# ---- ex_mem_stage_reg ----
### config.mk
export PLATFORM = sky130hd
export DESIGN_NAME = ex_mem_stage_reg
export DESIGN_NICKNAME = d
export VERILOG_FILES = /design/src/rtl/cpu_pipe_pkg.sv /design/src/rtl/pipe_hold_reg.sv /design/src/rtl/ex_mem_stage_reg.sv
export SDC_FILE = /design/constraint.sdc
export NUM_CORES = 1
export LEC_CHECK = 0
export CELL_PAD_IN_SITES_DETAIL_PLACEMENT = 1
export CELL_PAD_IN_SITES_GLOBAL_PLACEMENT = 2
export CORE_UTILIZATION = 21
export CTS_CLUSTER_SIZE = 12
export DETAILED_ROUTE_END_ITERATION = 12
export PLACE_DENSITY_LB_ADDON = 0.1
export SLEW_MARGIN = 20
export SYNTH_ARGS = -nofsm -noshare
export SYNTH_HDL_FRONTEND = slang
export SYNTH_SLANG_ARGS = --single-unit
### constraint.sdc
create_clock -name clk_i -period 3.1 [get_ports clk_i]
set_clock_uncertainty 0.15 [all_clocks]
set_input_delay 0.62 -clock clk_i [delete_from_list [all_inputs] [get_ports clk_i]]
set_output_delay 0.62 -clock clk_i [all_outputs]
set_load 0.01 [all_outputs]
### src/rtl/cpu_pipe_pkg.sv
// Shared pipeline types and defaults for the CPU pipeline registers.
// Holds register widths, memory access size encodings and the EX/MEM control bundle.
package cpu_pipe_pkg;

    localparam int DEF_XLEN    = 32;
    localparam int DEF_RADDR_W = 5;
    localparam int DEF_MSIZE_W = 3;

    // Load/store size and sign, funct3 encoding.
    localparam logic [2:0] MSZ_B  = 3'b000;
    localparam logic [2:0] MSZ_H  = 3'b001;
    localparam logic [2:0] MSZ_W  = 3'b010;
    localparam logic [2:0] MSZ_BU = 3'b100;
    localparam logic [2:0] MSZ_HU = 3'b101;

    typedef struct packed {
        logic regWrite;
        logic memToReg;
        logic memRead;
        logic memWrite;
    } exmem_ctrl_t;

endpackage

### src/rtl/pipe_hold_reg.sv
// Generic pipeline register with synchronous reset, clear-to-zero and hold.
// Priority on each edge: reset, then clear, then load when enabled.
module pipe_hold_reg #(
    parameter int WIDTH = 1
) (
    input  logic             clk_i,
    input  logic             rst_i,
    input  logic             en_i,
    input  logic             clr_i,
    input  logic [WIDTH-1:0] d_i,
    output logic [WIDTH-1:0] q_o
);

    logic [WIDTH-1:0] data_d;
    logic [WIDTH-1:0] data_q;

    always_comb begin
        data_d = data_q;
        if (clr_i) begin
            data_d = '0;
        end else if (en_i) begin
            data_d = d_i;
        end
    end

    always_ff @(posedge clk_i) begin
        if (rst_i) begin
            data_q <= '0;
        end else begin
            data_q <= data_d;
        end
    end

    assign q_o = data_q;

endmodule

### src/rtl/ex_mem_stage_reg.sv
// EX/MEM pipeline register with stall, flush, valid tracking, x0 write suppression and forwarding qualifiers.
// Optional stall-cycle counter on stall_cnt_o is built when EXMEM_PERF_CNT_EN is defined.
module ex_mem_stage_reg
    import cpu_pipe_pkg::*;
#(
    parameter int XLEN    = DEF_XLEN,
    parameter int RADDR_W = DEF_RADDR_W,
    parameter int MSIZE_W = DEF_MSIZE_W
) (
    input  logic               clk_i,
    input  logic               rst_i,
    input  logic               stall_i,
    input  logic               flush_i,
    input  logic               valid_i,
    input  logic               RegWrite_i,
    input  logic               MemtoReg_i,
    input  logic               MemRead_i,
    input  logic               MemWrite_i,
    input  logic [MSIZE_W-1:0] MemSize_i,
    input  logic [XLEN-1:0]    ALUResult_i,
    input  logic [XLEN-1:0]    RS2data_i,
    input  logic [RADDR_W-1:0] RDaddr_i,
    output logic               valid_o,
    output logic               RegWrite_o,
    output logic               MemtoReg_o,
    output logic               MemRead_o,
    output logic               MemWrite_o,
    output logic [MSIZE_W-1:0] MemSize_o,
    output logic [XLEN-1:0]    ALUResult_o,
    output logic [XLEN-1:0]    RS2data_o,
    output logic [RADDR_W-1:0] RDaddr_o,
    output logic               fwd_alu_o,
    output logic               load_use_o
`ifdef EXMEM_PERF_CNT_EN
    ,
    output logic [31:0]        stall_cnt_o
`endif
);

    localparam int CTRL_W = 1 + $bits(exmem_ctrl_t);
    localparam int DATA_W = MSIZE_W + 2 * XLEN + RADDR_W;

    exmem_ctrl_t       ctrl_in;
    exmem_ctrl_t       ctrl_out;
    logic [CTRL_W-1:0] ctrl_d;
    logic [CTRL_W-1:0] ctrl_q;
    logic [DATA_W-1:0] data_d;
    logic [DATA_W-1:0] data_q;
    logic              data_en;

    // Controls of a non-valid slot collapse to a bubble; writes to x0 die here.
    always_comb begin
        ctrl_in.regWrite = RegWrite_i & valid_i & (RDaddr_i != '0);
        ctrl_in.memToReg = MemtoReg_i & valid_i;
        ctrl_in.memRead  = MemRead_i & valid_i;
        ctrl_in.memWrite = MemWrite_i & valid_i;
    end

    assign ctrl_d  = {valid_i, ctrl_in};
    assign data_d  = {MemSize_i, ALUResult_i, RS2data_i, RDaddr_i};
    assign data_en = ~stall_i & ~flush_i;

    pipe_hold_reg #(.WIDTH(CTRL_W)) u_ctrl_reg (
        .clk_i (clk_i),
        .rst_i (rst_i),
        .en_i  (~stall_i),
        .clr_i (flush_i),
        .d_i   (ctrl_d),
        .q_o   (ctrl_q)
    );

    // Data fields are don't-care in a bubble, so a flush simply holds them.
    pipe_hold_reg #(.WIDTH(DATA_W)) u_data_reg (
        .clk_i (clk_i),
        .rst_i (rst_i),
        .en_i  (data_en),
        .clr_i (1'b0),
        .d_i   (data_d),
        .q_o   (data_q)
    );

    assign ctrl_out   = ctrl_q[CTRL_W-2:0];
    assign valid_o    = ctrl_q[CTRL_W-1];
    assign RegWrite_o = ctrl_out.regWrite;
    assign MemtoReg_o = ctrl_out.memToReg;
    assign MemRead_o  = ctrl_out.memRead;
    assign MemWrite_o = ctrl_out.memWrite;

    assign {MemSize_o, ALUResult_o, RS2data_o, RDaddr_o} = data_q;

    assign fwd_alu_o  = valid_o & RegWrite_o & ~MemtoReg_o;
    assign load_use_o = valid_o & MemRead_o;

`ifdef EXMEM_PERF_CNT_EN
    logic [31:0] stall_cnt_d;
    logic [31:0] stall_cnt_q;

    // Counts edges that hold a real instruction; saturates instead of wrapping.
    always_comb begin
        stall_cnt_d = stall_cnt_q;
        if (stall_i && !flush_i && valid_o && (stall_cnt_q != 32'hFFFF_FFFF)) begin
            stall_cnt_d = stall_cnt_q + 32'd1;
        end
    end

    always_ff @(posedge clk_i) begin
        if (rst_i) begin
            stall_cnt_q <= '0;
        end else begin
            stall_cnt_q <= stall_cnt_d;
        end
    end

    assign stall_cnt_o = stall_cnt_q;
`endif

endmodule

Fig. 1: ex_mem_stage_reg, signal wires by layer
Scale: 4 px per micron. Only two layers are drawn.
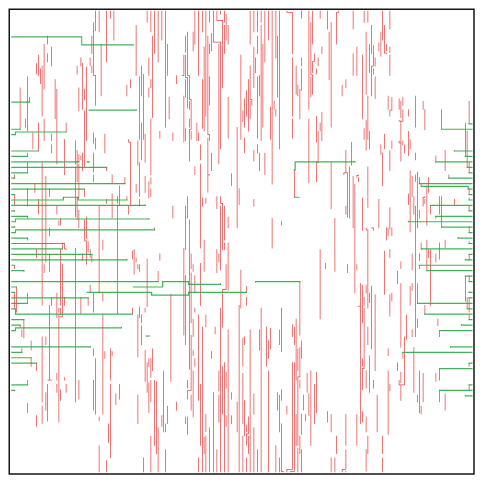
| layer | colour | wire length |
|---|---|---|
| M3 | green | 877 microns |
| M2 | red | 4400 microns |

==> results.sh <==
# physical design summary
export IMPL_stdcell_count=664
export IMPL_post_route_min_period_ns=2.26
export IMPL_ys_types=17
export IMPL_nNetsFinal=569
export IMPL_peakVddDrop_v=0.000190
export IMPL_worst_slew_pin_slew_ns=0.624
export IMPL_dpl_hpwl_mm=6.79
export IMPL_die_x_microns=116
export IMPL_cts_sinks=77
export IMPL_timing_setup_critical_path_class="flop to output port"
export IMPL_seq_cells=77
export IMPL_aoi_share_pct=14.6
export IMPL_fin_crit_sh_pct=72.8
export IMPL_synthCells=336
export IMPL_ys_top_logic_family="simple AND/OR/NAND/NOR gates"
export IMPL_synth_adder_area_share_pct=0
export IMPL_largest_cell_class="buffers"
export IMPL_yosys_stat_seqShare_pct=56.6
export IMPL_status="finished clean"
export IMPL_grt_pass1_wl_mm=14.5
export IMPL_lay_top_count="clkdlybuf4s50_1"
export IMPL_powerDensity_mw_per_mm2=506
export IMPL_power_mw=2.38
export IMPL_yosysCellCount=336
export IMPL_cp_arrival_ns=1.49
export IMPL_final_max_slew_viol_count=0
export IMPL_hold_path_class="flop to flop"
export IMPL_seq_power_share_pct=44.5
export IMPL_finalHoldViolCount=0
export IMPL_p_sw_share_pct=23.0
export IMPL_drt_iter0_drc=80
export IMPL_gp_congestion=0.659
export IMPL_path_max_fanout=4
export IMPL_hold_depth=2
export IMPL_clockBufferDepth=2
export IMPL_rows=41
export IMPL_powerComb_mw=0.329
export IMPL_ff2ff_path_depth=2
Fig. 2: ex_mem_stage_reg, I/O nets highlighted
Scale: 2 px per micron.
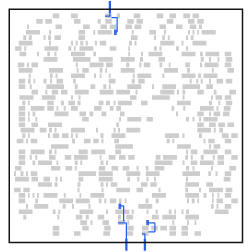
| port | colour | bits | direction | end cells | wire |
|---|---|---|---|---|---|
| `MemSize_i` | blue | 3 | input | 3 | 53.8 microns |
port bufs: 159
# IOs: 160

synthesized netlist by cell type (all sizes together):
library cell / n / area (sq um)
a21oi: 73 / 365
a22oi: 3 / 22.5
and2: 1 / 6.26
and3b: 1 / 8.76
buf: 16 / 133
clkbuf: 8 / 30.0
dfxtp: 77 / 1540
nand2: 145 / 544
nand3: 1 / 5.00
nor2: 6 / 30.0
nor2b: 1 / 6.26
o2111ai: 1 / 8.76
or2: 2 / 12.5
or4: 1 / 7.51
layer usage:
metal	part of all wire, %	GRT usage [%]
met1	42	16.1
met2	47	23.7
met3	9.4	6.75
met4	1.5	6.41
met5	0	0

# ---- otter_muldiv_flat ----
### src/rtl/otter_muldiv_pkg.sv
// otter_muldiv_pkg
//   Shared definitions for the OTTER RV32M multiply/divide unit: data width,
//   iteration count, funct3 operation codes and FSM state encoding, plus a
//   magnitude helper used when latching signed operands.
//   Configuration macro: OTTER_MULDIV_DIV_EN (consumed by otter_muldiv).
package otter_muldiv_pkg;

    localparam int unsigned XLEN  = 32;
    localparam int unsigned ITERS = 32;
    localparam int unsigned CNT_W = $clog2(ITERS);

    typedef enum logic [2:0] {
        OP_MUL    = 3'b000,
        OP_MULH   = 3'b001,
        OP_MULHSU = 3'b010,
        OP_MULHU  = 3'b011,
        OP_DIV    = 3'b100,
        OP_DIVU   = 3'b101,
        OP_REM    = 3'b110,
        OP_REMU   = 3'b111
    } muldiv_op_t;

    typedef enum logic [1:0] {
        IDLE = 2'd0,
        CALC = 2'd1,
        FIN  = 2'd2
    } muldiv_state_t;

    // Absolute value of v when it is treated as signed; 0x80000000 maps to
    // itself, which is the correct unsigned magnitude.
    function automatic logic [XLEN-1:0] mag(input logic [XLEN-1:0] v,
                                            input logic            is_signed);
        return (is_signed && v[XLEN-1]) ? -v : v;
    endfunction

endpackage

### src/rtl/otter_muldiv_if.sv
// otter_muldiv_if
//   Request/result bundle between the OTTER control path and the muldiv unit.
//   master: drives MULDIV_START/OP/SRC_A/SRC_B, receives RESULT/BUSY/DONE.
//   slave : the muldiv unit side.
interface otter_muldiv_if;
    import otter_muldiv_pkg::*;

    logic            MULDIV_START;
    logic [2:0]      MULDIV_OP;
    logic [XLEN-1:0] MULDIV_SRC_A;
    logic [XLEN-1:0] MULDIV_SRC_B;
    logic [XLEN-1:0] MULDIV_RESULT;
    logic            MULDIV_BUSY;
    logic            MULDIV_DONE;

    modport master (
        output MULDIV_START, MULDIV_OP, MULDIV_SRC_A, MULDIV_SRC_B,
        input  MULDIV_RESULT, MULDIV_BUSY, MULDIV_DONE
    );

    modport slave (
        input  MULDIV_START, MULDIV_OP, MULDIV_SRC_A, MULDIV_SRC_B,
        output MULDIV_RESULT, MULDIV_BUSY, MULDIV_DONE
    );

endinterface

### src/rtl/otter_div_step.sv
// otter_div_step
//   One combinational restoring-division step.
//   i_part    : shifted partial remainder {rem, next dividend bit}
//   i_divisor : divisor magnitude
//   o_rem     : next partial remainder
//   o_qbit    : quotient bit produced by this step
module otter_div_step
    import otter_muldiv_pkg::*;
(
    input  logic [XLEN:0]   i_part,
    input  logic [XLEN-1:0] i_divisor,
    output logic [XLEN-1:0] o_rem,
    output logic            o_qbit
);

    logic [XLEN:0] w_diff;

    // The running remainder stays below the divisor, so i_part < 2*divisor
    // and a non-negative difference always fits in XLEN bits.
    assign w_diff = i_part - {1'b0, i_divisor};
    assign o_qbit = ~w_diff[XLEN];
    assign o_rem  = o_qbit ? w_diff[XLEN-1:0] : i_part[XLEN-1:0];

endmodule

### src/rtl/otter_muldiv.sv
// otter_muldiv
//   Iterative RV32M multiply/divide unit (32 iterations per op). Operates in
//   parallel with the ALU on the selected source operands.
//   Ports:
//     CLK : system clock (rising edge)
//     RST : asynchronous active-high reset
//     bus : otter_muldiv_if.slave (START/OP/SRC_A/SRC_B in; RESULT/BUSY/DONE out)
//   Configuration macro: OTTER_MULDIV_DIV_EN builds the divider; without it,
//   divide ops complete in one edge with RESULT = 0.
module otter_muldiv
    import otter_muldiv_pkg::*;
(
    input  logic         CLK,
    input  logic         RST,
    otter_muldiv_if.slave bus
);

    muldiv_state_t     r_state, w_state_next;
    muldiv_op_t        r_op;
    logic [CNT_W-1:0]  r_cnt;
    logic [2*XLEN-1:0] r_p;      // product {hi, multiplier} or {rem, dividend/quotient}
    logic [XLEN-1:0]   r_b;      // multiplicand or divisor magnitude
    logic              r_neg;    // result negation (product or quotient)
    logic [XLEN-1:0]   r_result;

    muldiv_op_t        w_op_in;
    logic              w_is_div, w_accept, w_last;
    logic              w_a_neg, w_b_neg;
    logic [XLEN-1:0]   w_a_mag, w_b_mag;
    logic              w_special;
    logic [XLEN-1:0]   w_special_res;
    logic [XLEN:0]     w_sum;
    logic [2*XLEN-1:0] w_p_mul, w_p_next, w_prod;
    logic [XLEN-1:0]   w_fixed;

    assign w_op_in  = muldiv_op_t'(bus.MULDIV_OP);
    assign w_is_div = bus.MULDIV_OP[2];
    assign w_accept = bus.MULDIV_START && (r_state != CALC);
    assign w_last   = (r_cnt == CNT_W'(ITERS - 1));

    assign w_a_neg = (w_op_in inside {OP_MULH, OP_MULHSU, OP_DIV, OP_REM}) && bus.MULDIV_SRC_A[XLEN-1];
    assign w_b_neg = (w_op_in inside {OP_MULH, OP_DIV, OP_REM}) && bus.MULDIV_SRC_B[XLEN-1];
    assign w_a_mag = mag(bus.MULDIV_SRC_A, w_a_neg);
    assign w_b_mag = mag(bus.MULDIV_SRC_B, w_b_neg);

    // Shift-add: add multiplicand into the high half when the multiplier LSB
    // is set, then shift the whole 65-bit {carry, hi, lo} right by one.
    assign w_sum   = {1'b0, r_p[2*XLEN-1:XLEN]} + (r_p[0] ? {1'b0, r_b} : '0);
    assign w_p_mul = {w_sum, r_p[XLEN-1:1]};

`ifdef OTTER_MULDIV_DIV_EN
    logic              r_rem_neg;
    logic [XLEN-1:0]   w_div_rem;
    logic              w_div_q;
    logic [2*XLEN-1:0] w_p_div;

    otter_div_step u_div_step (
        .i_part    ({r_p[2*XLEN-1:XLEN], r_p[XLEN-1]}),
        .i_divisor (r_b),
        .o_rem     (w_div_rem),
        .o_qbit    (w_div_q)
    );

    // Dividend bits shift out of the low half as quotient bits shift in.
    assign w_p_div  = {w_div_rem, r_p[XLEN-2:0], w_div_q};
    assign w_p_next = r_op[2] ? w_p_div : w_p_mul;
`else
    assign w_p_next = w_p_mul;
`endif

    assign w_prod = r_neg ? -w_p_next : w_p_next;

    always_comb begin
        w_fixed = '0;
        case (r_op)
            OP_MUL:                         w_fixed = w_prod[XLEN-1:0];
            OP_MULH, OP_MULHSU, OP_MULHU:   w_fixed = w_prod[2*XLEN-1:XLEN];
`ifdef OTTER_MULDIV_DIV_EN
            OP_DIV, OP_DIVU:                w_fixed = r_neg ? -w_p_next[XLEN-1:0] : w_p_next[XLEN-1:0];
            OP_REM, OP_REMU:                w_fixed = r_rem_neg ? -w_p_next[2*XLEN-1:XLEN]
                                                                : w_p_next[2*XLEN-1:XLEN];
`endif
            default:                        w_fixed = '0;
        endcase
    end

    always_comb begin
        w_special     = 1'b0;
        w_special_res = '0;
`ifdef OTTER_MULDIV_DIV_EN
        if (w_is_div) begin
            if (bus.MULDIV_SRC_B == '0) begin
                w_special     = 1'b1;
                w_special_res = bus.MULDIV_OP[1] ? bus.MULDIV_SRC_A : '1;
            end else if (!bus.MULDIV_OP[0] && bus.MULDIV_SRC_A == {1'b1, {(XLEN-1){1'b0}}}
                         && bus.MULDIV_SRC_B == '1) begin
                w_special     = 1'b1;
                w_special_res = bus.MULDIV_OP[1] ? '0 : {1'b1, {(XLEN-1){1'b0}}};
            end
        end
`else
        if (w_is_div) begin
            w_special     = 1'b1;
            w_special_res = '0;
        end
`endif
    end

    always_ff @(posedge CLK or posedge RST) begin
        if (RST) r_state <= IDLE;
        else     r_state <= w_state_next;
    end

    always_comb begin
        w_state_next = r_state;
        case (r_state)
            IDLE, FIN: begin
                if (w_accept) w_state_next = w_special ? FIN : CALC;
                else          w_state_next = IDLE;
            end
            CALC:    if (w_last) w_state_next = FIN;
            default: w_state_next = IDLE;
        endcase
    end

    always_ff @(posedge CLK or posedge RST) begin
        if (RST) begin
            r_op      <= OP_MUL;
            r_cnt     <= '0;
            r_p       <= '0;
            r_b       <= '0;
            r_neg     <= 1'b0;
`ifdef OTTER_MULDIV_DIV_EN
            r_rem_neg <= 1'b0;
`endif
            r_result  <= '0;
        end else if (w_accept) begin
            r_op      <= w_op_in;
            r_cnt     <= '0;
            r_neg     <= w_a_neg ^ w_b_neg;
`ifdef OTTER_MULDIV_DIV_EN
            r_rem_neg <= w_a_neg;
`endif
            r_p       <= {{XLEN{1'b0}}, (w_is_div ? w_a_mag : w_b_mag)};
            r_b       <= w_is_div ? w_b_mag : w_a_mag;
            if (w_special) r_result <= w_special_res;
        end else if (r_state == CALC) begin
            r_p   <= w_p_next;
            r_cnt <= r_cnt + CNT_W'(1);
            if (w_last) r_result <= w_fixed;
        end
    end

    assign bus.MULDIV_RESULT = r_result;
    assign bus.MULDIV_BUSY   = (r_state == CALC);
    assign bus.MULDIV_DONE   = (r_state == FIN);

endmodule

### src/flat_wrapper.sv
// flat-port wrapper written by rule: the top's interface ports become plain ports
module otter_muldiv_flat import otter_muldiv_pkg::*;
  (CLK, RST, bus_MULDIV_START, bus_MULDIV_OP, bus_MULDIV_SRC_A, bus_MULDIV_SRC_B, bus_MULDIV_RESULT, bus_MULDIV_BUSY, bus_MULDIV_DONE);
  otter_muldiv_if bus_i ();
  input  logic CLK;
  input  logic RST;
  input wire logic [$bits(bus_i.MULDIV_START)-1:0] bus_MULDIV_START;
  input wire logic [$bits(bus_i.MULDIV_OP)-1:0] bus_MULDIV_OP;
  input wire logic [$bits(bus_i.MULDIV_SRC_A)-1:0] bus_MULDIV_SRC_A;
  input wire logic [$bits(bus_i.MULDIV_SRC_B)-1:0] bus_MULDIV_SRC_B;
  output wire logic [$bits(bus_i.MULDIV_RESULT)-1:0] bus_MULDIV_RESULT;
  output wire logic [$bits(bus_i.MULDIV_BUSY)-1:0] bus_MULDIV_BUSY;
  output wire logic [$bits(bus_i.MULDIV_DONE)-1:0] bus_MULDIV_DONE;
  assign bus_i.MULDIV_START = bus_MULDIV_START;
  assign bus_i.MULDIV_OP = bus_MULDIV_OP;
  assign bus_i.MULDIV_SRC_A = bus_MULDIV_SRC_A;
  assign bus_i.MULDIV_SRC_B = bus_MULDIV_SRC_B;
  assign bus_MULDIV_RESULT = bus_i.MULDIV_RESULT;
  assign bus_MULDIV_BUSY = bus_i.MULDIV_BUSY;
  assign bus_MULDIV_DONE = bus_i.MULDIV_DONE;
  otter_muldiv u_core (.CLK(CLK), .RST(RST), .bus(bus_i));
endmodule
### config.mk
export PLATFORM = sky130hd
export DESIGN_NAME = otter_muldiv_flat
export DESIGN_NICKNAME = d
export VERILOG_FILES = /design/src/rtl/otter_muldiv_pkg.sv /design/src/rtl/otter_muldiv_if.sv /design/src/rtl/otter_div_step.sv /design/src/rtl/otter_muldiv.sv /design/src/flat_wrapper.sv
export SDC_FILE = /design/constraint.sdc
export NUM_CORES = 1
export LEC_CHECK = 0
export CAP_MARGIN = 20
export CELL_PAD_IN_SITES_DETAIL_PLACEMENT = 0
export CELL_PAD_IN_SITES_GLOBAL_PLACEMENT = 1
export CORE_ASPECT_RATIO = 2
export CORE_MARGIN = 2
export CORE_UTILIZATION = 48
export CTS_BUF_LIST = sky130_fd_sc_hd__clkbuf_16
export DETAILED_ROUTE_END_ITERATION = 8
export HOLD_SLACK_MARGIN = 0.06
export PLACE_DENSITY_LB_ADDON = 0.1
export SLEW_MARGIN = 10
export SYNTH_ARGS = -nofsm -noshare
export SYNTH_HDL_FRONTEND = slang
export SYNTH_SLANG_ARGS = --single-unit
### constraint.sdc
create_clock -name CLK -period 13.9 [get_ports CLK]
set_input_delay 4.17 -clock CLK [delete_from_list [all_inputs] [get_ports CLK]]
set_output_delay 4.17 -clock CLK [all_outputs]
set_load 0.03 [all_outputs]
Fig. 3: otter_muldiv_flat, drive-strength map
Scale: 3 px per micron.
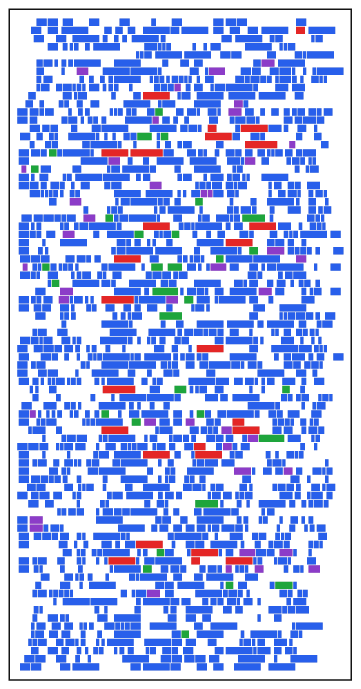
| size | colour | cells | share |
|---|---|---|---|
| x3 and x4 | green | 31 | 2.1% |
| x2 | purple | 41 | 2.8% |
| x6 and larger | red | 26 | 1.8% |
| x1 and smaller | blue | 1384 | 93% |
PnR worst setup slack: 6.47 ns
Buffers excl. clock: 118

Fig. 4: otter_muldiv_flat, signal wires by layer
Scale: 3 px per micron. Only two layers are drawn.
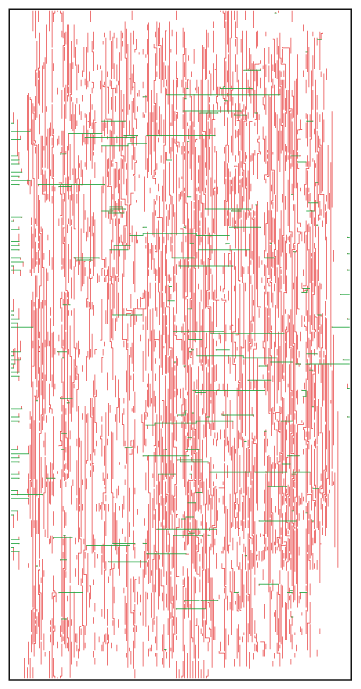
| layer | colour | wire length |
|---|---|---|
| M3 | green | 998 microns |
| M2 | red | 19100 microns |

==> results.sh <==
# physical design summary
export IMPL_fp_nets=1524
export IMPL_yosys_stat_seqShare_pct=30.2
export IMPL_cp_start_kind="input port"
export IMPL_track_usage_pct=29.3
export IMPL_peakVddDrop_v=0.000107
export IMPL_path_cells="clkdlybuf4s50_1 > or4_1 > nor4_1 > or4b_1 > nor4_2 > a21oi_1 > xnor2_1 > mux2i_1 > mux2_2"
export IMPL_power_mw=2.69
export IMPL_timing_fmax_mhz=135
export IMPL_cts_tree="yes"
export IMPL_ys_types=96
export IMPL_logic_gate_count=1164
export IMPL_regArea_sq_mm=0.00348
export IMPL_critPathCaptureType="flop"
export IMPL_aoi_share_pct=24.6
export IMPL_fin_util_pct=56.1
export IMPL_n_all_inverters=29
export IMPL_n_antenna_cell=0
export IMPL_taps=287
export IMPL_netlist_area_sq_mm=0.0115
export IMPL_nNetsFinal=1577
export IMPL_powerDensity_mw_per_mm2=203
export IMPL_final_max_slew_viol_count=0
export IMPL_grt_overflow_total=0
export IMPL_top_cell_area_share_pct=30.2
export IMPL_largest_cell_class="multi-input combinational cells"
export IMPL_timing_setup_critical_path_class="input port to flop"
export IMPL_synth_seq_cells=139
export IMPL_min_from="u_core.r_b[16]$_DFFE_PP0P_"
export IMPL_clock_buffers=17
export IMPL_buffer_area_share_pct=8.50
export IMPL_cap_viol_max_count=0
export IMPL_crit_buf_inv=1
export IMPL_cp_startpoint="bus_MULDIV_SRC_B[10]"
export IMPL_status="finished clean"
export IMPL_cts_buffers=17
export IMPL_lay_top_cells="nand2_1, dfrtp_1, o21ai_0, clkdlybuf4s50_1, a21oi_1"
report_power, final:
group,leakage (nW),switching (mW),internal (mW),total [mW]
registers,1.77,0.152,0.541,0.693
clock network,0.306,0.195,0.304,0.499
logic,3.48,0.953,0.548,1.50
metal layers:
metal,GRT usage [%],vias up,wire length (microns)
met1,34.5,5266,14600
li1,-,5268,-
met3,3.04,103,997
met4,14.7,0,1890
met2,52.3,281,19100
met5,0,-,0

# ---- irq_ctrl ----
Fig. 5: irq_ctrl, ports around the boundary
Scale: 4 px per micron. Pins as bars across the die edge, other pins in grey.
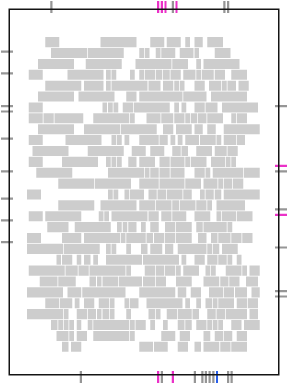
Fig. 6: irq_ctrl, I/O nets highlighted
Scale: 3 px per micron.
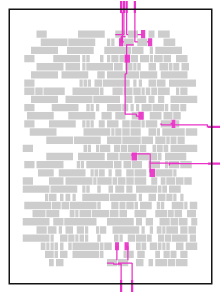
--- src/rtl/trsq8_pkg.sv ---
// Shared definitions for TRSQ8 peripherals: interrupt controller register
// offsets, FSM state encoding and the IVEC packing helper.
package trsq8_pkg;

  // Register offsets relative to the controller's base address
  localparam logic [7:0] IRQ_IEN   = 8'd0;
  localparam logic [7:0] IRQ_IPEND = 8'd1;
  localparam logic [7:0] IRQ_IVEC  = 8'd2;
  localparam logic [7:0] IRQ_ICFG  = 8'd3;

  // Number of registers in the controller's address window
  localparam logic [7:0] IRQ_NUM_REGS = 8'd4;

  // Interrupt pulse FSM
  typedef enum logic [1:0] {
    IDLE  = 2'd0,
    PULSE = 2'd1,
    WAIT  = 2'd2
  } irq_state_t;

  // IVEC layout: {valid, 4'b0, idx[2:0]}
  function automatic logic [7:0] irq_ivec_pack(input logic valid, input logic [2:0] idx);
    irq_ivec_pack = {valid, 4'b0000, idx};
  endfunction

endpackage

--- src/rtl/irq_edge_sync.sv ---
// Single interrupt source front end: optional synchroniser chain followed by
// a previous-value flop; emits a one-cycle strobe on each rising edge.
module irq_edge_sync #(
  parameter int SYNC_STAGES = 2
) (
  input  logic clk_ip,
  input  logic reset_ip,
  input  logic src_ip,
  output logic event_op
);

  logic cur_w;
  logic prev_q;

  generate
    if (SYNC_STAGES == 0) begin : g_nosync
      // Source is already synchronous to clk_ip
      assign cur_w = src_ip;
    end else begin : g_sync
      logic [SYNC_STAGES-1:0] sync_q;

      // Shift the raw source through the synchroniser chain
      always_ff @(posedge clk_ip or posedge reset_ip) begin
        if (reset_ip) begin
          sync_q <= '0;
        end else begin
          sync_q[0] <= src_ip;
          for (int i = 1; i < SYNC_STAGES; i++) begin
            sync_q[i] <= sync_q[i-1];
          end
        end
      end

      assign cur_w = sync_q[SYNC_STAGES-1];
    end
  endgenerate

  // Remember the last synchronised level for edge detection
  always_ff @(posedge clk_ip or posedge reset_ip) begin
    if (reset_ip) begin
      prev_q <= 1'b0;
    end else begin
      prev_q <= cur_w;
    end
  end

  // Cleared flops at reset mean a source held high produces one event
  assign event_op = cur_w & ~prev_q;

endmodule

--- src/rtl/irq_ctrl.sv ---
// TRSQ8 interrupt controller: edge-captures up to eight sources into IPEND,
// masks them with IEN, prioritises (index 0 highest) and drives the CPU
// interrupt line with a fixed-length pulse. Four bus registers: IEN, IPEND
// (write-1-to-clear), IVEC (read acknowledges) and ICFG (global enable).
module irq_ctrl
  import trsq8_pkg::*;
#(
  parameter int         N_SRC       = 8,
  parameter logic [7:0] BASE_ADDR   = 8'h10,
  parameter int         SYNC_STAGES = 2,
  parameter int         PULSE_LEN   = 2
) (
  input  logic             clk_ip,
  input  logic             reset_ip,
  input  logic [N_SRC-1:0] src_ip,
  input  logic [7:0]       addr_ip,
  input  logic [7:0]       data_ip,
  input  logic             wr_en_ip,
  input  logic             rd_en_ip,
  output logic [7:0]       data_op,
  output logic             irq_op
);

  // Counter value loaded on PULSE entry; reaching zero ends the pulse
  localparam logic [3:0] PULSE_LOAD = 4'(PULSE_LEN - 1);

  // Lowest-numbered set bit wins; 0 when nothing is requested
  function automatic logic [2:0] prio_enc(input logic [N_SRC-1:0] req);
    prio_enc = 3'd0;
    for (int i = N_SRC - 1; i >= 0; i--) begin
      if (req[i]) begin
        prio_enc = 3'(i);
      end
    end
  endfunction

  // Register state
  logic [N_SRC-1:0] ien_q, ien_d;
  logic [N_SRC-1:0] pend_q, pend_d;
  logic             gie_q, gie_d;
  irq_state_t       state_q, state_d;
  logic [3:0]       cnt_q, cnt_d;

  // Decode and datapath nets
  logic [7:0]       offset_w;
  logic             in_win_w;
  logic             sel_ien_w, sel_pend_w, sel_ivec_w, sel_icfg_w;
  logic [N_SRC-1:0] event_w;
  logic [N_SRC-1:0] active_w;
  logic             valid_w;
  logic [2:0]       idx_w;
  logic             ack_w;
  logic [N_SRC-1:0] ack_mask_w;
  logic [N_SRC-1:0] w1c_mask_w;

  // Per-source synchroniser and edge detector
  generate
    for (genvar gi = 0; gi < N_SRC; gi++) begin : g_src
      irq_edge_sync #(
        .SYNC_STAGES (SYNC_STAGES)
      ) u_edge (
        .clk_ip   (clk_ip),
        .reset_ip (reset_ip),
        .src_ip   (src_ip[gi]),
        .event_op (event_w[gi])
      );
    end
  endgenerate

  // Address window decode; the subtraction keeps the window check to one compare
  always_comb begin
    offset_w   = addr_ip - BASE_ADDR;
    in_win_w   = (offset_w < IRQ_NUM_REGS);
    sel_ien_w  = in_win_w && (offset_w == IRQ_IEN);
    sel_pend_w = in_win_w && (offset_w == IRQ_IPEND);
    sel_ivec_w = in_win_w && (offset_w == IRQ_IVEC);
    sel_icfg_w = in_win_w && (offset_w == IRQ_ICFG);
  end

  // Priority selection over enabled pending sources
  always_comb begin
    active_w = pend_q & ien_q;
    valid_w  = |active_w;
    idx_w    = prio_enc(active_w);
    ack_w    = rd_en_ip && sel_ivec_w && valid_w;
  end

  // Clear masks from a W1C write and from an IVEC acknowledge
  always_comb begin
    ack_mask_w = '0;
    for (int i = 0; i < N_SRC; i++) begin
      if (ack_w && (idx_w == 3'(i))) begin
        ack_mask_w[i] = 1'b1;
      end
    end
    w1c_mask_w = (wr_en_ip && sel_pend_w) ? data_ip[N_SRC-1:0] : '0;
  end

  // Next register values; new events are ORed in last so a set beats any clear
  always_comb begin
    ien_d  = (wr_en_ip && sel_ien_w) ? data_ip[N_SRC-1:0] : ien_q;
    gie_d  = (wr_en_ip && sel_icfg_w) ? data_ip[0] : gie_q;
    pend_d = (pend_q & ~w1c_mask_w & ~ack_mask_w) | event_w;
  end

  // Configuration and pending registers
  always_ff @(posedge clk_ip or posedge reset_ip) begin
    if (reset_ip) begin
      ien_q  <= '0;
      pend_q <= '0;
      gie_q  <= 1'b0;
    end else begin
      ien_q  <= ien_d;
      pend_q <= pend_d;
      gie_q  <= gie_d;
    end
  end

  // FSM state register and pulse counter
  always_ff @(posedge clk_ip or posedge reset_ip) begin
    if (reset_ip) begin
      state_q <= IDLE;
      cnt_q   <= 4'd0;
    end else begin
      state_q <= state_d;
      cnt_q   <= cnt_d;
    end
  end

  // FSM next state: IDLE waits for work, PULSE times the pulse, WAIT holds
  // off until software acknowledges or the request goes away
  always_comb begin
    state_d = state_q;
    cnt_d   = cnt_q;
    unique case (state_q)
      IDLE: begin
        if (gie_q && valid_w) begin
          state_d = PULSE;
          cnt_d   = PULSE_LOAD;
        end
      end
      PULSE: begin
        if (cnt_q == 4'd0) begin
          state_d = WAIT;
        end else begin
          cnt_d = cnt_q - 4'd1;
        end
      end
      WAIT: begin
        if (ack_w || !valid_w || !gie_q) begin
          state_d = IDLE;
        end
      end
      default: begin
        state_d = IDLE;
        cnt_d   = 4'd0;
      end
    endcase
  end

  // FSM output: irq_op is a decode of the state register only
  always_comb begin
    irq_op = (state_q == PULSE);
  end

  // Combinational read mux; anything outside the window reads zero
  always_comb begin
    data_op = 8'h00;
    if (sel_ien_w) begin
      data_op = 8'(ien_q);
    end else if (sel_pend_w) begin
      data_op = 8'(pend_q);
    end else if (sel_ivec_w) begin
      data_op = irq_ivec_pack(valid_w, idx_w);
    end else if (sel_icfg_w) begin
      data_op = {7'b0000000, gie_q};
    end
  end

endmodule

--- config.mk ---
export PLATFORM = sky130hd
export DESIGN_NAME = irq_ctrl
export DESIGN_NICKNAME = d
export VERILOG_FILES = /design/src/rtl/trsq8_pkg.sv /design/src/rtl/irq_edge_sync.sv /design/src/rtl/irq_ctrl.sv
export SDC_FILE = /design/constraint.sdc
export NUM_CORES = 1
export LEC_CHECK = 0
export ABC_AREA = 1
export CORE_AREA = 4 4 63 87
export CTS_CLUSTER_SIZE = 16
export DETAILED_ROUTE_END_ITERATION = 10
export DIE_AREA = 0 0 67 91
export PLACE_DENSITY_LB_ADDON = 0.12
export SLEW_MARGIN = 30
export SYNTH_ARGS = -nofsm -noshare
export SYNTH_HDL_FRONTEND = slang
export SYNTH_SLANG_ARGS = --single-unit
export TNS_END_PERCENT = 100
--- constraint.sdc ---
create_clock -name clk_ip -period 1.3 [get_ports clk_ip]
set_input_delay 0.195 -clock clk_ip [delete_from_list [all_inputs] [get_ports clk_ip]]
set_output_delay 0.195 -clock clk_ip [all_outputs]
set_load 0.02 [all_outputs]
==> results.sh <==
# physical design summary
export IMPL_status="finished, violations left"
export IMPL_failed_checks="negative setup slack"
export IMPL_fp_nets=273
export IMPL_switching_power_mw=1.31
export IMPL_first_global_vias=1831
export IMPL_dr_pass1_iters=7
export IMPL_cpLargestDelayFamily="simple AND/OR/NAND/NOR gates"
export IMPL_post_cts_setup_buffers=8
export IMPL_cp_startpoint="pend_q[7]$_DFF_PP0_"
export IMPL_setup_viol=21
export IMPL_synth_seq_cells=47
export IMPL_crit_end="data_op[0]"
export IMPL_regArea_sq_mm=0.00118
export IMPL_met1_usage_pct=21.1
export IMPL_seq_cell_power_mw=1.64
export IMPL_synthSimpleGateAreaFrac_pct=26.0
export IMPL_leakagePower_nw=1.65
export IMPL_drive_above_1_share_pct=44.4
export IMPL_timing_fmax_mhz=564
export IMPL_synth_adder_area_share_pct=1.17
export IMPL_crit_slowest_cell="dfrtp_1"
export IMPL_io_pins=37
export IMPL_cts_buffers=5
export IMPL_ant_nets=0
export IMPL_skew_ns=0.00785
export IMPL_fin_util_pct=74.1
export IMPL_layout_setup_ws_ns=-0.474
export IMPL_slew_headroom_pct=80.3
export IMPL_critPathCaptureType="output port"
export IMPL_n_all_inverters=43
export IMPL_yosysTopAreaCell="dfrtp_1"
export IMPL_cap_viol_max_count=0
export IMPL_core_area_sq_mm=0.00461
export IMPL_num_fill_cells=343
export IMPL_p_sw_share_pct=30.3
export IMPL_post_route_min_period_ns=1.77
export IMPL_cp_start_kind="flop"
About Fig. 5:
| port | colour | pins | direction | edge |
|---|---|---|---|---|
| `data_ip` | magenta | 8 | input | 4 top, 2 bottom, 2 right |
| `rd_en_ip` | blue | 1 | input | bottom |
port bufs: 36
Die W: 67 microns
die height: 91 microns

About Fig. 6:
| port | colour | bits | direction | end cells | wire |
|---|---|---|---|---|---|
| `data_ip` | magenta | 8 | input | 10 | 165 microns |

## synthesized netlist by cell type
cell type	count
xor2_1	2
inv_2	1
nand2_4	3
o21ai_0	5
buf_6	1
o22ai_1	1
inv_6	1
inv_1	41
dfrtp_1	47
a31oi_1	1
o21ai_2	6
nand3b_1	1
nand3_1	22
ha_1	2
o21ai_1	6
o211ai_1	2
nor4_1	1
nor2_2	4
nand2_1	65
a21oi_1	4
a22o_1	4
nor2_1	11
nand4_1	5
nor2_4	3
nand2_2	4

# ---- keypad_scan_fifo ----
Fig. 7: keypad_scan_fifo, signal wires by layer
Scale: 4 px per micron. Only two layers are drawn.
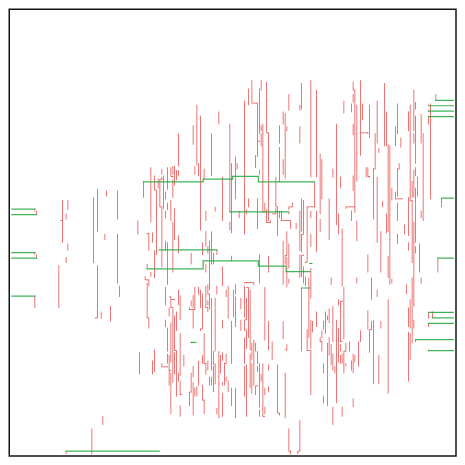
Fig. 8: keypad_scan_fifo, I/O nets highlighted
Scale: 2 px per micron.
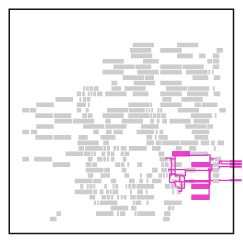
### config.mk
export PLATFORM = sky130hd
export DESIGN_NAME = keypad_scan_fifo
export DESIGN_NICKNAME = d
export VERILOG_FILES = /design/src/rtl/keypad_scan_fifo.sv
export SDC_FILE = /design/constraint.sdc
export NUM_CORES = 1
export LEC_CHECK = 0
export CAP_MARGIN = 15
export CORE_MARGIN = 3
export CORE_UTILIZATION = 28
export DETAILED_ROUTE_END_ITERATION = 10
export PLACE_DENSITY = 0.52
export SYNTH_ARGS = -nofsm -noshare
export SYNTH_HDL_FRONTEND = slang
export SYNTH_SLANG_ARGS = --single-unit
### constraint.sdc
create_clock -name clk -period 3.2 [get_ports clk]
set_clock_uncertainty 0.2 [all_clocks]
set_input_delay 0.32 -clock clk [delete_from_list [all_inputs] [get_ports clk]]
set_output_delay 0.32 -clock clk [all_outputs]
set_load 0.005 [all_outputs]
### src/rtl/keypad_scan_fifo.sv
// Keypad front end: synchronises and debounces a 74C922-style encoder, decodes one key
// value per press and queues the values in a first-word fall-through FIFO.
module keypad_scan_fifo #(
  parameter int SYNC_STAGES     = 2,
  parameter int DEBOUNCE_CYCLES = 1000,
  parameter int DEPTH           = 8,
  parameter bit DECODE_EN       = 1'b1
) (
  input  logic                     clk,
  input  logic                     rst_n,
  input  logic [3:0]               enc_code,
  input  logic                     key_avail,
  input  logic                     out_ready,
  input  logic                     clr_ovf,
  output logic                     out_valid,
  output logic [3:0]               key_code,
  output logic                     key_is_op,
  output logic [$clog2(DEPTH):0]   fifo_count,
  output logic                     overflow
);

  localparam int AW    = $clog2(DEPTH);
  localparam int CW    = AW + 1;
  localparam int CNT_W = (DEBOUNCE_CYCLES < 2) ? 1 : $clog2(DEBOUNCE_CYCLES);
  localparam logic [CNT_W-1:0] CNT_LAST = CNT_W'(DEBOUNCE_CYCLES - 1);

  typedef enum logic [1:0] {IDLE, PRESS_WAIT, HELD, RELEASE_WAIT} state_t;

  function automatic logic [3:0] decode_key(input logic [3:0] c);
    logic [3:0] v;
    case (c)
      4'b1000: v = 4'h0;
      4'b0011: v = 4'h1;
      4'b1011: v = 4'h2;
      4'b0111: v = 4'h3;
      4'b0001: v = 4'h4;
      4'b1001: v = 4'h5;
      4'b0101: v = 4'h6;
      4'b0010: v = 4'h7;
      4'b1010: v = 4'h8;
      4'b0110: v = 4'h9;
      4'b1100: v = 4'hA;
      4'b1110: v = 4'hB;
      4'b1101: v = 4'hC;
      4'b1111: v = 4'hD;
      4'b0100: v = 4'hE;
      default: v = 4'hF;
    endcase
    return DECODE_EN ? v : c;
  endfunction

  logic [SYNC_STAGES-1:0] avail_sync;
  logic [3:0]             code_sync [SYNC_STAGES];
  logic                   avail_s;
  logic [3:0]             code_s;

  // Synchroniser stage: code and strobe share the same delay so they stay aligned.
  always_ff @(posedge clk or negedge rst_n) begin
    if (!rst_n) begin
      avail_sync <= '0;
      for (int i = 0; i < SYNC_STAGES; i++) code_sync[i] <= 4'h0;
    end else begin
      avail_sync   <= {avail_sync[SYNC_STAGES-2:0], key_avail};
      code_sync[0] <= enc_code;
      for (int i = 1; i < SYNC_STAGES; i++) code_sync[i] <= code_sync[i-1];
    end
  end

  assign avail_s = avail_sync[SYNC_STAGES-1];
  assign code_s  = code_sync[SYNC_STAGES-1];

  state_t           state;
  logic [CNT_W-1:0] cnt;
  logic [3:0]       code_q;
  logic             push_req;
  logic             load_code;
  logic [3:0]       push_data;

  // push_req fires on the edge that completes debouncing; code_s equals code_q then.
  always_comb begin
    push_req  = 1'b0;
    load_code = 1'b0;
    case (state)
      IDLE: begin
        push_req  = avail_s && (DEBOUNCE_CYCLES == 1);
        load_code = avail_s;
      end
      PRESS_WAIT: begin
        push_req  = avail_s && (code_s == code_q) && (cnt == CNT_LAST);
        load_code = avail_s && (code_s != code_q);
      end
      default: ;
    endcase
  end

  assign push_data = decode_key(code_s);

  always_ff @(posedge clk) begin
    if (load_code) code_q <= code_s;
  end

  // Debounce stage
  always_ff @(posedge clk or negedge rst_n) begin
    if (!rst_n) begin
      state <= IDLE;
      cnt   <= '0;
    end else begin
      case (state)
        IDLE: begin
          if (avail_s) begin
            if (DEBOUNCE_CYCLES == 1) begin
              state <= HELD;
            end else begin
              cnt   <= CNT_W'(1);
              state <= PRESS_WAIT;
            end
          end
        end
        PRESS_WAIT: begin
          if (!avail_s)                 state <= IDLE;
          else if (code_s != code_q)    cnt   <= CNT_W'(1);
          else if (cnt == CNT_LAST)     state <= HELD;
          else                          cnt   <= cnt + CNT_W'(1);
        end
        HELD: begin
          if (!avail_s) begin
            if (DEBOUNCE_CYCLES == 1) begin
              state <= IDLE;
            end else begin
              cnt   <= CNT_W'(1);
              state <= RELEASE_WAIT;
            end
          end
        end
        RELEASE_WAIT: begin
          if (avail_s)                  state <= HELD;
          else if (cnt == CNT_LAST)     state <= IDLE;
          else                          cnt   <= cnt + CNT_W'(1);
        end
        default: state <= IDLE;
      endcase
    end
  end

  logic [3:0]    mem [DEPTH];
  logic [AW-1:0] wr_ptr;
  logic [AW-1:0] rd_ptr;
  logic [CW-1:0] count;
  logic          pop;
  logic          full;
  logic          push_ok;
  logic          drop;

  assign pop     = out_valid && out_ready;
  assign full    = (count == CW'(DEPTH));
  assign push_ok = push_req && (!full || pop);
  assign drop    = push_req && full && !pop;

  always_ff @(posedge clk) begin
    if (push_ok) mem[wr_ptr] <= push_data;
  end

  // FIFO stage: a pop on a full FIFO frees the slot for a same-edge push.
  always_ff @(posedge clk or negedge rst_n) begin
    if (!rst_n) begin
      wr_ptr   <= '0;
      rd_ptr   <= '0;
      count    <= '0;
      overflow <= 1'b0;
    end else begin
      if (push_ok) wr_ptr <= wr_ptr + AW'(1);
      if (pop)     rd_ptr <= rd_ptr + AW'(1);
      case ({push_ok, pop})
        2'b10:   count <= count + CW'(1);
        2'b01:   count <= count - CW'(1);
        default: ;
      endcase
      if (drop)         overflow <= 1'b1;
      else if (clr_ovf) overflow <= 1'b0;
    end
  end

  assign out_valid  = (count != '0);
  assign key_code   = out_valid ? mem[rd_ptr] : 4'h0;
  assign key_is_op  = out_valid && (key_code >= 4'hA);
  assign fifo_count = count;

endmodule

==> results.sh <==
# physical design summary
export IMPL_status="finished clean"
export IMPL_fp_nets=252
export IMPL_ys_top_logic_family="simple AND/OR/NAND/NOR gates"
export IMPL_top_cell_area_share_pct=34.8
export IMPL_seq_cell_power_mw=1.03
export IMPL_drt_vias_per_instance=4.63
export IMPL_yosys_area_sq_mm=0.00311
export IMPL_finalHoldViolCount=0
export IMPL_post_cts_setup_buffers=0
export IMPL_powerDensity_mw_per_mm2=529
export IMPL_yosys_top_cells_count="edfxtp_1, dfrtp_1, nor2_1, nand2_1"
export IMPL_io_pins=20
export IMPL_switching_power_mw=0.518
export IMPL_ys_types=42
export IMPL_lay_top_count="edfxtp_1"
export IMPL_yosysCellCount=239
export IMPL_synth_seq_cells=69
export IMPL_num_fill_cells=1032
export IMPL_cp_start_kind="flop"
export IMPL_hold_depth=0
export IMPL_grt_start_max_net_pins=34
export IMPL_seq_cells=69
export IMPL_hold_worst_slack_ns=0.151
export IMPL_comb_area_share_pct=30.4
export IMPL_clockBufferDepth=2
export IMPL_lay_top_cells="edfxtp_1, dfrtp_1, nor2_1, nand2_1, clkdlybuf4s50_1"
export IMPL_logic_gate_count=152
export IMPL_cts_buffers=9
export IMPL_synth_adder_area_share_pct=1.61
export IMPL_ff2ff_path_depth=11
export IMPL_clkPwrFrac_pct=37.3
export IMPL_hold_path_class="flop to flop"
export IMPL_area_leaders="edfxtp_1, dfrtp_1, mux4_2"
export IMPL_synthCells=239
export IMPL_r2r_slack_ns=0.31
export IMPL_dpl_hpwl_mm=3.84
export IMPL_final_max_slew_viol_count=0
export IMPL_drc=0
Notes on Fig. 7 above:
| layer | colour | wire length |
|---|---|---|
| M2 | red | 2490 microns |
| M3 | green | 240 microns |

Notes on Fig. 8 above:
| port | colour | bits | direction | end cells | wire |
|---|---|---|---|---|---|
| `fifo_count` | magenta | 4 | output | 4 | 203 microns |

per-stage QoR:
stage / instances / cell area (sq um)
floorplan: 239 / 3110
global placement: 389 / 3470
detailed placement: 389 / 3470
CTS: 405 / 3680
global route: 405 / 3680
finish: 405 / 3680
routing by layer:
| metal | global-route usage [%] | vias to the layer above | wire length (microns) |
|---|---|---|---|
| met2 | 14.1 | 29 | 2490 |
| met4 | 4.14 | 0 | 74 |
| met5 | 0 | - | 0 |
| met1 | 12.7 | 916 | 2680 |
| li1 | - | 923 | - |
| met3 | 3.66 | 7 | 239 |

# ---- pll_reset_sequencer ----
$ cat src/rtl/pll_reset_sequencer.sv
`default_nettype none
// ==== pll_reset_sequencer : PLL RESETB pulse, lock qualification and core reset (rev 1.0) ====
module pll_reset_sequencer #(
  parameter int SYNC_STAGES   = 2,
  parameter int RESET_PULSE   = 16,
  parameter int LOCK_TIMEOUT  = 65536,
  parameter int STABLE_CYCLES = 1024
) (
  input  logic       i_clock,
  input  logic       i_reset,
  input  logic       i_locked,
  input  logic       i_force_relock,
  output logic       o_pll_resetb,
  output logic       o_sys_reset,
  output logic       o_ready,
  output logic [1:0] o_state,
  output logic [7:0] o_loss_count,
  output logic [7:0] o_timeout_count
);

  localparam int c_CNT_W = 20;
  localparam logic [c_CNT_W-1:0] c_PULSE_LAST   = c_CNT_W'(RESET_PULSE - 1);
  localparam logic [c_CNT_W-1:0] c_TIMEOUT_LAST = c_CNT_W'(LOCK_TIMEOUT - 1);
  localparam logic [c_CNT_W-1:0] c_STABLE_LAST  = c_CNT_W'(STABLE_CYCLES - 1);

  typedef enum logic [1:0] {
    ST_PLL_RST   = 2'd0,
    ST_WAIT_LOCK = 2'd1,
    ST_STABLE    = 2'd2,
    ST_RUN       = 2'd3
  } state_t;

  logic [SYNC_STAGES-1:0] r_sync;
  logic                   w_lock_s;
  state_t                 r_state;
  state_t                 w_nstate;
  logic [c_CNT_W-1:0]     r_cnt;
  logic [c_CNT_W-1:0]     w_ncnt;
  logic                   w_loss_evt;
  logic                   w_timeout_evt;
  logic                   r_pll_resetb;
  logic                   r_sys_reset;
  logic                   r_ready;
  logic [7:0]             r_loss_count;
  logic [7:0]             r_timeout_count;

  always_ff @(posedge i_clock or posedge i_reset) begin
    if (i_reset) begin
      r_sync <= '0;
    end else begin
      r_sync <= {r_sync[SYNC_STAGES-2:0], i_locked};
    end
  end

  assign w_lock_s = r_sync[SYNC_STAGES-1];

  always_comb begin
    w_nstate      = r_state;
    w_ncnt        = r_cnt + c_CNT_W'(1);
    w_loss_evt    = 1'b0;
    w_timeout_evt = 1'b0;
    case (r_state)
      ST_PLL_RST: begin
        if (r_cnt == c_PULSE_LAST) begin
          w_nstate = ST_WAIT_LOCK;
          w_ncnt   = '0;
        end
      end
      ST_WAIT_LOCK: begin
        if (w_lock_s) begin
          w_nstate = ST_STABLE;
          w_ncnt   = '0;
        end else if (r_cnt == c_TIMEOUT_LAST) begin
          w_nstate      = ST_PLL_RST;
          w_ncnt        = '0;
          w_timeout_evt = 1'b1;
        end
      end
      ST_STABLE: begin
        // A dropout before qualification is a retry, not a loss.
        if (!w_lock_s) begin
          w_nstate = ST_WAIT_LOCK;
          w_ncnt   = '0;
        end else if (r_cnt == c_STABLE_LAST) begin
          w_nstate = ST_RUN;
          w_ncnt   = '0;
        end
      end
      ST_RUN: begin
        w_ncnt = r_cnt;
        if (!w_lock_s) begin
          w_nstate   = ST_PLL_RST;
          w_ncnt     = '0;
          w_loss_evt = 1'b1;
        end
      end
      default: begin
        w_nstate = ST_PLL_RST;
        w_ncnt   = '0;
      end
    endcase
    // Software restart wins, but the event counters above still see their cause.
    if (i_force_relock) begin
      w_nstate = ST_PLL_RST;
      w_ncnt   = '0;
    end
  end

  always_ff @(posedge i_clock or posedge i_reset) begin
    if (i_reset) begin
      r_state         <= ST_PLL_RST;
      r_cnt           <= '0;
      r_pll_resetb    <= 1'b0;
      r_sys_reset     <= 1'b1;
      r_ready         <= 1'b0;
      r_loss_count    <= '0;
      r_timeout_count <= '0;
    end else begin
      r_state      <= w_nstate;
      r_cnt        <= w_ncnt;
      r_pll_resetb <= (w_nstate != ST_PLL_RST);
      r_sys_reset  <= (w_nstate != ST_RUN);
      r_ready      <= (w_nstate == ST_RUN);
      if (w_loss_evt && (r_loss_count != 8'hFF)) begin
        r_loss_count <= r_loss_count + 8'd1;
      end
      if (w_timeout_evt && (r_timeout_count != 8'hFF)) begin
        r_timeout_count <= r_timeout_count + 8'd1;
      end
    end
  end

  assign o_pll_resetb    = r_pll_resetb;
  assign o_sys_reset     = r_sys_reset;
  assign o_ready         = r_ready;
  assign o_state         = r_state;
  assign o_loss_count    = r_loss_count;
  assign o_timeout_count = r_timeout_count;

endmodule
`default_nettype wire

$ cat config.mk
export PLATFORM = sky130hd
export DESIGN_NAME = pll_reset_sequencer
export DESIGN_NICKNAME = d
export VERILOG_FILES = /design/src/rtl/pll_reset_sequencer.sv
export SDC_FILE = /design/constraint.sdc
export NUM_CORES = 1
export LEC_CHECK = 0
export CORE_MARGIN = 5
export CORE_UTILIZATION = 50
export CTS_BUF_LIST = sky130_fd_sc_hd__clkbuf_16
export DETAILED_ROUTE_END_ITERATION = 7
export PLACE_DENSITY_LB_ADDON = 0.1
export SYNTH_ARGS = -nofsm -noshare
export SYNTH_HDL_FRONTEND = slang
export SYNTH_SLANG_ARGS = --single-unit
$ cat constraint.sdc
create_clock -name i_clock -period 2.3 [get_ports i_clock]
set_input_delay 0.575 -clock i_clock [delete_from_list [all_inputs] [get_ports i_clock]]
set_output_delay 0.575 -clock i_clock [all_outputs]
set_load 0.02 [all_outputs]
==> results.sh <==
# physical design summary
export IMPL_syn_to_final_growth_pct=20.3
export IMPL_fp_dieH_microns=76.7
export IMPL_slowest_delay_ns=0.38
export IMPL_grt_overflow_total=0
export IMPL_synth_adder_area_share_pct=1.69
export IMPL_hold_depth=0
export IMPL_powerDensity_mw_per_mm2=561
export IMPL_maxPowerGroup="registers"
export IMPL_switching_power_mw=0.320
export IMPL_aoi_share_pct=10.9
export IMPL_busiest_layer="met2"
export IMPL_synthCells=202
export IMPL_cpLargestDelayFamily="AND-OR/OR-AND gates"
export IMPL_setup_viol=0
export IMPL_yosys_stat_seqShare_pct=48.5
export IMPL_crit_buf_inv=0
export IMPL_yosysTopAreaCell="dfrtp_1"
export IMPL_yosys_top_cells_count="dfrtp_1, nand2_1, nor2_1, xor2_1, nand3_1"
export IMPL_yosysCellCount=202
export IMPL_worst_path_stages=7
export IMPL_rsz0062_at_grt="no"
export IMPL_clkPwrFrac_pct=45.0
export IMPL_synthSimpleGateAreaFrac_pct=25.5
export IMPL_dr_pass1_iters=4
export IMPL_status="finished clean"
export IMPL_num_fill_cells=352
export IMPL_clk_power_mw=0.675
export IMPL_seq_power_share_pct=51.4
export IMPL_fin_area_sq_mm=0.00267
export IMPL_timing_fmax_mhz=462
export IMPL_cts_root_buf="clkbuf_16"
export IMPL_highest_layer="met4"
export IMPL_intPower_mw=1.18
export IMPL_hold_worst_slack_ns=0.356
-- layout make-up --
type | count | area, sq um | share of cell area, %
timing repair buffer | 28 | 270 | 10.1
clock inverter | 3 | 16.3 | 0.609
multi-input combinational | 151 | 1100 | 41.3
clock buffer | 5 | 125 | 4.68
inverter | 4 | 15.0 | 0.562
tap | 52 | 65.1 | 2.43
sequential | 43 | 1080 | 40.3
-- flip-flops by register name (all words and copies together), names as in the netlist --
name	count
r_cnt	20
o_loss_count	8
o_timeout_count	8
o_state	2
r_sync	2
o_pll_resetb	1
o_ready	1
o_sys_reset	1
Fig. 9: pll_reset_sequencer, signal wires by layer
Scale: 6 px per micron. Only two layers are drawn.
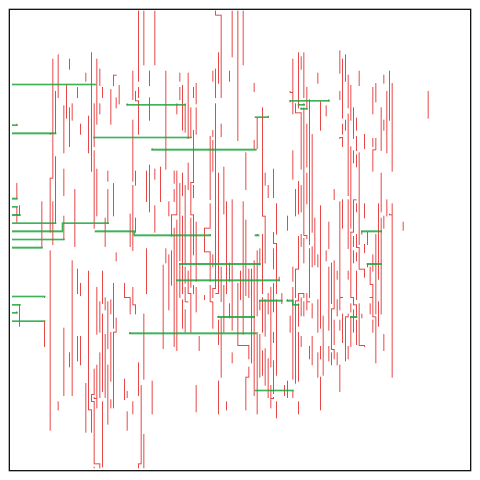
| layer | colour | wire length |
|---|---|---|
| M3 | green | 224 microns |
| M2 | red | 2270 microns |
Total GRT Usage: 17.2%
WL final: 4.68 mm
detailed-route via count: 1662
DR WL/cell: 16.3 microns

Fig. 10: pll_reset_sequencer, ports around the boundary
Scale: 6 px per micron. Pins as bars across the die edge, other pins in grey.
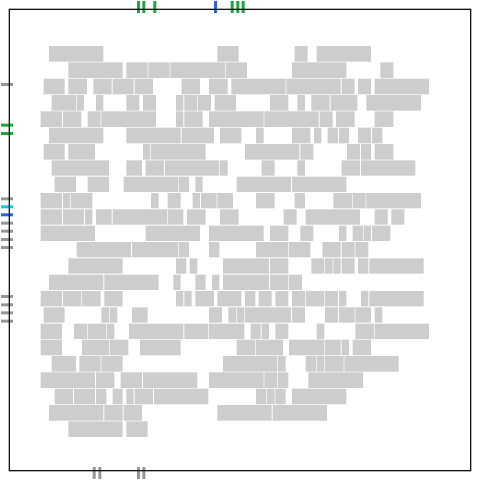
| port | colour | pins | direction | edge |
|---|---|---|---|---|
| `o_loss_count` | green | 8 | output | 6 top, 2 left |
| `o_state` | blue | 2 | output | 1 left, 1 top |
| `o_pll_resetb` | cyan | 1 | output | left |


# ---- dma_priority_ctrl ----
Fig. 11: dma_priority_ctrl, ports around the boundary
Scale: 6 px per micron. Pins as bars across the die edge, other pins in grey.
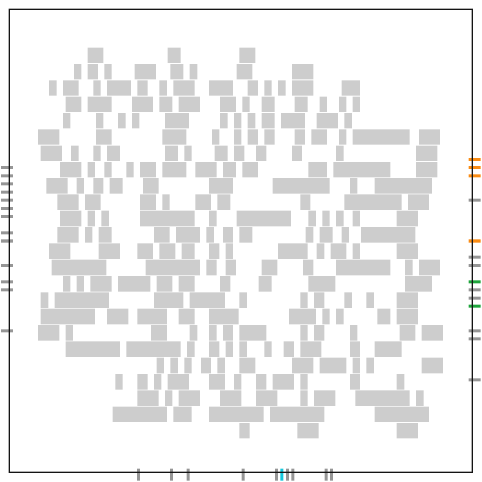
<file path="src/rtl/dma_priority_ctrl.sv">
// dma_priority_ctrl: four-channel DMA request arbiter with HOLD handshake.
// Selects fixed or rotating priority, grants one channel per bus ownership,
// tracks per-channel terminal count, and drives registered DACK/HRQ.
module dma_priority_ctrl #(
    parameter int DACK_ACT_HIGH = 0
) (
    input  logic       CLK,
    input  logic       RESET,
    input  logic       MCLR,
    input  logic [3:0] DREQ,
    input  logic [3:0] MASK,
    input  logic [3:0] BLK,
    input  logic       ROT_PRI,
    input  logic       CTRL_DIS,
    input  logic       HLDA,
    input  logic       XFER_DONE,
    input  logic       EOP_IN,
    input  logic       STAT_RD,
    output logic       HRQ,
    output logic [3:0] DACK,
    output logic [1:0] ACT_CH,
    output logic       ACT_VLD,
    output logic [7:0] STATUS
);

    typedef enum logic [1:0] {
        S_IDLE     = 2'd0,
        S_HOLD_REQ = 2'd1,
        S_ACTIVE   = 2'd2,
        S_RELEASE  = 2'd3
    } state_t;

    localparam logic [3:0] DACK_IDLE = (DACK_ACT_HIGH != 0) ? 4'b0000 : 4'b1111;

    // state and bookkeeping registers
    state_t     r_state;
    logic [1:0] r_ch;
    logic [1:0] r_ptr;
    logic [3:0] r_tc;
    logic [3:0] r_dreq;

    // registered outputs
    logic       r_hrq;
    logic [3:0] r_dack;
    logic       r_act_vld;

    // combinational next values
    state_t     w_next;
    logic [1:0] w_next_ch;
    logic [1:0] w_next_ptr;
    logic [3:0] w_next_tc;
    logic       w_set_tc;
    logic [3:0] w_elig;
    logic [1:0] w_base;
    logic [1:0] w_win;
    logic [1:0] w_idx;
    logic       w_found;
    logic [3:0] w_grant_oh;
    logic [3:0] w_cur_oh;

    function automatic logic [3:0] f_onehot(input logic [1:0] c);
        return 4'b0001 << c;
    endfunction

    assign w_elig   = DREQ & ~MASK;
    // fixed priority is simply rotating priority with the pointer pinned at 0
    assign w_base   = ROT_PRI ? r_ptr : 2'd0;
    assign w_cur_oh = f_onehot(r_ch);

    // scan upward from the pointer, wrapping, for the first eligible channel
    always_comb begin
        w_win   = w_base;
        w_found = 1'b0;
        w_idx   = w_base;
        for (int i = 0; i < 4; i++) begin
            w_idx = w_base + 2'(i);
            if (!w_found && w_elig[w_idx]) begin
                w_win   = w_idx;
                w_found = 1'b1;
            end
        end
    end

    // next-state, grant latch, pointer and terminal-count decisions
    always_comb begin
        w_next     = r_state;
        w_next_ch  = r_ch;
        w_next_ptr = ROT_PRI ? r_ptr : 2'd0;
        w_set_tc   = 1'b0;
        case (r_state)
            S_IDLE: begin
                if ((|w_elig) && !CTRL_DIS)
                    w_next = S_HOLD_REQ;
            end
            S_HOLD_REQ: begin
                if (HLDA) begin
                    if (|w_elig) begin
                        w_next    = S_ACTIVE;
                        w_next_ch = w_win;
                    end else begin
                        // request withdrawn while waiting for the bus
                        w_next = S_RELEASE;
                    end
                end
            end
            S_ACTIVE: begin
                if (!HLDA) begin
                    // CPU took the bus back: abort without TC or pointer update
                    w_next = S_IDLE;
                end else if (EOP_IN) begin
                    w_next   = S_RELEASE;
                    w_set_tc = 1'b1;
                    if (ROT_PRI)
                        w_next_ptr = r_ch + 2'd1;
                end else if (XFER_DONE && !BLK[r_ch]) begin
                    w_next = S_RELEASE;
                    if (ROT_PRI)
                        w_next_ptr = r_ch + 2'd1;
                end
            end
            S_RELEASE: begin
                if (!HLDA)
                    w_next = S_IDLE;
            end
            default: w_next = S_IDLE;
        endcase
    end

    // a TC set in the same cycle as a status read survives the clear
    assign w_next_tc  = (STAT_RD ? 4'b0000 : r_tc) | (w_set_tc ? w_cur_oh : 4'b0000);
    assign w_grant_oh = f_onehot(w_next_ch);

    // FSM state, granted channel, priority pointer and TC flags
    always_ff @(posedge CLK or posedge RESET) begin
        if (RESET) begin
            r_state <= S_IDLE;
            r_ch    <= 2'd0;
            r_ptr   <= 2'd0;
            r_tc    <= 4'b0000;
        end else if (MCLR) begin
            r_state <= S_IDLE;
            r_ch    <= 2'd0;
            r_ptr   <= 2'd0;
            r_tc    <= 4'b0000;
        end else begin
            r_state <= w_next;
            r_ch    <= w_next_ch;
            r_ptr   <= w_next_ptr;
            r_tc    <= w_next_tc;
        end
    end

    // outputs are decoded from the next state so they line up with it
    always_ff @(posedge CLK or posedge RESET) begin
        if (RESET) begin
            r_hrq     <= 1'b0;
            r_dack    <= DACK_IDLE;
            r_act_vld <= 1'b0;
        end else if (MCLR) begin
            r_hrq     <= 1'b0;
            r_dack    <= DACK_IDLE;
            r_act_vld <= 1'b0;
        end else begin
            r_hrq     <= (w_next == S_HOLD_REQ) || (w_next == S_ACTIVE);
            r_act_vld <= (w_next == S_ACTIVE);
            if (w_next == S_ACTIVE)
                r_dack <= (DACK_ACT_HIGH != 0) ? w_grant_oh : ~w_grant_oh;
            else
                r_dack <= DACK_IDLE;
        end
    end

    // request snapshot for the status register
    always_ff @(posedge CLK or posedge RESET) begin
        if (RESET)
            r_dreq <= 4'b0000;
        else if (MCLR)
            r_dreq <= 4'b0000;
        else
            r_dreq <= DREQ;
    end

    assign HRQ     = r_hrq;
    assign DACK    = r_dack;
    assign ACT_CH  = r_ch;
    assign ACT_VLD = r_act_vld;
    assign STATUS  = {r_dreq, r_tc};

endmodule

</file>
<file path="config.mk">
export PLATFORM = sky130hd
export DESIGN_NAME = dma_priority_ctrl
export DESIGN_NICKNAME = d
export VERILOG_FILES = /design/src/rtl/dma_priority_ctrl.sv
export SDC_FILE = /design/constraint.sdc
export NUM_CORES = 1
export LEC_CHECK = 0
export ABC_AREA = 1
export CAP_MARGIN = 20
export CELL_PAD_IN_SITES_DETAIL_PLACEMENT = 1
export CELL_PAD_IN_SITES_GLOBAL_PLACEMENT = 1
export CORE_MARGIN = 4
export CORE_UTILIZATION = 29
export CTS_CLUSTER_DIAMETER = 150
export DETAILED_ROUTE_END_ITERATION = 10
export PLACE_DENSITY_LB_ADDON = 0.1
export SKIP_CTS_REPAIR_TIMING = 1
export SYNTH_ARGS = -nofsm -noshare
export SYNTH_HDL_FRONTEND = slang
export SYNTH_SLANG_ARGS = --single-unit
</file>
<file path="constraint.sdc">
create_clock -name CLK -period 2.2 [get_ports CLK]
set_input_delay 0.44 -clock CLK [delete_from_list [all_inputs] [get_ports CLK]]
set_output_delay 0.44 -clock CLK [all_outputs]
set_load 0.02 [all_outputs]
</file>
==> results.sh <==
# physical design summary
export IMPL_synthSimpleGateAreaFrac_pct=42.8
export IMPL_core_area_sq_mm=0.00447
export IMPL_critPathRequiredTime_ns=2.39
export IMPL_grtUsageMet3_pct=3.86
export IMPL_drt_iter0_drc=28
export IMPL_ys_flop_type="dfrtp_1"
export IMPL_dr_pass1_iters=4
export IMPL_mi_logic_area_sq_um=756
export IMPL_powerDensity_mw_per_mm2=444
export IMPL_grt_pass1_wl_mm=6.52
export IMPL_drive_above_1_share_pct=30.7
export IMPL_yosysTopAreaCell="dfrtp_1"
export IMPL_route_met2_wl_mm=2.00
export IMPL_ys_top_logic_family="simple AND/OR/NAND/NOR gates"
export IMPL_worst_path_stages=14
export IMPL_synthMuxAreaShare_pct=0
export IMPL_gp_congestion=0.757
export IMPL_synth_async_reset_ratio_pct=100
export IMPL_post_route_min_period_ns=2.06
export IMPL_yosys_top_cells_count="nand2_1, inv_1, dfrtp_1, nor2_1, nand3_1"
export IMPL_cts_clk_slew_worst_paths_ns=0.08
export IMPL_grt_overflow_total=0
export IMPL_cts_tree="yes"
export IMPL_largest_cell_class="multi-input combinational cells"
export IMPL_p_sw_share_pct=28.2
export IMPL_powerComb_mw=0.226
export IMPL_post_place_ws_ns=-0.249
export IMPL_taps=52
export IMPL_finalHoldViolCount=0
export IMPL_cts_sinks=20
export IMPL_port_buffer_count=36
export IMPL_insertion_delay_ns=0.26
export IMPL_r2r_slack_ns=0.14
export IMPL_layout_setup_ws_ns=0.142
export IMPL_cp_startpoint="ACT_CH[1]$_DFF_PP0_"
export IMPL_antenna_found_initial=0
export IMPL_tns_ns=0
export IMPL_intPower_mw=0.648
export IMPL_met1_usage_pct=15.9
export IMPL_netlist_area_sq_mm=0.00138
export IMPL_worst_slew_pin_slew_ns=0.503
export IMPL_synthXorXnorAreaFrac_pct=0
export IMPL_status="finished clean"
Notes on Fig. 11 above:
| port | colour | pins | direction | edge |
|---|---|---|---|---|
| `DACK` | orange | 4 | output | right |
| `MCLR` | cyan | 1 | input | bottom |
| `ACT_CH` | green | 2 | output | right |
all pins by edge: 14 right, 13 left, 10 bottom

state kept, by name (all words and copies together) (netlist names):
signal,cells
ACT_VLD,1
r_state,2
r_dreq,4
r_ptr,2
HRQ,1
DACK,4
ACT_CH,2
r_tc,4
cell usage in the layout, fill, tap and decap left out, drive strengths merged:
cell,synthesis,final
nand2,60,60
nor3b,1,1
ha,5,5
nand4,1,1
nor2,19,19
o21ai,4,4
dfrtp,16,16
a21oi,10,10
dlymetal6s2s,0,2
buf,1,23
clkdlybuf4s50,0,34
nor3,3,3
nand3,23,23
clkbuf,2,4
a211oi,2,2
inv,27,27
dfstp,4,4

# ---- customized_to_fixed_converter ----
Fig. 12: customized_to_fixed_converter, signal wires by layer
Scale: 4 px per micron. Only two layers are drawn.
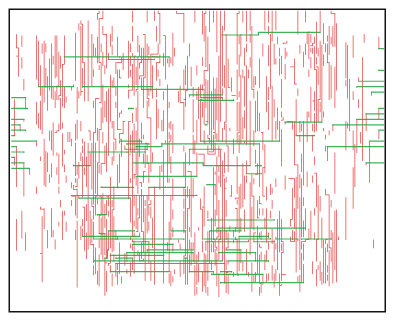
Fig. 13: customized_to_fixed_converter, placed standard cells
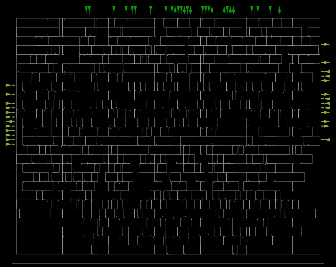
`src/rtl/customized_to_fixed_converter.sv`:
```
// rtl/customized_to_fixed_converter.sv - customized float to sign-magnitude fixed-point, one alignment bit per cycle
module customized_to_fixed_converter #(
    parameter int int_len      = 8,
    parameter int fra_len      = 4,
    parameter int montissa_len = 23
) (
    input  logic                      clk,
    input  logic                      rst,
    input  logic                      in_valid,
    output logic                      in_ready,
    input  logic [montissa_len+8:0]   ieee_val,
    output logic                      out_valid,
    input  logic                      out_ready,
    output logic [int_len-1:0]        o_integer,
    output logic [fra_len-1:0]        o_fraction,
    output logic                      sign_flag,
    output logic                      overflow
);

    localparam int W  = int_len + fra_len;
    localparam int AW = (W > montissa_len + 1) ? W : montissa_len + 1;

    typedef enum logic [1:0] {IDLE, SHIFT, DONE} state_t;

    state_t             state, next_state;
    logic [AW-1:0]      acc, acc_next;
    logic signed [15:0] cnt, cnt_next;
    logic               sign_r, sign_next;
    logic               ovf_r, ovf_next;

    logic               sign_in;
    logic [7:0]         exp_in;
    logic [montissa_len-1:0] man_in;
    logic [AW-1:0]      m_ext, sat_val;
    logic signed [15:0] e_val, s_val;

    assign sign_in = ieee_val[montissa_len+8];
    assign exp_in  = ieee_val[montissa_len+7:montissa_len];
    assign man_in  = ieee_val[montissa_len-1:0];

    always_ff @(posedge clk or posedge rst) begin
        if (rst) begin
            state  <= IDLE;
            acc    <= '0;
            cnt    <= '0;
            sign_r <= 1'b0;
            ovf_r  <= 1'b0;
        end else begin
            state  <= next_state;
            acc    <= acc_next;
            cnt    <= cnt_next;
            sign_r <= sign_next;
            ovf_r  <= ovf_next;
        end
    end

    always_comb begin
        next_state = state;
        acc_next   = acc;
        cnt_next   = cnt;
        sign_next  = sign_r;
        ovf_next   = ovf_r;

        m_ext                   = '0;
        m_ext[montissa_len:0]   = {1'b1, man_in};
        sat_val                 = '0;
        sat_val[W-1:0]          = '1;
        e_val = $signed({8'b0, exp_in}) - 16'sd127;
        s_val = e_val - 16'(montissa_len) + 16'(fra_len);

        case (state)
            IDLE: begin
                if (in_valid) begin
                    sign_next  = sign_in;
                    ovf_next   = 1'b0;
                    cnt_next   = '0;
                    next_state = DONE;
                    if (exp_in == 8'd0) begin
                        acc_next = '0;
                    end else if (exp_in == 8'hFF || e_val >= 16'(int_len)) begin
                        acc_next = sat_val;
                        ovf_next = 1'b1;
                    end else if (e_val < -16'(fra_len)) begin
                        acc_next = '0;
                    end else begin
                        // In range: the aligned value is known to fit in W bits.
                        acc_next = m_ext;
                        cnt_next = s_val;
                        if (s_val != 16'sd0)
                            next_state = SHIFT;
                    end
                end
            end
            SHIFT: begin
                if (cnt > 16'sd0) begin
                    acc_next = acc << 1;
                    cnt_next = cnt - 16'sd1;
                end else if (cnt < 16'sd0) begin
                    acc_next = acc >> 1;
                    cnt_next = cnt + 16'sd1;
                end
                if (cnt_next == 16'sd0)
                    next_state = DONE;
            end
            DONE: begin
                if (out_ready)
                    next_state = IDLE;
            end
            default: next_state = IDLE;
        endcase
    end

    assign in_ready   = (state == IDLE);
    assign out_valid  = (state == DONE);
    assign o_integer  = acc[W-1:fra_len];
    assign o_fraction = acc[fra_len-1:0];
    assign sign_flag  = sign_r;
    assign overflow   = ovf_r;

endmodule

```
`config.mk`:
```
export PLATFORM = sky130hd
export DESIGN_NAME = customized_to_fixed_converter
export DESIGN_NICKNAME = d
export VERILOG_FILES = /design/src/rtl/customized_to_fixed_converter.sv
export SDC_FILE = /design/constraint.sdc
export NUM_CORES = 1
export LEC_CHECK = 0
export ABC_CLOCK_PERIOD_IN_PS = 8000
export CORE_ASPECT_RATIO = 0.8
export CORE_UTILIZATION = 50
export DETAILED_ROUTE_END_ITERATION = 7
export GPL_TIMING_DRIVEN = 0
export PLACE_DENSITY = 0.76
export SETUP_SLACK_MARGIN = 0.3
export SYNTH_ARGS = -nofsm -noshare
export SYNTH_HDL_FRONTEND = slang
export SYNTH_SLANG_ARGS = --single-unit
```
`constraint.sdc`:
```
create_clock -name clk -period 8 [get_ports clk]
set_input_delay 1.6 -clock clk [delete_from_list [all_inputs] [get_ports clk]]
set_output_delay 1.6 -clock clk [all_outputs]
set_load 0.005 [all_outputs]
```
==> results.sh <==
# physical design summary
export IMPL_drc=0
export IMPL_regArea_sq_mm=0.00110
export IMPL_reg2reg_from="cnt[1]$_DFFE_PP0P_"
export IMPL_area_leaders="dfrtp_1, mux2i_1, nor2_1"
export IMPL_grt_overflow_total=0
export IMPL_status="finished clean"
export IMPL_power_mw=1.47
export IMPL_ys_flop_type="dfrtp_1"
export IMPL_yosys_area_sq_mm=0.00336
export IMPL_intPower_mw=0.813
export IMPL_maxPowerGroup="combinational cells"
export IMPL_yosys_top_cells_count="nor2_1, dfrtp_1, a21oi_1, nand2_1, clkbuf_1"
export IMPL_rows=26
export IMPL_n_antenna_cell=0
export IMPL_buffer_area_share_pct=17.7
export IMPL_synth_adder_area_share_pct=2.91
export IMPL_critPathRequiredTime_ns=8.23
export IMPL_post_cts_setup_buffers=0
export IMPL_seq_share_pct=26.9
export IMPL_aoi_share_pct=23.9
export IMPL_cts_hold_buf=0
export IMPL_tns_ns=0
export IMPL_cts_buffers=5
export IMPL_path_common_cell="clkbuf_1"
export IMPL_avgSynthCellArea_sq_um=8.03
export IMPL_dp_cells=553
export IMPL_slew_headroom_pct=50.0
export IMPL_cts_sinks=44
export IMPL_highest_layer="met4"
export IMPL_cap_viol_max_count=0
About Fig. 12:
| layer | colour | wire length |
|---|---|---|
| M3 | green | 803 microns |
| M2 | red | 4250 microns |
WL final: 9.62 mm
Total GRT Usage: 29.1%
DR WL/cell: 17.2 microns

About Fig. 13:
Core Footprint: 0.00644 sq mm
tally of non-filler cells in the final layout: 561

[sequential cells by signal, indices dropped and copies added, names as in the netlist]
register,flops
overflow,1
acc,24
sign_flag,1
state,2
cnt,16
[worst max-delay path: cells and delay by family]
family / cells / cell delay [ns]
buffers and inverters: 4 / 1.33
and+or+nand+nor: 3 / 1.06
AOI/OAI and AO/OA: 4 / 0.64
adders and majority gates: 1 / 0.30

# ---- bfly2_out_sched_flat ----
Fig. 14: bfly2_out_sched_flat, ports around the boundary
Scale: 1 px per micron. Pins as bars across the die edge, other pins in grey.
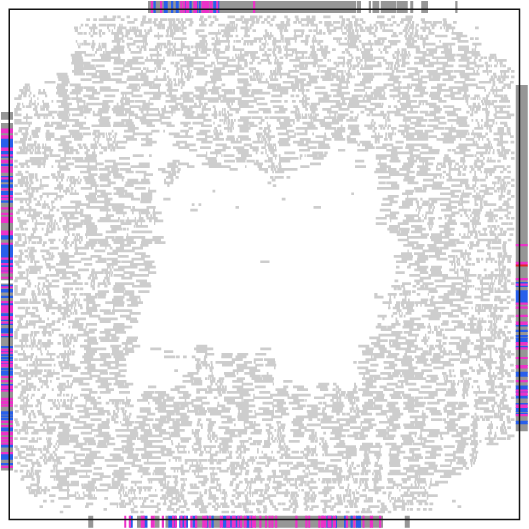
Fig. 15: bfly2_out_sched_flat, signal wires by layer
Scale: 1 px per micron. Only two layers are drawn.
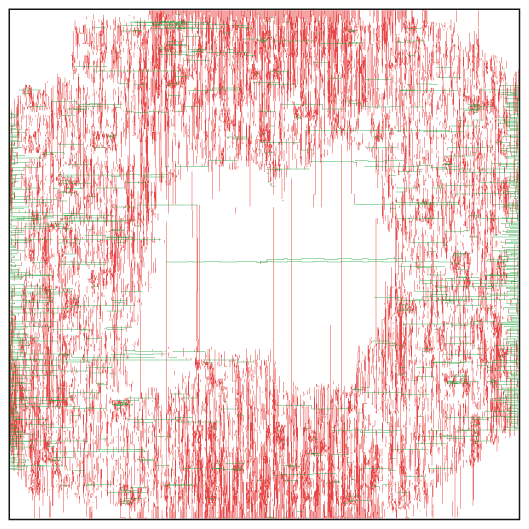
### config.mk
export PLATFORM = sky130hd
export DESIGN_NAME = bfly2_out_sched_flat
export DESIGN_NICKNAME = d
export VERILOG_FILES = /design/src/rtl/bfly2_out_sched_if.sv /design/src/rtl/bfly2_out_sched.sv /design/src/flat_wrapper.sv
export SDC_FILE = /design/constraint.sdc
export NUM_CORES = 2
export LEC_CHECK = 0
export CAP_MARGIN = 20
export CORE_MARGIN = 4
export CORE_UTILIZATION = 31
export DETAILED_ROUTE_END_ITERATION = 6
export HOLD_SLACK_MARGIN = 0.08
export PLACE_DENSITY = 0.5
export SYNTH_ARGS = -nofsm -noshare
export SYNTH_HDL_FRONTEND = slang
export SYNTH_SLANG_ARGS = --single-unit
### constraint.sdc
create_clock -name clk -period 10.12 [get_ports clk]
set_clock_uncertainty 0.05 [all_clocks]
set_input_delay 1.012 -clock clk [delete_from_list [all_inputs] [get_ports clk]]
set_output_delay 1.012 -clock clk [all_outputs]
set_load 0.01 [all_outputs]
### src/rtl/bfly2_out_sched_if.sv
// rtl/bfly2_out_sched_if.sv - input/output stream bundle of the butterfly output scheduler
//
// Purpose : carries one beat of butterfly outputs in and one beat of rescaled samples out.
// Signals : in_valid/in_ready    - input beat handshake
//           sum_re/sum_im        - LANES x (WIDTH+1) butterfly sum outputs
//           dif_re/dif_im        - LANES x (WIDTH+1) butterfly difference outputs
//           out_valid/out_ready  - output beat handshake
//           out_re/out_im        - LANES x WIDTH rescaled samples
//           out_half             - 0 = sums, 1 = differences
//           out_last             - final beat of the frame
// Modports: master = upstream/downstream side, slave = the scheduler.
interface bfly2_out_sched_if #(
    parameter int WIDTH = 10,
    parameter int LANES = 16
);
    logic                          in_valid;
    logic                          in_ready;
    logic [LANES-1:0][WIDTH:0]     sum_re;
    logic [LANES-1:0][WIDTH:0]     sum_im;
    logic [LANES-1:0][WIDTH:0]     dif_re;
    logic [LANES-1:0][WIDTH:0]     dif_im;
    logic                          out_valid;
    logic                          out_ready;
    logic [LANES-1:0][WIDTH-1:0]   out_re;
    logic [LANES-1:0][WIDTH-1:0]   out_im;
    logic                          out_half;
    logic                          out_last;

    modport master (
        output in_valid, sum_re, sum_im, dif_re, dif_im, out_ready,
        input  in_ready, out_valid, out_re, out_im, out_half, out_last
    );

    modport slave (
        input  in_valid, sum_re, sum_im, dif_re, dif_im, out_ready,
        output in_ready, out_valid, out_re, out_im, out_half, out_last
    );
endinterface

### src/rtl/bfly2_out_sched.sv
// rtl/bfly2_out_sched.sv - radix-2 butterfly output rescaler and natural-order scheduler
//
// Purpose : accepts one beat of LANES sums and differences per cycle, rescales every
//           value to WIDTH bits, forwards sums at once and buffers the differences.
//           After DEPTH input beats the buffered differences are drained, so each
//           frame leaves as DEPTH sum beats followed by DEPTH difference beats.
// Ports   : clk   - clock, rising edge
//           rst_n - asynchronous active-low reset
//           bus   - bfly2_out_sched_if.slave (input beat stream, output beat stream)
module bfly2_out_sched #(
    parameter int SIG   = 1,
    parameter int INT   = 3,
    parameter int FLT   = 6,
    parameter int WIDTH = SIG + INT + FLT,
    parameter int LANES = 16,
    parameter int DEPTH = 4,
    parameter int SCALE = 1
) (
    input  logic             clk,
    input  logic             rst_n,
    bfly2_out_sched_if.slave bus
);

    localparam int CW = (DEPTH > 1) ? $clog2(DEPTH) : 1;
    localparam logic [CW-1:0] LAST_IDX = CW'(DEPTH - 1);

    typedef logic [LANES-1:0][WIDTH-1:0] beat_t;
    typedef enum logic {FILL, DRAIN} state_t;

    state_t          state;
    state_t          state_nxt;
    logic [CW-1:0]   cnt;
    logic [CW-1:0]   ptr;
    beat_t           buf_re [DEPTH];
    beat_t           buf_im [DEPTH];
    beat_t           sum_re_s;
    beat_t           sum_im_s;
    beat_t           dif_re_s;
    beat_t           dif_im_s;

    logic            out_valid_q;
    logic            out_half_q;
    logic            out_last_q;
    beat_t           out_re_q;
    beat_t           out_im_q;

    logic            adv;
    logic            in_ready_c;
    logic            accept;
    logic            load_drain;
    logic            cnt_last;
    logic            ptr_last;

    // SCALE!=0: (x+1)>>>1 computed one bit wider so +1 on the max value cannot wrap.
    // Both modes then share one clamp: the result fits WIDTH bits exactly when its
    // two top bits agree.
    function automatic logic [WIDTH-1:0] rescale(input logic [WIDTH:0] x);
        logic [WIDTH+1:0] t;
        logic [WIDTH:0]   y;
        logic [WIDTH-1:0] r;
        t = {x[WIDTH], x} + {{(WIDTH+1){1'b0}}, 1'b1};
        y = (SCALE != 0) ? t[WIDTH+1:1] : x;
        if (y[WIDTH] != y[WIDTH-1]) begin
            r = y[WIDTH] ? {1'b1, {(WIDTH-1){1'b0}}} : {1'b0, {(WIDTH-1){1'b1}}};
        end else begin
            r = y[WIDTH-1:0];
        end
        return r;
    endfunction

    always_comb begin
        sum_re_s = '0;
        sum_im_s = '0;
        dif_re_s = '0;
        dif_im_s = '0;
        for (int l = 0; l < LANES; l++) begin
            sum_re_s[l] = rescale(bus.sum_re[l]);
            sum_im_s[l] = rescale(bus.sum_im[l]);
            dif_re_s[l] = rescale(bus.dif_re[l]);
            dif_im_s[l] = rescale(bus.dif_im[l]);
        end
    end

    // The output register may take a new beat when it is empty or being consumed.
    assign adv        = !out_valid_q || bus.out_ready;
    assign accept     = bus.in_valid && in_ready_c;
    assign load_drain = (state == DRAIN) && adv;
    assign cnt_last   = (cnt == LAST_IDX);
    assign ptr_last   = (ptr == LAST_IDX);

    always_ff @(posedge clk or negedge rst_n) begin
        if (!rst_n) begin
            state <= FILL;
        end else begin
            state <= state_nxt;
        end
    end

    always_comb begin
        state_nxt  = state;
        in_ready_c = 1'b0;
        case (state)
            FILL: begin
                in_ready_c = adv;
                if (bus.in_valid && adv && cnt_last) begin
                    state_nxt = DRAIN;
                end
            end
            DRAIN: begin
                if (adv && ptr_last) begin
                    state_nxt = FILL;
                end
            end
            default: state_nxt = FILL;
        endcase
    end

    always_ff @(posedge clk or negedge rst_n) begin
        if (!rst_n) begin
            cnt <= '0;
            ptr <= '0;
        end else begin
            if (accept) begin
                cnt <= cnt_last ? '0 : cnt + 1'b1;
            end
            if (load_drain) begin
                ptr <= ptr_last ? '0 : ptr + 1'b1;
            end
        end
    end

    // Buffer holds post-rescale differences; written only in FILL, read only in DRAIN.
    always_ff @(posedge clk) begin
        if (accept) begin
            buf_re[cnt] <= dif_re_s;
            buf_im[cnt] <= dif_im_s;
        end
    end

    always_ff @(posedge clk or negedge rst_n) begin
        if (!rst_n) begin
            out_valid_q <= 1'b0;
            out_half_q  <= 1'b0;
            out_last_q  <= 1'b0;
            out_re_q    <= '0;
            out_im_q    <= '0;
        end else if (adv) begin
            if (load_drain) begin
                out_valid_q <= 1'b1;
                out_half_q  <= 1'b1;
                out_last_q  <= ptr_last;
                out_re_q    <= buf_re[ptr];
                out_im_q    <= buf_im[ptr];
            end else if (accept) begin
                out_valid_q <= 1'b1;
                out_half_q  <= 1'b0;
                out_last_q  <= 1'b0;
                out_re_q    <= sum_re_s;
                out_im_q    <= sum_im_s;
            end else begin
                out_valid_q <= 1'b0;
            end
        end
    end

    assign bus.in_ready  = in_ready_c;
    assign bus.out_valid = out_valid_q;
    assign bus.out_half  = out_half_q;
    assign bus.out_last  = out_last_q;
    assign bus.out_re    = out_re_q;
    assign bus.out_im    = out_im_q;

endmodule
### src/flat_wrapper.sv
// flat-port wrapper written by rule: the top's interface ports become plain ports
module bfly2_out_sched_flat 
#(
    parameter int SIG   = 1,
    parameter int INT   = 3,
    parameter int FLT   = 6,
    parameter int WIDTH = SIG + INT + FLT,
    parameter int LANES = 16,
    parameter int DEPTH = 4,
    parameter int SCALE = 1
)
  (clk, rst_n, bus_in_valid, bus_sum_re, bus_sum_im, bus_dif_re, bus_dif_im, bus_out_ready, bus_in_ready, bus_out_valid, bus_out_re, bus_out_im, bus_out_half, bus_out_last);
  bfly2_out_sched_if #(.WIDTH(WIDTH), .LANES(LANES)) bus_i ();
  input  logic clk;
  input  logic rst_n;
  input wire logic [$bits(bus_i.in_valid)-1:0] bus_in_valid;
  input wire logic [$bits(bus_i.sum_re)-1:0] bus_sum_re;
  input wire logic [$bits(bus_i.sum_im)-1:0] bus_sum_im;
  input wire logic [$bits(bus_i.dif_re)-1:0] bus_dif_re;
  input wire logic [$bits(bus_i.dif_im)-1:0] bus_dif_im;
  input wire logic [$bits(bus_i.out_ready)-1:0] bus_out_ready;
  output wire logic [$bits(bus_i.in_ready)-1:0] bus_in_ready;
  output wire logic [$bits(bus_i.out_valid)-1:0] bus_out_valid;
  output wire logic [$bits(bus_i.out_re)-1:0] bus_out_re;
  output wire logic [$bits(bus_i.out_im)-1:0] bus_out_im;
  output wire logic [$bits(bus_i.out_half)-1:0] bus_out_half;
  output wire logic [$bits(bus_i.out_last)-1:0] bus_out_last;
  assign bus_i.in_valid = bus_in_valid;
  assign bus_i.sum_re = bus_sum_re;
  assign bus_i.sum_im = bus_sum_im;
  assign bus_i.dif_re = bus_dif_re;
  assign bus_i.dif_im = bus_dif_im;
  assign bus_i.out_ready = bus_out_ready;
  assign bus_in_ready = bus_i.in_ready;
  assign bus_out_valid = bus_i.out_valid;
  assign bus_out_re = bus_i.out_re;
  assign bus_out_im = bus_i.out_im;
  assign bus_out_half = bus_i.out_half;
  assign bus_out_last = bus_i.out_last;
  bfly2_out_sched #(.SIG(SIG), .INT(INT), .FLT(FLT), .WIDTH(WIDTH), .LANES(LANES), .DEPTH(DEPTH), .SCALE(SCALE)) u_core (.clk(clk), .rst_n(rst_n), .bus(bus_i));
endmodule
==> results.sh <==
# physical design summary
export IMPL_insertion_delay_ns=0.82
export IMPL_fp_nets=6819
export IMPL_ys_top_logic_family="AND-OR/OR-AND gates"
export IMPL_peakVddDrop_v=0.000183
export IMPL_cts_resized=0
export IMPL_ys_types=71
export IMPL_warnings=104
export IMPL_yosys_stat_seqShare_pct=60.0
export IMPL_status="finished clean"
export IMPL_seq_power_share_pct=39.7
export IMPL_timing_fmax_mhz=238
export IMPL_intPower_mw=15.7
export IMPL_ys_flop_type="edfxtp_1"
export IMPL_io_pins=1032
export IMPL_synthCells=5982
export IMPL_met1_usage_pct=25.7
export IMPL_r2r_end="u_core.bus.out_im[50]$_DFFE_PN0P_"
export IMPL_clock_area_share_pct=6.30
export IMPL_drive_above_1_share_pct=10.2
export IMPL_stdcell_count=10500
export IMPL_cts_sinks=1608
export IMPL_dp_cells=10100
export IMPL_num_vias=55100
export IMPL_grt_pass1_wl_mm=370
export IMPL_hold_path_class="input port to async pin"
export IMPL_reg2reg_from="u_core.ptr[1]$_DFFE_PN0N_"
export IMPL_drt_vias_per_instance=5.25
export IMPL_seq_share_pct=47.6
export IMPL_edf_count=1280
About Fig. 14:
| port | colour | pins | direction | edge |
|---|---|---|---|---|
| `bus_out_re` | magenta | 160 | output | 67 left, 53 bottom, 23 right, 17 top |
| `bus_out_half` | red | 1 | output | right |
| `bus_sum_re` | blue | 176 | input | 80 left, 48 bottom, 34 right, 14 top |
all pins by edge: 268 top, 257 left, 254 right, 253 bottom

About Fig. 15:
| layer | colour | wire length |
|---|---|---|
| M3 | green | 15500 microns |
| M2 | red | 118 mm |

[power by group through the flow]
stage,Combinational (mW),Clock (mW),Sequential (mW)
after floorplan,3.55,0,9.43
after global placement,7.25,0,9.26
after detailed placement,7.27,0,9.27
after CTS,7.30,6.96,9.16
after global routing,7.69,7.25,9.25
final,7.11,6.75,9.14
[sequential cells by signal, indices dropped and copies added (netlist names)]
signal                flops
u_core.cnt                2
u_core.bus.out_re       160
u_core.bus.out_valid      1
u_core.bus.out_last       1
u_core.state              1
u_core.ptr                2
u_core.bus.out_im       160
u_core.buf_im           640
u_core.buf_re           640
u_core.bus.out_half       1

# ---- muldiv_seq_flat ----
Fig. 16: muldiv_seq_flat, placed standard cells
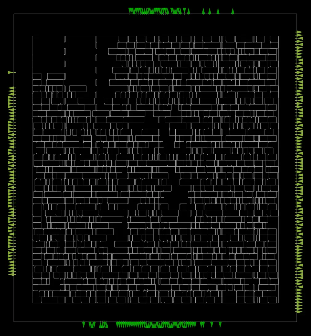
Fig. 17: muldiv_seq_flat, ports around the boundary
Scale: 4 px per micron. Pins as bars across the die edge, other pins in grey.
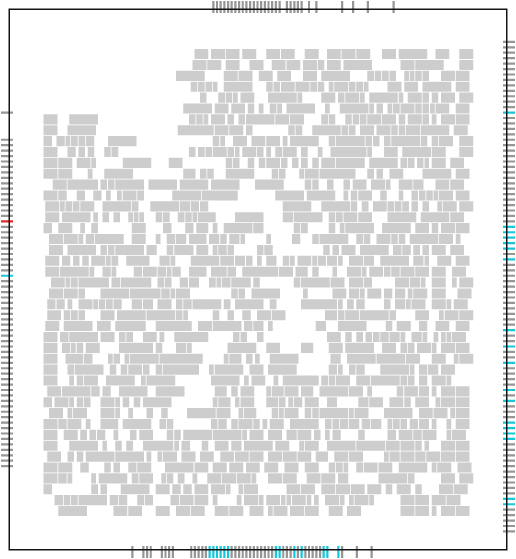
<file path="config.mk">
export PLATFORM = sky130hd
export DESIGN_NAME = muldiv_seq_flat
export DESIGN_NICKNAME = d
export VERILOG_FILES = /design/src/rtl/muldiv_seq_if.sv /design/src/rtl/muldiv_seq.sv /design/src/flat_wrapper.sv
export SDC_FILE = /design/constraint.sdc
export NUM_CORES = 1
export LEC_CHECK = 0
export ABC_AREA = 0
export CAP_MARGIN = 0
export CORE_ASPECT_RATIO = 1.1
export CORE_MARGIN = 8
export CORE_UTILIZATION = 49
export DETAILED_ROUTE_END_ITERATION = 16
export PLACE_DENSITY = 0.87
export SKIP_LAST_GASP = 1
export SYNTH_ARGS = -nofsm -noshare
export SYNTH_HDL_FRONTEND = slang
export SYNTH_SLANG_ARGS = --single-unit
</file>
<file path="constraint.sdc">
create_clock -name clk -period 5.1 [get_ports clk]
set_clock_uncertainty 0.2 [all_clocks]
set_input_delay 0.765 -clock clk [delete_from_list [all_inputs] [get_ports clk]]
set_output_delay 0.765 -clock clk [all_outputs]
set_load 0.02 [all_outputs]
</file>
<file path="src/rtl/muldiv_seq_if.sv">
// Bundle between the CPU control FSM, the multiply/divide sequencer and the shared adder.
interface muldiv_seq_if;
  logic        start;
  logic        op;
  logic [31:0] opa;
  logic [31:0] opb;
  logic        busy;
  logic        done;
  logic [31:0] hi;
  logic [31:0] lo;
  logic        div_zero;
  logic [31:0] add_a;
  logic [31:0] add_b;
  logic        add_mode;
  logic [31:0] add_s;
  logic        add_cf;

  // Sequencer side
  modport slave (
    input  start, op, opa, opb, add_s, add_cf,
    output busy, done, hi, lo, div_zero, add_a, add_b, add_mode
  );

  // CPU / adder side
  modport master (
    output start, op, opa, opb, add_s, add_cf,
    input  busy, done, hi, lo, div_zero, add_a, add_b, add_mode
  );
endinterface

</file>
<file path="src/rtl/muldiv_seq.sv">
// Multi-cycle unsigned MULU/DIVU sequencer. Borrows the shared 32-bit add/subtract unit:
// shift-add multiply and restoring divide, one iteration per cycle, 32 iterations.
module muldiv_seq (
  input  logic         clk,
  input  logic         rst_n,
  muldiv_seq_if.slave  bus
);

  typedef enum logic [1:0] {StIdle, StRun, StDone} state_e;

  state_e      state_q;
  logic [4:0]  cnt_q;
  logic        op_q;
  logic [31:0] m_q;
  logic [31:0] hi_q;
  logic [31:0] lo_q;
  logic        div_zero_q;
  logic        busy_q;
  logic        done_q;

  logic        div_q_bit;
  logic [31:0] iter_hi;
  logic [31:0] iter_lo;

  assign bus.busy     = busy_q;
  assign bus.done     = done_q;
  assign bus.hi       = hi_q;
  assign bus.lo       = lo_q;
  assign bus.div_zero = div_zero_q;

  // Adder operand steering; driven only while iterating, zero otherwise.
  always_comb begin
    bus.add_a    = '0;
    bus.add_b    = '0;
    bus.add_mode = 1'b0;
    if (state_q == StRun) begin
      if (!op_q) begin
        bus.add_a = hi_q;
        bus.add_b = lo_q[0] ? m_q : '0;
      end else begin
        bus.add_a    = {hi_q[30:0], lo_q[31]};
        bus.add_b    = m_q;
        bus.add_mode = 1'b1;
      end
    end
  end

  // Quotient bit: a set hi[31] means the shifted remainder is 33 bits wide and always >= m.
  assign div_q_bit = hi_q[31] | ~bus.add_cf;

  // One iteration's worth of hi/lo update for the current op.
  always_comb begin
    iter_hi = hi_q;
    iter_lo = lo_q;
    if (!op_q) begin
      iter_hi = {bus.add_cf, bus.add_s[31:1]};
      iter_lo = {bus.add_s[0], lo_q[31:1]};
    end else begin
      iter_hi = div_q_bit ? bus.add_s : {hi_q[30:0], lo_q[31]};
      iter_lo = {lo_q[30:0], div_q_bit};
    end
  end

  // Control FSM with registered busy/done and result registers.
  always_ff @(posedge clk) begin
    if (!rst_n) begin
      state_q    <= StIdle;
      cnt_q      <= '0;
      op_q       <= 1'b0;
      m_q        <= '0;
      hi_q       <= '0;
      lo_q       <= '0;
      div_zero_q <= 1'b0;
      busy_q     <= 1'b0;
      done_q     <= 1'b0;
    end else begin
      unique case (state_q)
        StIdle: begin
          done_q <= 1'b0;
          if (bus.start) begin
            op_q <= bus.op;
            if (bus.op && (bus.opb == '0)) begin
              // Divide by zero finishes immediately with all-ones quotient, dividend as remainder.
              lo_q       <= '1;
              hi_q       <= bus.opa;
              div_zero_q <= 1'b1;
              done_q     <= 1'b1;
              state_q    <= StDone;
            end else begin
              hi_q       <= '0;
              lo_q       <= bus.opa;
              m_q        <= bus.opb;
              cnt_q      <= '0;
              div_zero_q <= 1'b0;
              busy_q     <= 1'b1;
              state_q    <= StRun;
            end
          end
        end
        StRun: begin
          hi_q  <= iter_hi;
          lo_q  <= iter_lo;
          cnt_q <= cnt_q + 5'd1;
          if (cnt_q == 5'd31) begin
            busy_q  <= 1'b0;
            done_q  <= 1'b1;
            state_q <= StDone;
          end
        end
        StDone: begin
          done_q  <= 1'b0;
          state_q <= StIdle;
        end
        default: begin
          busy_q  <= 1'b0;
          done_q  <= 1'b0;
          state_q <= StIdle;
        end
      endcase
    end
  end

endmodule

</file>
<file path="src/flat_wrapper.sv">
// flat-port wrapper written by rule: the top's interface ports become plain ports
module muldiv_seq_flat 
  (clk, rst_n, bus_start, bus_op, bus_opa, bus_opb, bus_add_s, bus_add_cf, bus_busy, bus_done, bus_hi, bus_lo, bus_div_zero, bus_add_a, bus_add_b, bus_add_mode);
  muldiv_seq_if bus_i ();
  input  logic clk;
  input  logic rst_n;
  input wire logic [$bits(bus_i.start)-1:0] bus_start;
  input wire logic [$bits(bus_i.op)-1:0] bus_op;
  input wire logic [$bits(bus_i.opa)-1:0] bus_opa;
  input wire logic [$bits(bus_i.opb)-1:0] bus_opb;
  input wire logic [$bits(bus_i.add_s)-1:0] bus_add_s;
  input wire logic [$bits(bus_i.add_cf)-1:0] bus_add_cf;
  output wire logic [$bits(bus_i.busy)-1:0] bus_busy;
  output wire logic [$bits(bus_i.done)-1:0] bus_done;
  output wire logic [$bits(bus_i.hi)-1:0] bus_hi;
  output wire logic [$bits(bus_i.lo)-1:0] bus_lo;
  output wire logic [$bits(bus_i.div_zero)-1:0] bus_div_zero;
  output wire logic [$bits(bus_i.add_a)-1:0] bus_add_a;
  output wire logic [$bits(bus_i.add_b)-1:0] bus_add_b;
  output wire logic [$bits(bus_i.add_mode)-1:0] bus_add_mode;
  assign bus_i.start = bus_start;
  assign bus_i.op = bus_op;
  assign bus_i.opa = bus_opa;
  assign bus_i.opb = bus_opb;
  assign bus_i.add_s = bus_add_s;
  assign bus_i.add_cf = bus_add_cf;
  assign bus_busy = bus_i.busy;
  assign bus_done = bus_i.done;
  assign bus_hi = bus_i.hi;
  assign bus_lo = bus_i.lo;
  assign bus_div_zero = bus_i.div_zero;
  assign bus_add_a = bus_i.add_a;
  assign bus_add_b = bus_i.add_b;
  assign bus_add_mode = bus_i.add_mode;
  muldiv_seq u_core (.clk(clk), .rst_n(rst_n), .bus(bus_i));
endmodule
</file>
==> results.sh <==
# physical design summary
export IMPL_critPathCaptureType="output port"
export IMPL_clock_area_share_pct=3.35
export IMPL_fp_dieH_microns=135
export IMPL_setup_viol=0
export IMPL_min_from="u_core.m_q[24]$_SDFFE_PN0P_"
export IMPL_busiest_layer="met2"
export IMPL_largest_cell_class="multi-input combinational cells"
export IMPL_grt_pass1_wl_mm=33.0
export IMPL_powerComb_mw=0.622
export IMPL_synthXorXnorAreaFrac_pct=0
export IMPL_yosys_stat_seqShare_pct=34.1
export IMPL_seq_share_pct=24.3
export IMPL_cap_viol_max_count=0
export IMPL_highest_layer="met5"
export IMPL_post_synth_top_count_cell="dfxtp_1"
export IMPL_crit_slowest_cell="dfxtp_1"
export IMPL_grt_start_max_net_pins=87
export IMPL_yosys_top_cells_count="dfxtp_1, mux2i_1, o21ai_0, nor2_1, a21oi_1"
export IMPL_switching_power_mw=0.736
export IMPL_status="finished clean"
export IMPL_synth_async_reset_ratio_pct=0
export IMPL_p_sw_share_pct=31.8
export IMPL_leakagePower_nw=3.20
export IMPL_rsz0062_at_grt="no"
export IMPL_cts_sinks=107
export IMPL_cp_startpoint="u_core.state_q[1]$_SDFFE_PN0P_"
export IMPL_final_max_slew_viol_count=0
export IMPL_signal_buffers=243
export IMPL_ant_nets=0
export IMPL_cts_resized=0
export IMPL_r2r_end="u_core.bus.hi[31]$_SDFFE_PN0P_"
export IMPL_yosysTopAreaCell="dfxtp_1"
export IMPL_die_x_microns=124
export IMPL_logic_gate_count=617
export IMPL_cts_buffers=9
export IMPL_core_util_floorplan_pct=49.9
export IMPL_yosys_area_sq_mm=0.00628
export IMPL_netlist_area_sq_mm=0.00628
export IMPL_insertion_delay_ns=0.34
export IMPL_taps=157
export IMPL_top_cell_area_share_pct=34.1
export IMPL_cp_arrival_ns=2.68
export IMPL_drc=0
Notes on Fig. 16 above:
flop count: 107
fillers: 1014

Notes on Fig. 17 above:
| port | colour | pins | direction | edge |
|---|---|---|---|---|
| `bus_hi` | cyan | 32 | output | 18 right, 13 bottom, 1 left |
| `bus_done` | red | 1 | output | left |

-- per-stage QoR --
step	instance area (sq um)	utilization, %	cells	hold slack (ns)	worst slack, ns
floorplan	6280	-	805	0.225	2.55
global placement	8550	67.9	1125	0.239	1.90
detailed placement	8550	67.9	1125	0.246	1.86
CTS	8840	70.2	1141	0.257	1.47
global route	8840	70.2	1141	0.279	1.28
finish	8840	70.2	1141	0.253	1.46
-- worst max-delay path: cells and delay by family, from the launching register on --
family	cells	cell delay (ns)
flip-flops	1	0.59
AND/OR/NAND/NOR	2	0.67
buffers and inverters	2	1.04

# ---- av_pwm_mc ----
Fig. 18: av_pwm_mc, drive-strength map
Scale: 1.5 px per micron.
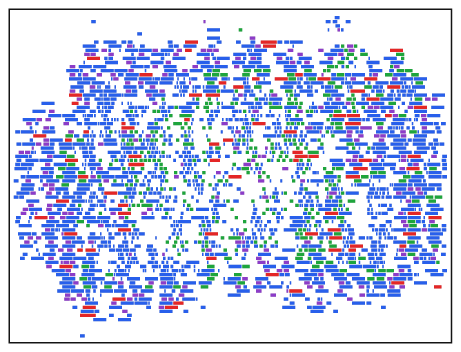
Fig. 19: av_pwm_mc, placed standard cells
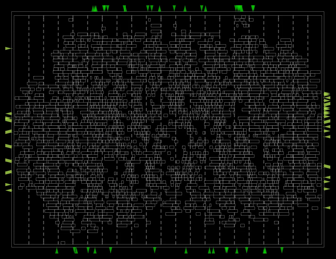
Fig. 20: av_pwm_mc, signal wires by layer
Scale: 1.5 px per micron. Only two layers are drawn.
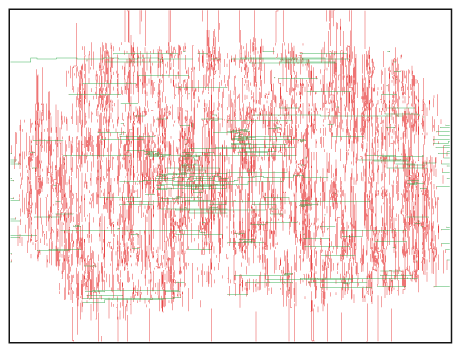
==> config.mk <==
export PLATFORM = sky130hd
export DESIGN_NAME = av_pwm_mc
export DESIGN_NICKNAME = d
export VERILOG_FILES = /design/src/rtl/pwm_pkg.sv /design/src/rtl/pwm_cmp_chan.sv /design/src/rtl/av_pwm_mc.sv
export SDC_FILE = /design/constraint.sdc
export NUM_CORES = 1
export LEC_CHECK = 0
export CAP_MARGIN = 20
export CORE_ASPECT_RATIO = 0.75
export CORE_MARGIN = 2
export CORE_UTILIZATION = 35
export DETAILED_ROUTE_END_ITERATION = 8
export SKIP_CTS_REPAIR_TIMING = 1
export SLEW_MARGIN = 20
export SYNTH_ARGS = -nofsm -noshare
export SYNTH_HDL_FRONTEND = slang
export SYNTH_SLANG_ARGS = --single-unit
==> constraint.sdc <==
create_clock -name clk -period 4.3 [get_ports clk]
set_clock_uncertainty 0.15 [all_clocks]
set_input_delay 0.645 -clock clk [delete_from_list [all_inputs] [get_ports clk]]
set_output_delay 0.645 -clock clk [all_outputs]
set_load 0.01 [all_outputs]
==> src/rtl/pwm_pkg.sv <==
// Shared register map, control/status bit positions and counter direction
// for the multi-channel Avalon PWM block.
package pwm_pkg;

    localparam logic [3:0] ADDR_ARR    = 4'd0;
    localparam logic [3:0] ADDR_CTRL   = 4'd1;
    localparam logic [3:0] ADDR_POL    = 4'd2;
    localparam logic [3:0] ADDR_STATUS = 4'd3;
    localparam logic [3:0] ADDR_CCR0   = 4'd4;

    localparam int CTRL_EN     = 0;
    localparam int CTRL_CENTER = 1;
    localparam int CTRL_IE     = 2;
    localparam int STATUS_PEF  = 0;

    typedef enum logic {
        UP   = 1'b0,
        DOWN = 1'b1
    } dir_e;

endpackage

==> src/rtl/pwm_cmp_chan.sv <==
// One PWM channel: double-buffered compare register, comparator against the
// shared counter, polarity inversion and registered output.
module pwm_cmp_chan #(
    parameter int CNT_W = 32
) (
    input  logic             clk,
    input  logic             reset_n,
    input  logic             wr_i,
    input  logic [CNT_W-1:0] wdata_i,
    input  logic             load_i,
    input  logic             en_i,
    input  logic             pol_i,
    input  logic [CNT_W-1:0] cnt_i,
    output logic [CNT_W-1:0] ccr_o,
    output logic             pwm_o
);

    logic [CNT_W-1:0] ccr_sh_q;
    logic [CNT_W-1:0] ccr_act_q;
    logic             pwm_q;
    logic             pwm_d;

    // Compare against the current count; the output lags the counter by one cycle.
    assign pwm_d = en_i ? ((cnt_i < ccr_act_q) ^ pol_i) : pol_i;

    // NOTE: sequential state uses non-blocking assignments so every register
    // samples pre-edge values regardless of statement order.
    always_ff @(posedge clk or negedge reset_n) begin
        if (!reset_n) begin
            ccr_sh_q  <= '0;
            ccr_act_q <= '0;
            pwm_q     <= 1'b0;
        end else begin
            if (wr_i)   ccr_sh_q  <= wdata_i;
            if (load_i) ccr_act_q <= ccr_sh_q;
            pwm_q <= pwm_d;
        end
    end

    assign ccr_o = ccr_sh_q;
    assign pwm_o = pwm_q;

endmodule

==> src/rtl/av_pwm_mc.sv <==
// Avalon-MM slave PWM timer: shared edge/center-aligned counter, control and
// status registers, bus decode, and NUM_CH compare channels.
module av_pwm_mc
    import pwm_pkg::*;
#(
    parameter int NUM_CH = 4,
    parameter int CNT_W  = 32
) (
    input  logic              clk,
    input  logic              reset_n,
    input  logic              as_chipselect,
    input  logic [3:0]        as_address,
    input  logic              as_write,
    input  logic [31:0]       as_writedata,
    output logic [31:0]       as_readdata,
    output logic [NUM_CH-1:0] o_pwm,
    output logic              o_irq
);

    logic [CNT_W-1:0]  arr_sh_q, arr_act_q;
    logic              en_q, center_q, ie_q, center_act_q;
    logic [NUM_CH-1:0] pol_q;
    logic              pef_q, pef_d;
    logic [CNT_W-1:0]  cnt_q, cnt_d;
    dir_e              dir_q, dir_d;
    logic [31:0]       rdata_q, rdata_d;
    logic [CNT_W-1:0]  ccr_sh [NUM_CH];
    logic              wr, upd, load;

    assign wr = as_chipselect & as_write;

    // NOTE: every always_comb output gets a default first so no path leaves
    // a signal unassigned, which would otherwise infer a latch.
    always_comb begin
        cnt_d = cnt_q;
        dir_d = dir_q;
        if (!en_q) begin
            cnt_d = '0;
        end else if (!center_act_q) begin
            cnt_d = (cnt_q >= arr_act_q) ? '0 : cnt_q + 1'b1;
        end else if (dir_q == UP) begin
            if (cnt_q >= arr_act_q) begin
                cnt_d = (arr_act_q == '0) ? '0 : arr_act_q - 1'b1;
                dir_d = DOWN;
            end else begin
                cnt_d = cnt_q + 1'b1;
            end
        end else begin
            cnt_d = cnt_q - 1'b1;
        end
        if (cnt_d == '0) dir_d = UP;
    end

    // A new period starts whenever the next count is zero.
    assign upd   = en_q & (cnt_d == '0);
    assign load  = ~en_q | upd;
    assign pef_d = upd | (pef_q & ~(wr && as_address == ADDR_STATUS && as_writedata[STATUS_PEF]));

    always_comb begin
        rdata_d = '0;
        case (as_address)
            ADDR_ARR:    rdata_d = 32'(arr_sh_q);
            ADDR_CTRL: begin
                rdata_d[CTRL_EN]     = en_q;
                rdata_d[CTRL_CENTER] = center_q;
                rdata_d[CTRL_IE]     = ie_q;
            end
            ADDR_POL:    rdata_d = 32'(pol_q);
            ADDR_STATUS: rdata_d[STATUS_PEF] = pef_q;
            default: begin
                for (int n = 0; n < NUM_CH; n++) begin
                    if (as_address == ADDR_CCR0 + 4'(n)) rdata_d = 32'(ccr_sh[n]);
                end
            end
        endcase
    end

    always_ff @(posedge clk or negedge reset_n) begin
        if (!reset_n) begin
            arr_sh_q     <= '0;
            arr_act_q    <= '0;
            en_q         <= 1'b0;
            center_q     <= 1'b0;
            ie_q         <= 1'b0;
            center_act_q <= 1'b0;
            pol_q        <= '0;
            pef_q        <= 1'b0;
            cnt_q        <= '0;
            dir_q        <= UP;
            rdata_q      <= '0;
        end else begin
            if (wr) begin
                case (as_address)
                    ADDR_ARR:  arr_sh_q <= as_writedata[CNT_W-1:0];
                    ADDR_CTRL: begin
                        en_q     <= as_writedata[CTRL_EN];
                        center_q <= as_writedata[CTRL_CENTER];
                        ie_q     <= as_writedata[CTRL_IE];
                    end
                    ADDR_POL:  pol_q <= as_writedata[NUM_CH-1:0];
                    default:   ;
                endcase
            end
            if (load) begin
                arr_act_q    <= arr_sh_q;
                center_act_q <= center_q;
            end
            cnt_q <= cnt_d;
            dir_q <= dir_d;
            pef_q <= pef_d;
            if (as_chipselect) rdata_q <= rdata_d;
        end
    end

    for (genvar g = 0; g < NUM_CH; g++) begin : g_ch
        localparam logic [3:0] CH_ADDR = ADDR_CCR0 + 4'(g);
        pwm_cmp_chan #(.CNT_W(CNT_W)) u_chan (
            .clk     (clk),
            .reset_n (reset_n),
            .wr_i    (wr && as_address == CH_ADDR),
            .wdata_i (as_writedata[CNT_W-1:0]),
            .load_i  (load),
            .en_i    (en_q),
            .pol_i   (pol_q[g]),
            .cnt_i   (cnt_q),
            .ccr_o   (ccr_sh[g]),
            .pwm_o   (o_pwm[g])
        );
    end

    assign as_readdata = rdata_q;
    assign o_irq       = pef_q & ie_q;

endmodule

==> results.sh <==
# physical design summary
export IMPL_clockBufferDepth=3
export IMPL_drc=0
export IMPL_finalHoldViolCount=20
export IMPL_core_util_floorplan_pct=35.5
export IMPL_met1_usage_pct=32.9
export IMPL_antenna_found_initial=2
export IMPL_critPathCaptureType="flop"
export IMPL_seq_share_pct=35.8
export IMPL_hold_worst_slack_ns=-0.0672
export IMPL_status="finished, violations left"
export IMPL_lay_top_count="dfrtp_1"
export IMPL_dieArea_sq_mm=0.0650
export IMPL_clock_buffers=55
export IMPL_layout_setup_ws_ns=-0.427
export IMPL_fin_crit_sh_pct=110
export IMPL_reg2reg_from="cnt_q[1]$_DFF_PN0_"
export IMPL_cts_clk_slew_worst_paths_ns=0.06
export IMPL_n_antenna_cell=0
export IMPL_failed_checks="negative hold slack, negative setup slack"
export IMPL_cts_root_buf="clkbuf_16"
export IMPL_synth_seq_cells=398
export IMPL_postPlaceCellArea_sq_mm=0.0255
export IMPL_fp_nets=2165
export IMPL_use_met2_pct=31.5
export IMPL_setup_viol=163
export IMPL_path_common_cell="buf_12"
export IMPL_edf_count=0
export IMPL_synthCells=1965
## Picture notes: Fig. 18
| size | colour | cells | share |
|---|---|---|---|
| x1 and smaller | blue | 1577 | 69% |
| x3 and x4 | green | 381 | 17% |
| x2 | purple | 255 | 11% |
| x6 and larger | red | 83 | 3.6% |

## Picture notes: Fig. 19
final core utilization: 44.7%
Tapcells: 810
Core Footprint: 0.0622 sq mm

## Picture notes: Fig. 20
| layer | colour | wire length |
|---|---|---|
| M3 | green | 4250 microns |
| M2 | red | 30.1 mm |

## per-stage QoR
step | worst slack (ns) | hold WS, ns
after floorplan | 0.0120 | 0.199
after global routing | -0.573 | 0.0114
final | -0.427 | -0.0672
after CTS | -0.525 | 0.0214
after global placement | -0.490 | 0.320
after detailed placement | -0.471 | 0.325
## power breakdown
part           internal, mW  switching, mW  leakage (nW)
registers              4.87          0.818          5.11
clock network          2.16           1.55         0.683
logic                  4.09           3.60          7.51

# ---- pipe_scoreboard ----
Fig. 21: pipe_scoreboard, signal wires by layer
Scale: 4 px per micron. Only two layers are drawn.
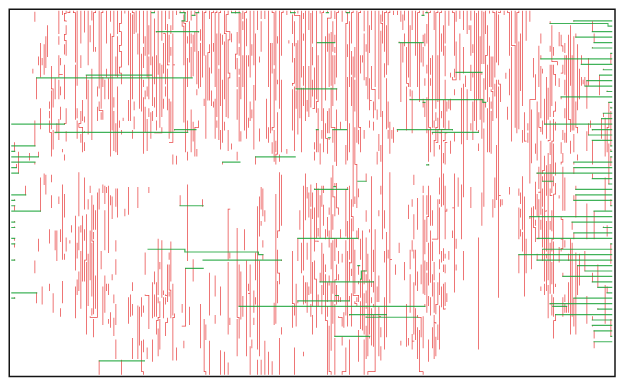
Fig. 22: pipe_scoreboard, placed standard cells
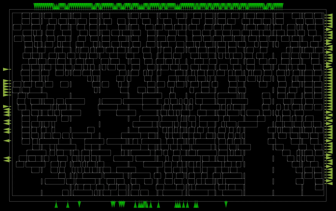
`src/rtl/pipe_scoreboard_pkg.sv`:
```
// Shared defaults and helpers for the pipeline hazard/forwarding scoreboard.
package pipe_scoreboard_pkg;

    // Default geometry
    localparam int unsigned DEPTH_DEF  = 4;
    localparam int unsigned REGS_DEF   = 16;
    localparam int unsigned DATA_W_DEF = 24;
    localparam int unsigned CNT_W_DEF  = 16;

    // Index width that stays at least one bit for degenerate sizes
    function automatic int unsigned idx_w(input int unsigned n);
        return (n > 1) ? $clog2(n) : 1;
    endfunction

    // Slot-entry field widths for the default geometry
    localparam int unsigned SLOT_DST_W_DEF = idx_w(REGS_DEF);
    localparam int unsigned SLOT_RDY_W_DEF = idx_w(DEPTH_DEF);

    // First slot whose stage result carries the value
    localparam int unsigned RDY_ALU  = 0;
    localparam int unsigned RDY_LOAD = 2;

endpackage

```
`src/rtl/pipe_scoreboard_lookup.sv`:
```
// Youngest-match priority search over the in-flight slots for one source operand.
module sb_lookup
    import pipe_scoreboard_pkg::*;
#(
    parameter int unsigned DEPTH  = DEPTH_DEF,
    parameter int unsigned REGS   = REGS_DEF,
    parameter int unsigned DATA_W = DATA_W_DEF,
    localparam int unsigned RW    = idx_w(REGS),
    localparam int unsigned RDW   = idx_w(DEPTH)
) (
    input  logic                      used_i,
    input  logic [RW-1:0]             src_i,
    input  logic [DEPTH-1:0]          slot_valid_i,
    input  logic [DEPTH-1:0]          slot_we_i,
    input  logic [DEPTH-1:0][RW-1:0]  slot_dst_i,
    input  logic [DEPTH-1:0][RDW-1:0] slot_rdy_i,
    input  logic [DEPTH*DATA_W-1:0]   stage_result_i,
    output logic                      hit_o,
    output logic                      pending_o,
    output logic [DATA_W-1:0]         value_o
);

    logic [RDW-1:0] sel;

    // Scan oldest to youngest so the lowest matching slot is the one that sticks
    always_comb begin
        hit_o = 1'b0;
        sel   = '0;
        for (int k = DEPTH - 1; k >= 0; k--) begin
            if (used_i && slot_valid_i[k] && slot_we_i[k] && (slot_dst_i[k] == src_i)) begin
                hit_o = 1'b1;
                sel   = RDW'(k);
            end
        end
        // Result not yet produced when the producer sits before its ready slot
        pending_o = hit_o && (sel < slot_rdy_i[sel]);
        value_o   = stage_result_i[sel*DATA_W +: DATA_W];
    end

endmodule

```
`src/rtl/pipe_scoreboard.sv`:
```
// Hazard and forwarding scoreboard between ID and the register files: tracks in-flight
// writes, forwards the youngest ready result and stalls on not-yet-produced results.
module pipe_scoreboard
    import pipe_scoreboard_pkg::*;
#(
    parameter int unsigned DEPTH  = DEPTH_DEF,
    parameter int unsigned REGS   = REGS_DEF,
    parameter int unsigned DATA_W = DATA_W_DEF,
    parameter int unsigned CNT_W  = CNT_W_DEF,
    localparam int unsigned RW    = idx_w(REGS),
    localparam int unsigned RDW   = idx_w(DEPTH)
) (
    input  logic                    iw_clk,
    input  logic                    iw_rst_n,
    input  logic                    iw_issue_valid,
    input  logic                    iw_issue_we,
    input  logic [RW-1:0]           iw_issue_dst,
    input  logic [RDW-1:0]          iw_issue_rdy,
    input  logic                    iw_flush,
    input  logic                    iw_src_a_used,
    input  logic                    iw_src_b_used,
    input  logic [RW-1:0]           iw_src_a,
    input  logic [RW-1:0]           iw_src_b,
    input  logic [DATA_W-1:0]       iw_rf_a,
    input  logic [DATA_W-1:0]       iw_rf_b,
    input  logic [DEPTH*DATA_W-1:0] iw_stage_result,
    output logic [DATA_W-1:0]       ow_src_a_val,
    output logic [DATA_W-1:0]       ow_src_b_val,
    output logic                    ow_stall,
    output logic                    ow_busy,
    output logic [CNT_W-1:0]        or_stall_cnt
);

    // Slot 0 is the EX/MA latch, slot DEPTH-1 retires into the register file
    logic [DEPTH-1:0]          slot_valid_q, slot_valid_d;
    logic [DEPTH-1:0]          slot_we_q, slot_we_d;
    logic [DEPTH-1:0][RW-1:0]  slot_dst_q, slot_dst_d;
    logic [DEPTH-1:0][RDW-1:0] slot_rdy_q, slot_rdy_d;
    logic [CNT_W-1:0]          stall_cnt_q, stall_cnt_d;

    logic              hit_a, hit_b;
    logic              pend_a, pend_b;
    logic [DATA_W-1:0] fwd_a, fwd_b;
    logic              stall;
    logic              issue_fire;

    sb_lookup #(
        .DEPTH  (DEPTH),
        .REGS   (REGS),
        .DATA_W (DATA_W)
    ) u_lookup_a (
        .used_i         (iw_src_a_used),
        .src_i          (iw_src_a),
        .slot_valid_i   (slot_valid_q),
        .slot_we_i      (slot_we_q),
        .slot_dst_i     (slot_dst_q),
        .slot_rdy_i     (slot_rdy_q),
        .stage_result_i (iw_stage_result),
        .hit_o          (hit_a),
        .pending_o      (pend_a),
        .value_o        (fwd_a)
    );

    sb_lookup #(
        .DEPTH  (DEPTH),
        .REGS   (REGS),
        .DATA_W (DATA_W)
    ) u_lookup_b (
        .used_i         (iw_src_b_used),
        .src_i          (iw_src_b),
        .slot_valid_i   (slot_valid_q),
        .slot_we_i      (slot_we_q),
        .slot_dst_i     (slot_dst_q),
        .slot_rdy_i     (slot_rdy_q),
        .stage_result_i (iw_stage_result),
        .hit_o          (hit_b),
        .pending_o      (pend_b),
        .value_o        (fwd_b)
    );

    // Operand resolution and stall decision; a flush squashes both stall and issue
    always_comb begin
        ow_src_a_val = (hit_a && !pend_a) ? fwd_a : iw_rf_a;
        ow_src_b_val = (hit_b && !pend_b) ? fwd_b : iw_rf_b;
        stall        = iw_issue_valid && !iw_flush && (pend_a || pend_b);
        issue_fire   = iw_issue_valid && !iw_flush && !stall;
    end

    assign ow_stall     = stall;
    assign ow_busy      = |slot_valid_q;
    assign or_stall_cnt = stall_cnt_q;

    // Next slot state: shift toward retirement, ID instruction or a bubble enters slot 0
    always_comb begin
        slot_valid_d = '0;
        slot_we_d    = '0;
        slot_dst_d   = '0;
        slot_rdy_d   = '0;
        for (int k = 1; k < DEPTH; k++) begin
            slot_valid_d[k] = slot_valid_q[k-1];
            slot_we_d[k]    = slot_we_q[k-1];
            slot_dst_d[k]   = slot_dst_q[k-1];
            slot_rdy_d[k]   = slot_rdy_q[k-1];
        end
        slot_valid_d[0] = issue_fire;
        slot_we_d[0]    = iw_issue_we;
        slot_dst_d[0]   = iw_issue_dst;
        slot_rdy_d[0]   = iw_issue_rdy;
    end

    // Saturating stall-cycle counter
    always_comb begin
        stall_cnt_d = stall_cnt_q;
        if (stall && (stall_cnt_q != {CNT_W{1'b1}})) begin
            stall_cnt_d = stall_cnt_q + CNT_W'(1);
        end
    end

    // Slot and counter state
    always_ff @(posedge iw_clk or negedge iw_rst_n) begin
        if (!iw_rst_n) begin
            slot_valid_q <= '0;
            slot_we_q    <= '0;
            slot_dst_q   <= '0;
            slot_rdy_q   <= '0;
            stall_cnt_q  <= '0;
        end else begin
            slot_valid_q <= slot_valid_d;
            slot_we_q    <= slot_we_d;
            slot_dst_q   <= slot_dst_d;
            slot_rdy_q   <= slot_rdy_d;
            stall_cnt_q  <= stall_cnt_d;
        end
    end

endmodule
```
`config.mk`:
```
export PLATFORM = sky130hd
export DESIGN_NAME = pipe_scoreboard
export DESIGN_NICKNAME = d
export VERILOG_FILES = /design/src/rtl/pipe_scoreboard_pkg.sv /design/src/rtl/pipe_scoreboard_lookup.sv /design/src/rtl/pipe_scoreboard.sv
export SDC_FILE = /design/constraint.sdc
export NUM_CORES = 1
export LEC_CHECK = 0
export CELL_PAD_IN_SITES_DETAIL_PLACEMENT = 1
export CELL_PAD_IN_SITES_GLOBAL_PLACEMENT = 1
export CORE_ASPECT_RATIO = 0.6
export CORE_UTILIZATION = 31
export DETAILED_ROUTE_END_ITERATION = 8
export PLACE_DENSITY = 0.87
export SLEW_MARGIN = 20
export SYNTH_ARGS = -nofsm -noshare
export SYNTH_HDL_FRONTEND = slang
export SYNTH_SLANG_ARGS = --single-unit
```
`constraint.sdc`:
```
create_clock -name iw_clk -period 17 [get_ports iw_clk]
set_clock_uncertainty 0.2 [all_clocks]
set_input_delay 4.25 -clock iw_clk [delete_from_list [all_inputs] [get_ports iw_clk]]
set_output_delay 4.25 -clock iw_clk [all_outputs]
set_load 0.02 [all_outputs]
```
==> results.sh <==
# physical design summary
export IMPL_status="finished clean"
export IMPL_nNetsFinal=799
export IMPL_regArea_sq_mm=0.00118
export IMPL_slowest_delay_ns=0.85
export IMPL_fin_util_pct=51.8
export IMPL_final_max_slew_viol_count=0
export IMPL_timing_fmax_mhz=69.7
export IMPL_post_route_min_period_ns=14.35
export IMPL_stdcell_count=802
export IMPL_track_usage_pct=24.0
export IMPL_path_max_fanout=27
export IMPL_ys_types=46
export IMPL_syn_to_final_growth_pct=62.1
export IMPL_crit_slowest_cell="o21ai_4"
export IMPL_grt_pass1_wl_mm=25.4
export IMPL_ys_flop_type="dfrtp_1"
export IMPL_finalHoldViolCount=0
export IMPL_setup_viol=0
export IMPL_r2r_slack_ns=12.31
export IMPL_holdPathEnd="slot_rdy_d[6]$_DFF_PN0_"
export IMPL_antenna_found_initial=0
export IMPL_synth_seq_cells=47
export IMPL_core_area_sq_mm=0.0129
export IMPL_clock_area_share_pct=2.17
Notes on Fig. 21 above:
| layer | colour | wire length |
|---|---|---|
| M2 | red | 8080 microns |
| M3 | green | 909 microns |
detailed-route via count: 4434
WL final: 16.9 mm
DR WL/cell: 21.1 microns

Notes on Fig. 22 above:
Tapcells: 170
flop count: 47
Cell Rows: 32

metal layers:
| metal | vias up | track usage (%) | part of all wire, % |
|---|---|---|---|
| li1 | 2040 | - | - |
| met1 | 2217 | 31.3 | 44 |
| met5 | - | 0 | 0 |
| met4 | 0 | 7.33 | 2.4 |
| met3 | 32 | 3.82 | 5.4 |
| met2 | 145 | 40.5 | 48 |
registers in the layout, summed over array words and instances, names as in the netlist:
| register | cells |
|---|---|
| slot_dst_d | 12 |
| or_stall_cnt | 16 |
| slot_we_q | 4 |
| slot_rdy_d | 6 |
| slot_rdy_q | 1 |
| slot_dst_q | 4 |
| slot_valid_q | 4 |


## Gallery

Placed standard cells.
shot_01.png
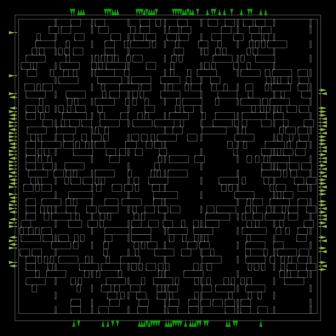
shot_02.png
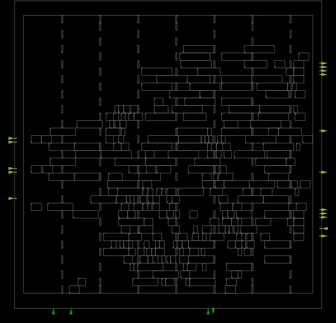
shot_03.png
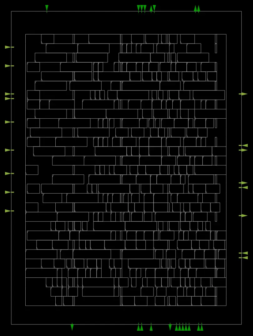
shot_04.png
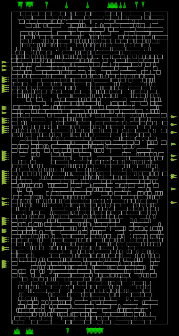
shot_05.png
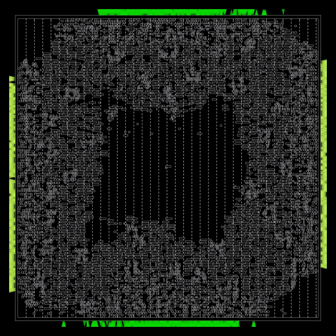
Of these, most cells: shot_05.png
Of these, fewest sequential cells: shot_03.png
| from | picture |
|---|---|
| irq_ctrl | shot_03.png |
| ex_mem_stage_reg | shot_01.png |
| otter_muldiv_flat | shot_04.png |
| keypad_scan_fifo | shot_02.png |
| bfly2_out_sched_flat | shot_05.png |


==> notes/layouts.md <==
Pictures saved along the way, in no particular order.

I/O nets highlighted.
image #1
Scale: 4 px per micron.
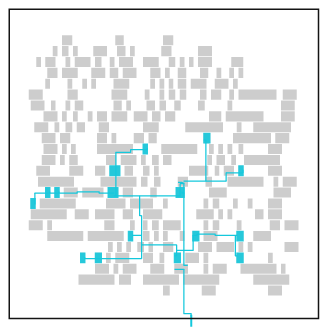
image #2
Scale: 1.5 px per micron.
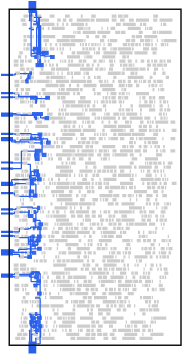
image #3
Scale: 2 px per micron.
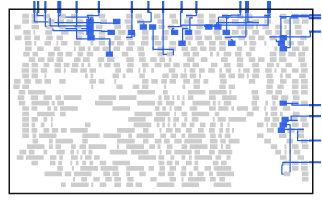
image #4
Scale: 1 px per micron.
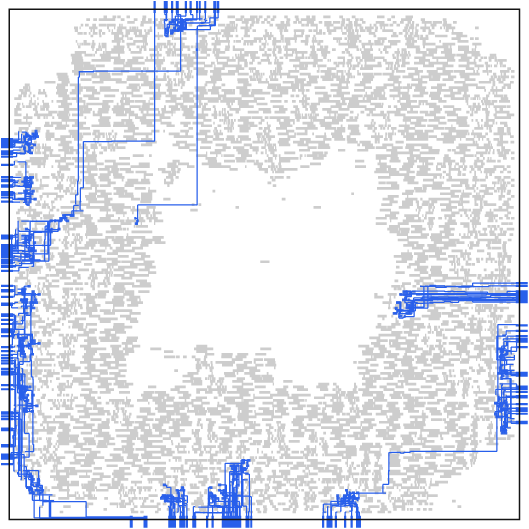
image #5
Scale: 2 px per micron.
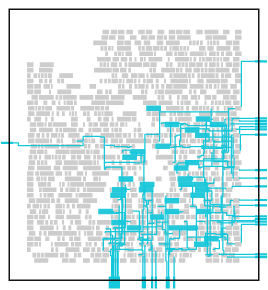
image #6
Scale: 1 px per micron.
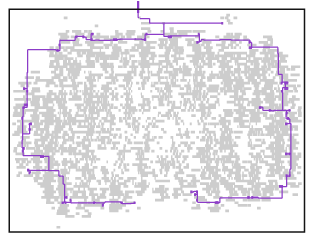
Image #5 is muldiv_seq_flat.
Image #3 is pipe_scoreboard.
Image #6 is av_pwm_mc.
Image #2 is otter_muldiv_flat.
Image #4 is bfly2_out_sched_flat.
Image #1 is dma_priority_ctrl.

No activity file was given, so power comes from the tool's default toggle rates.
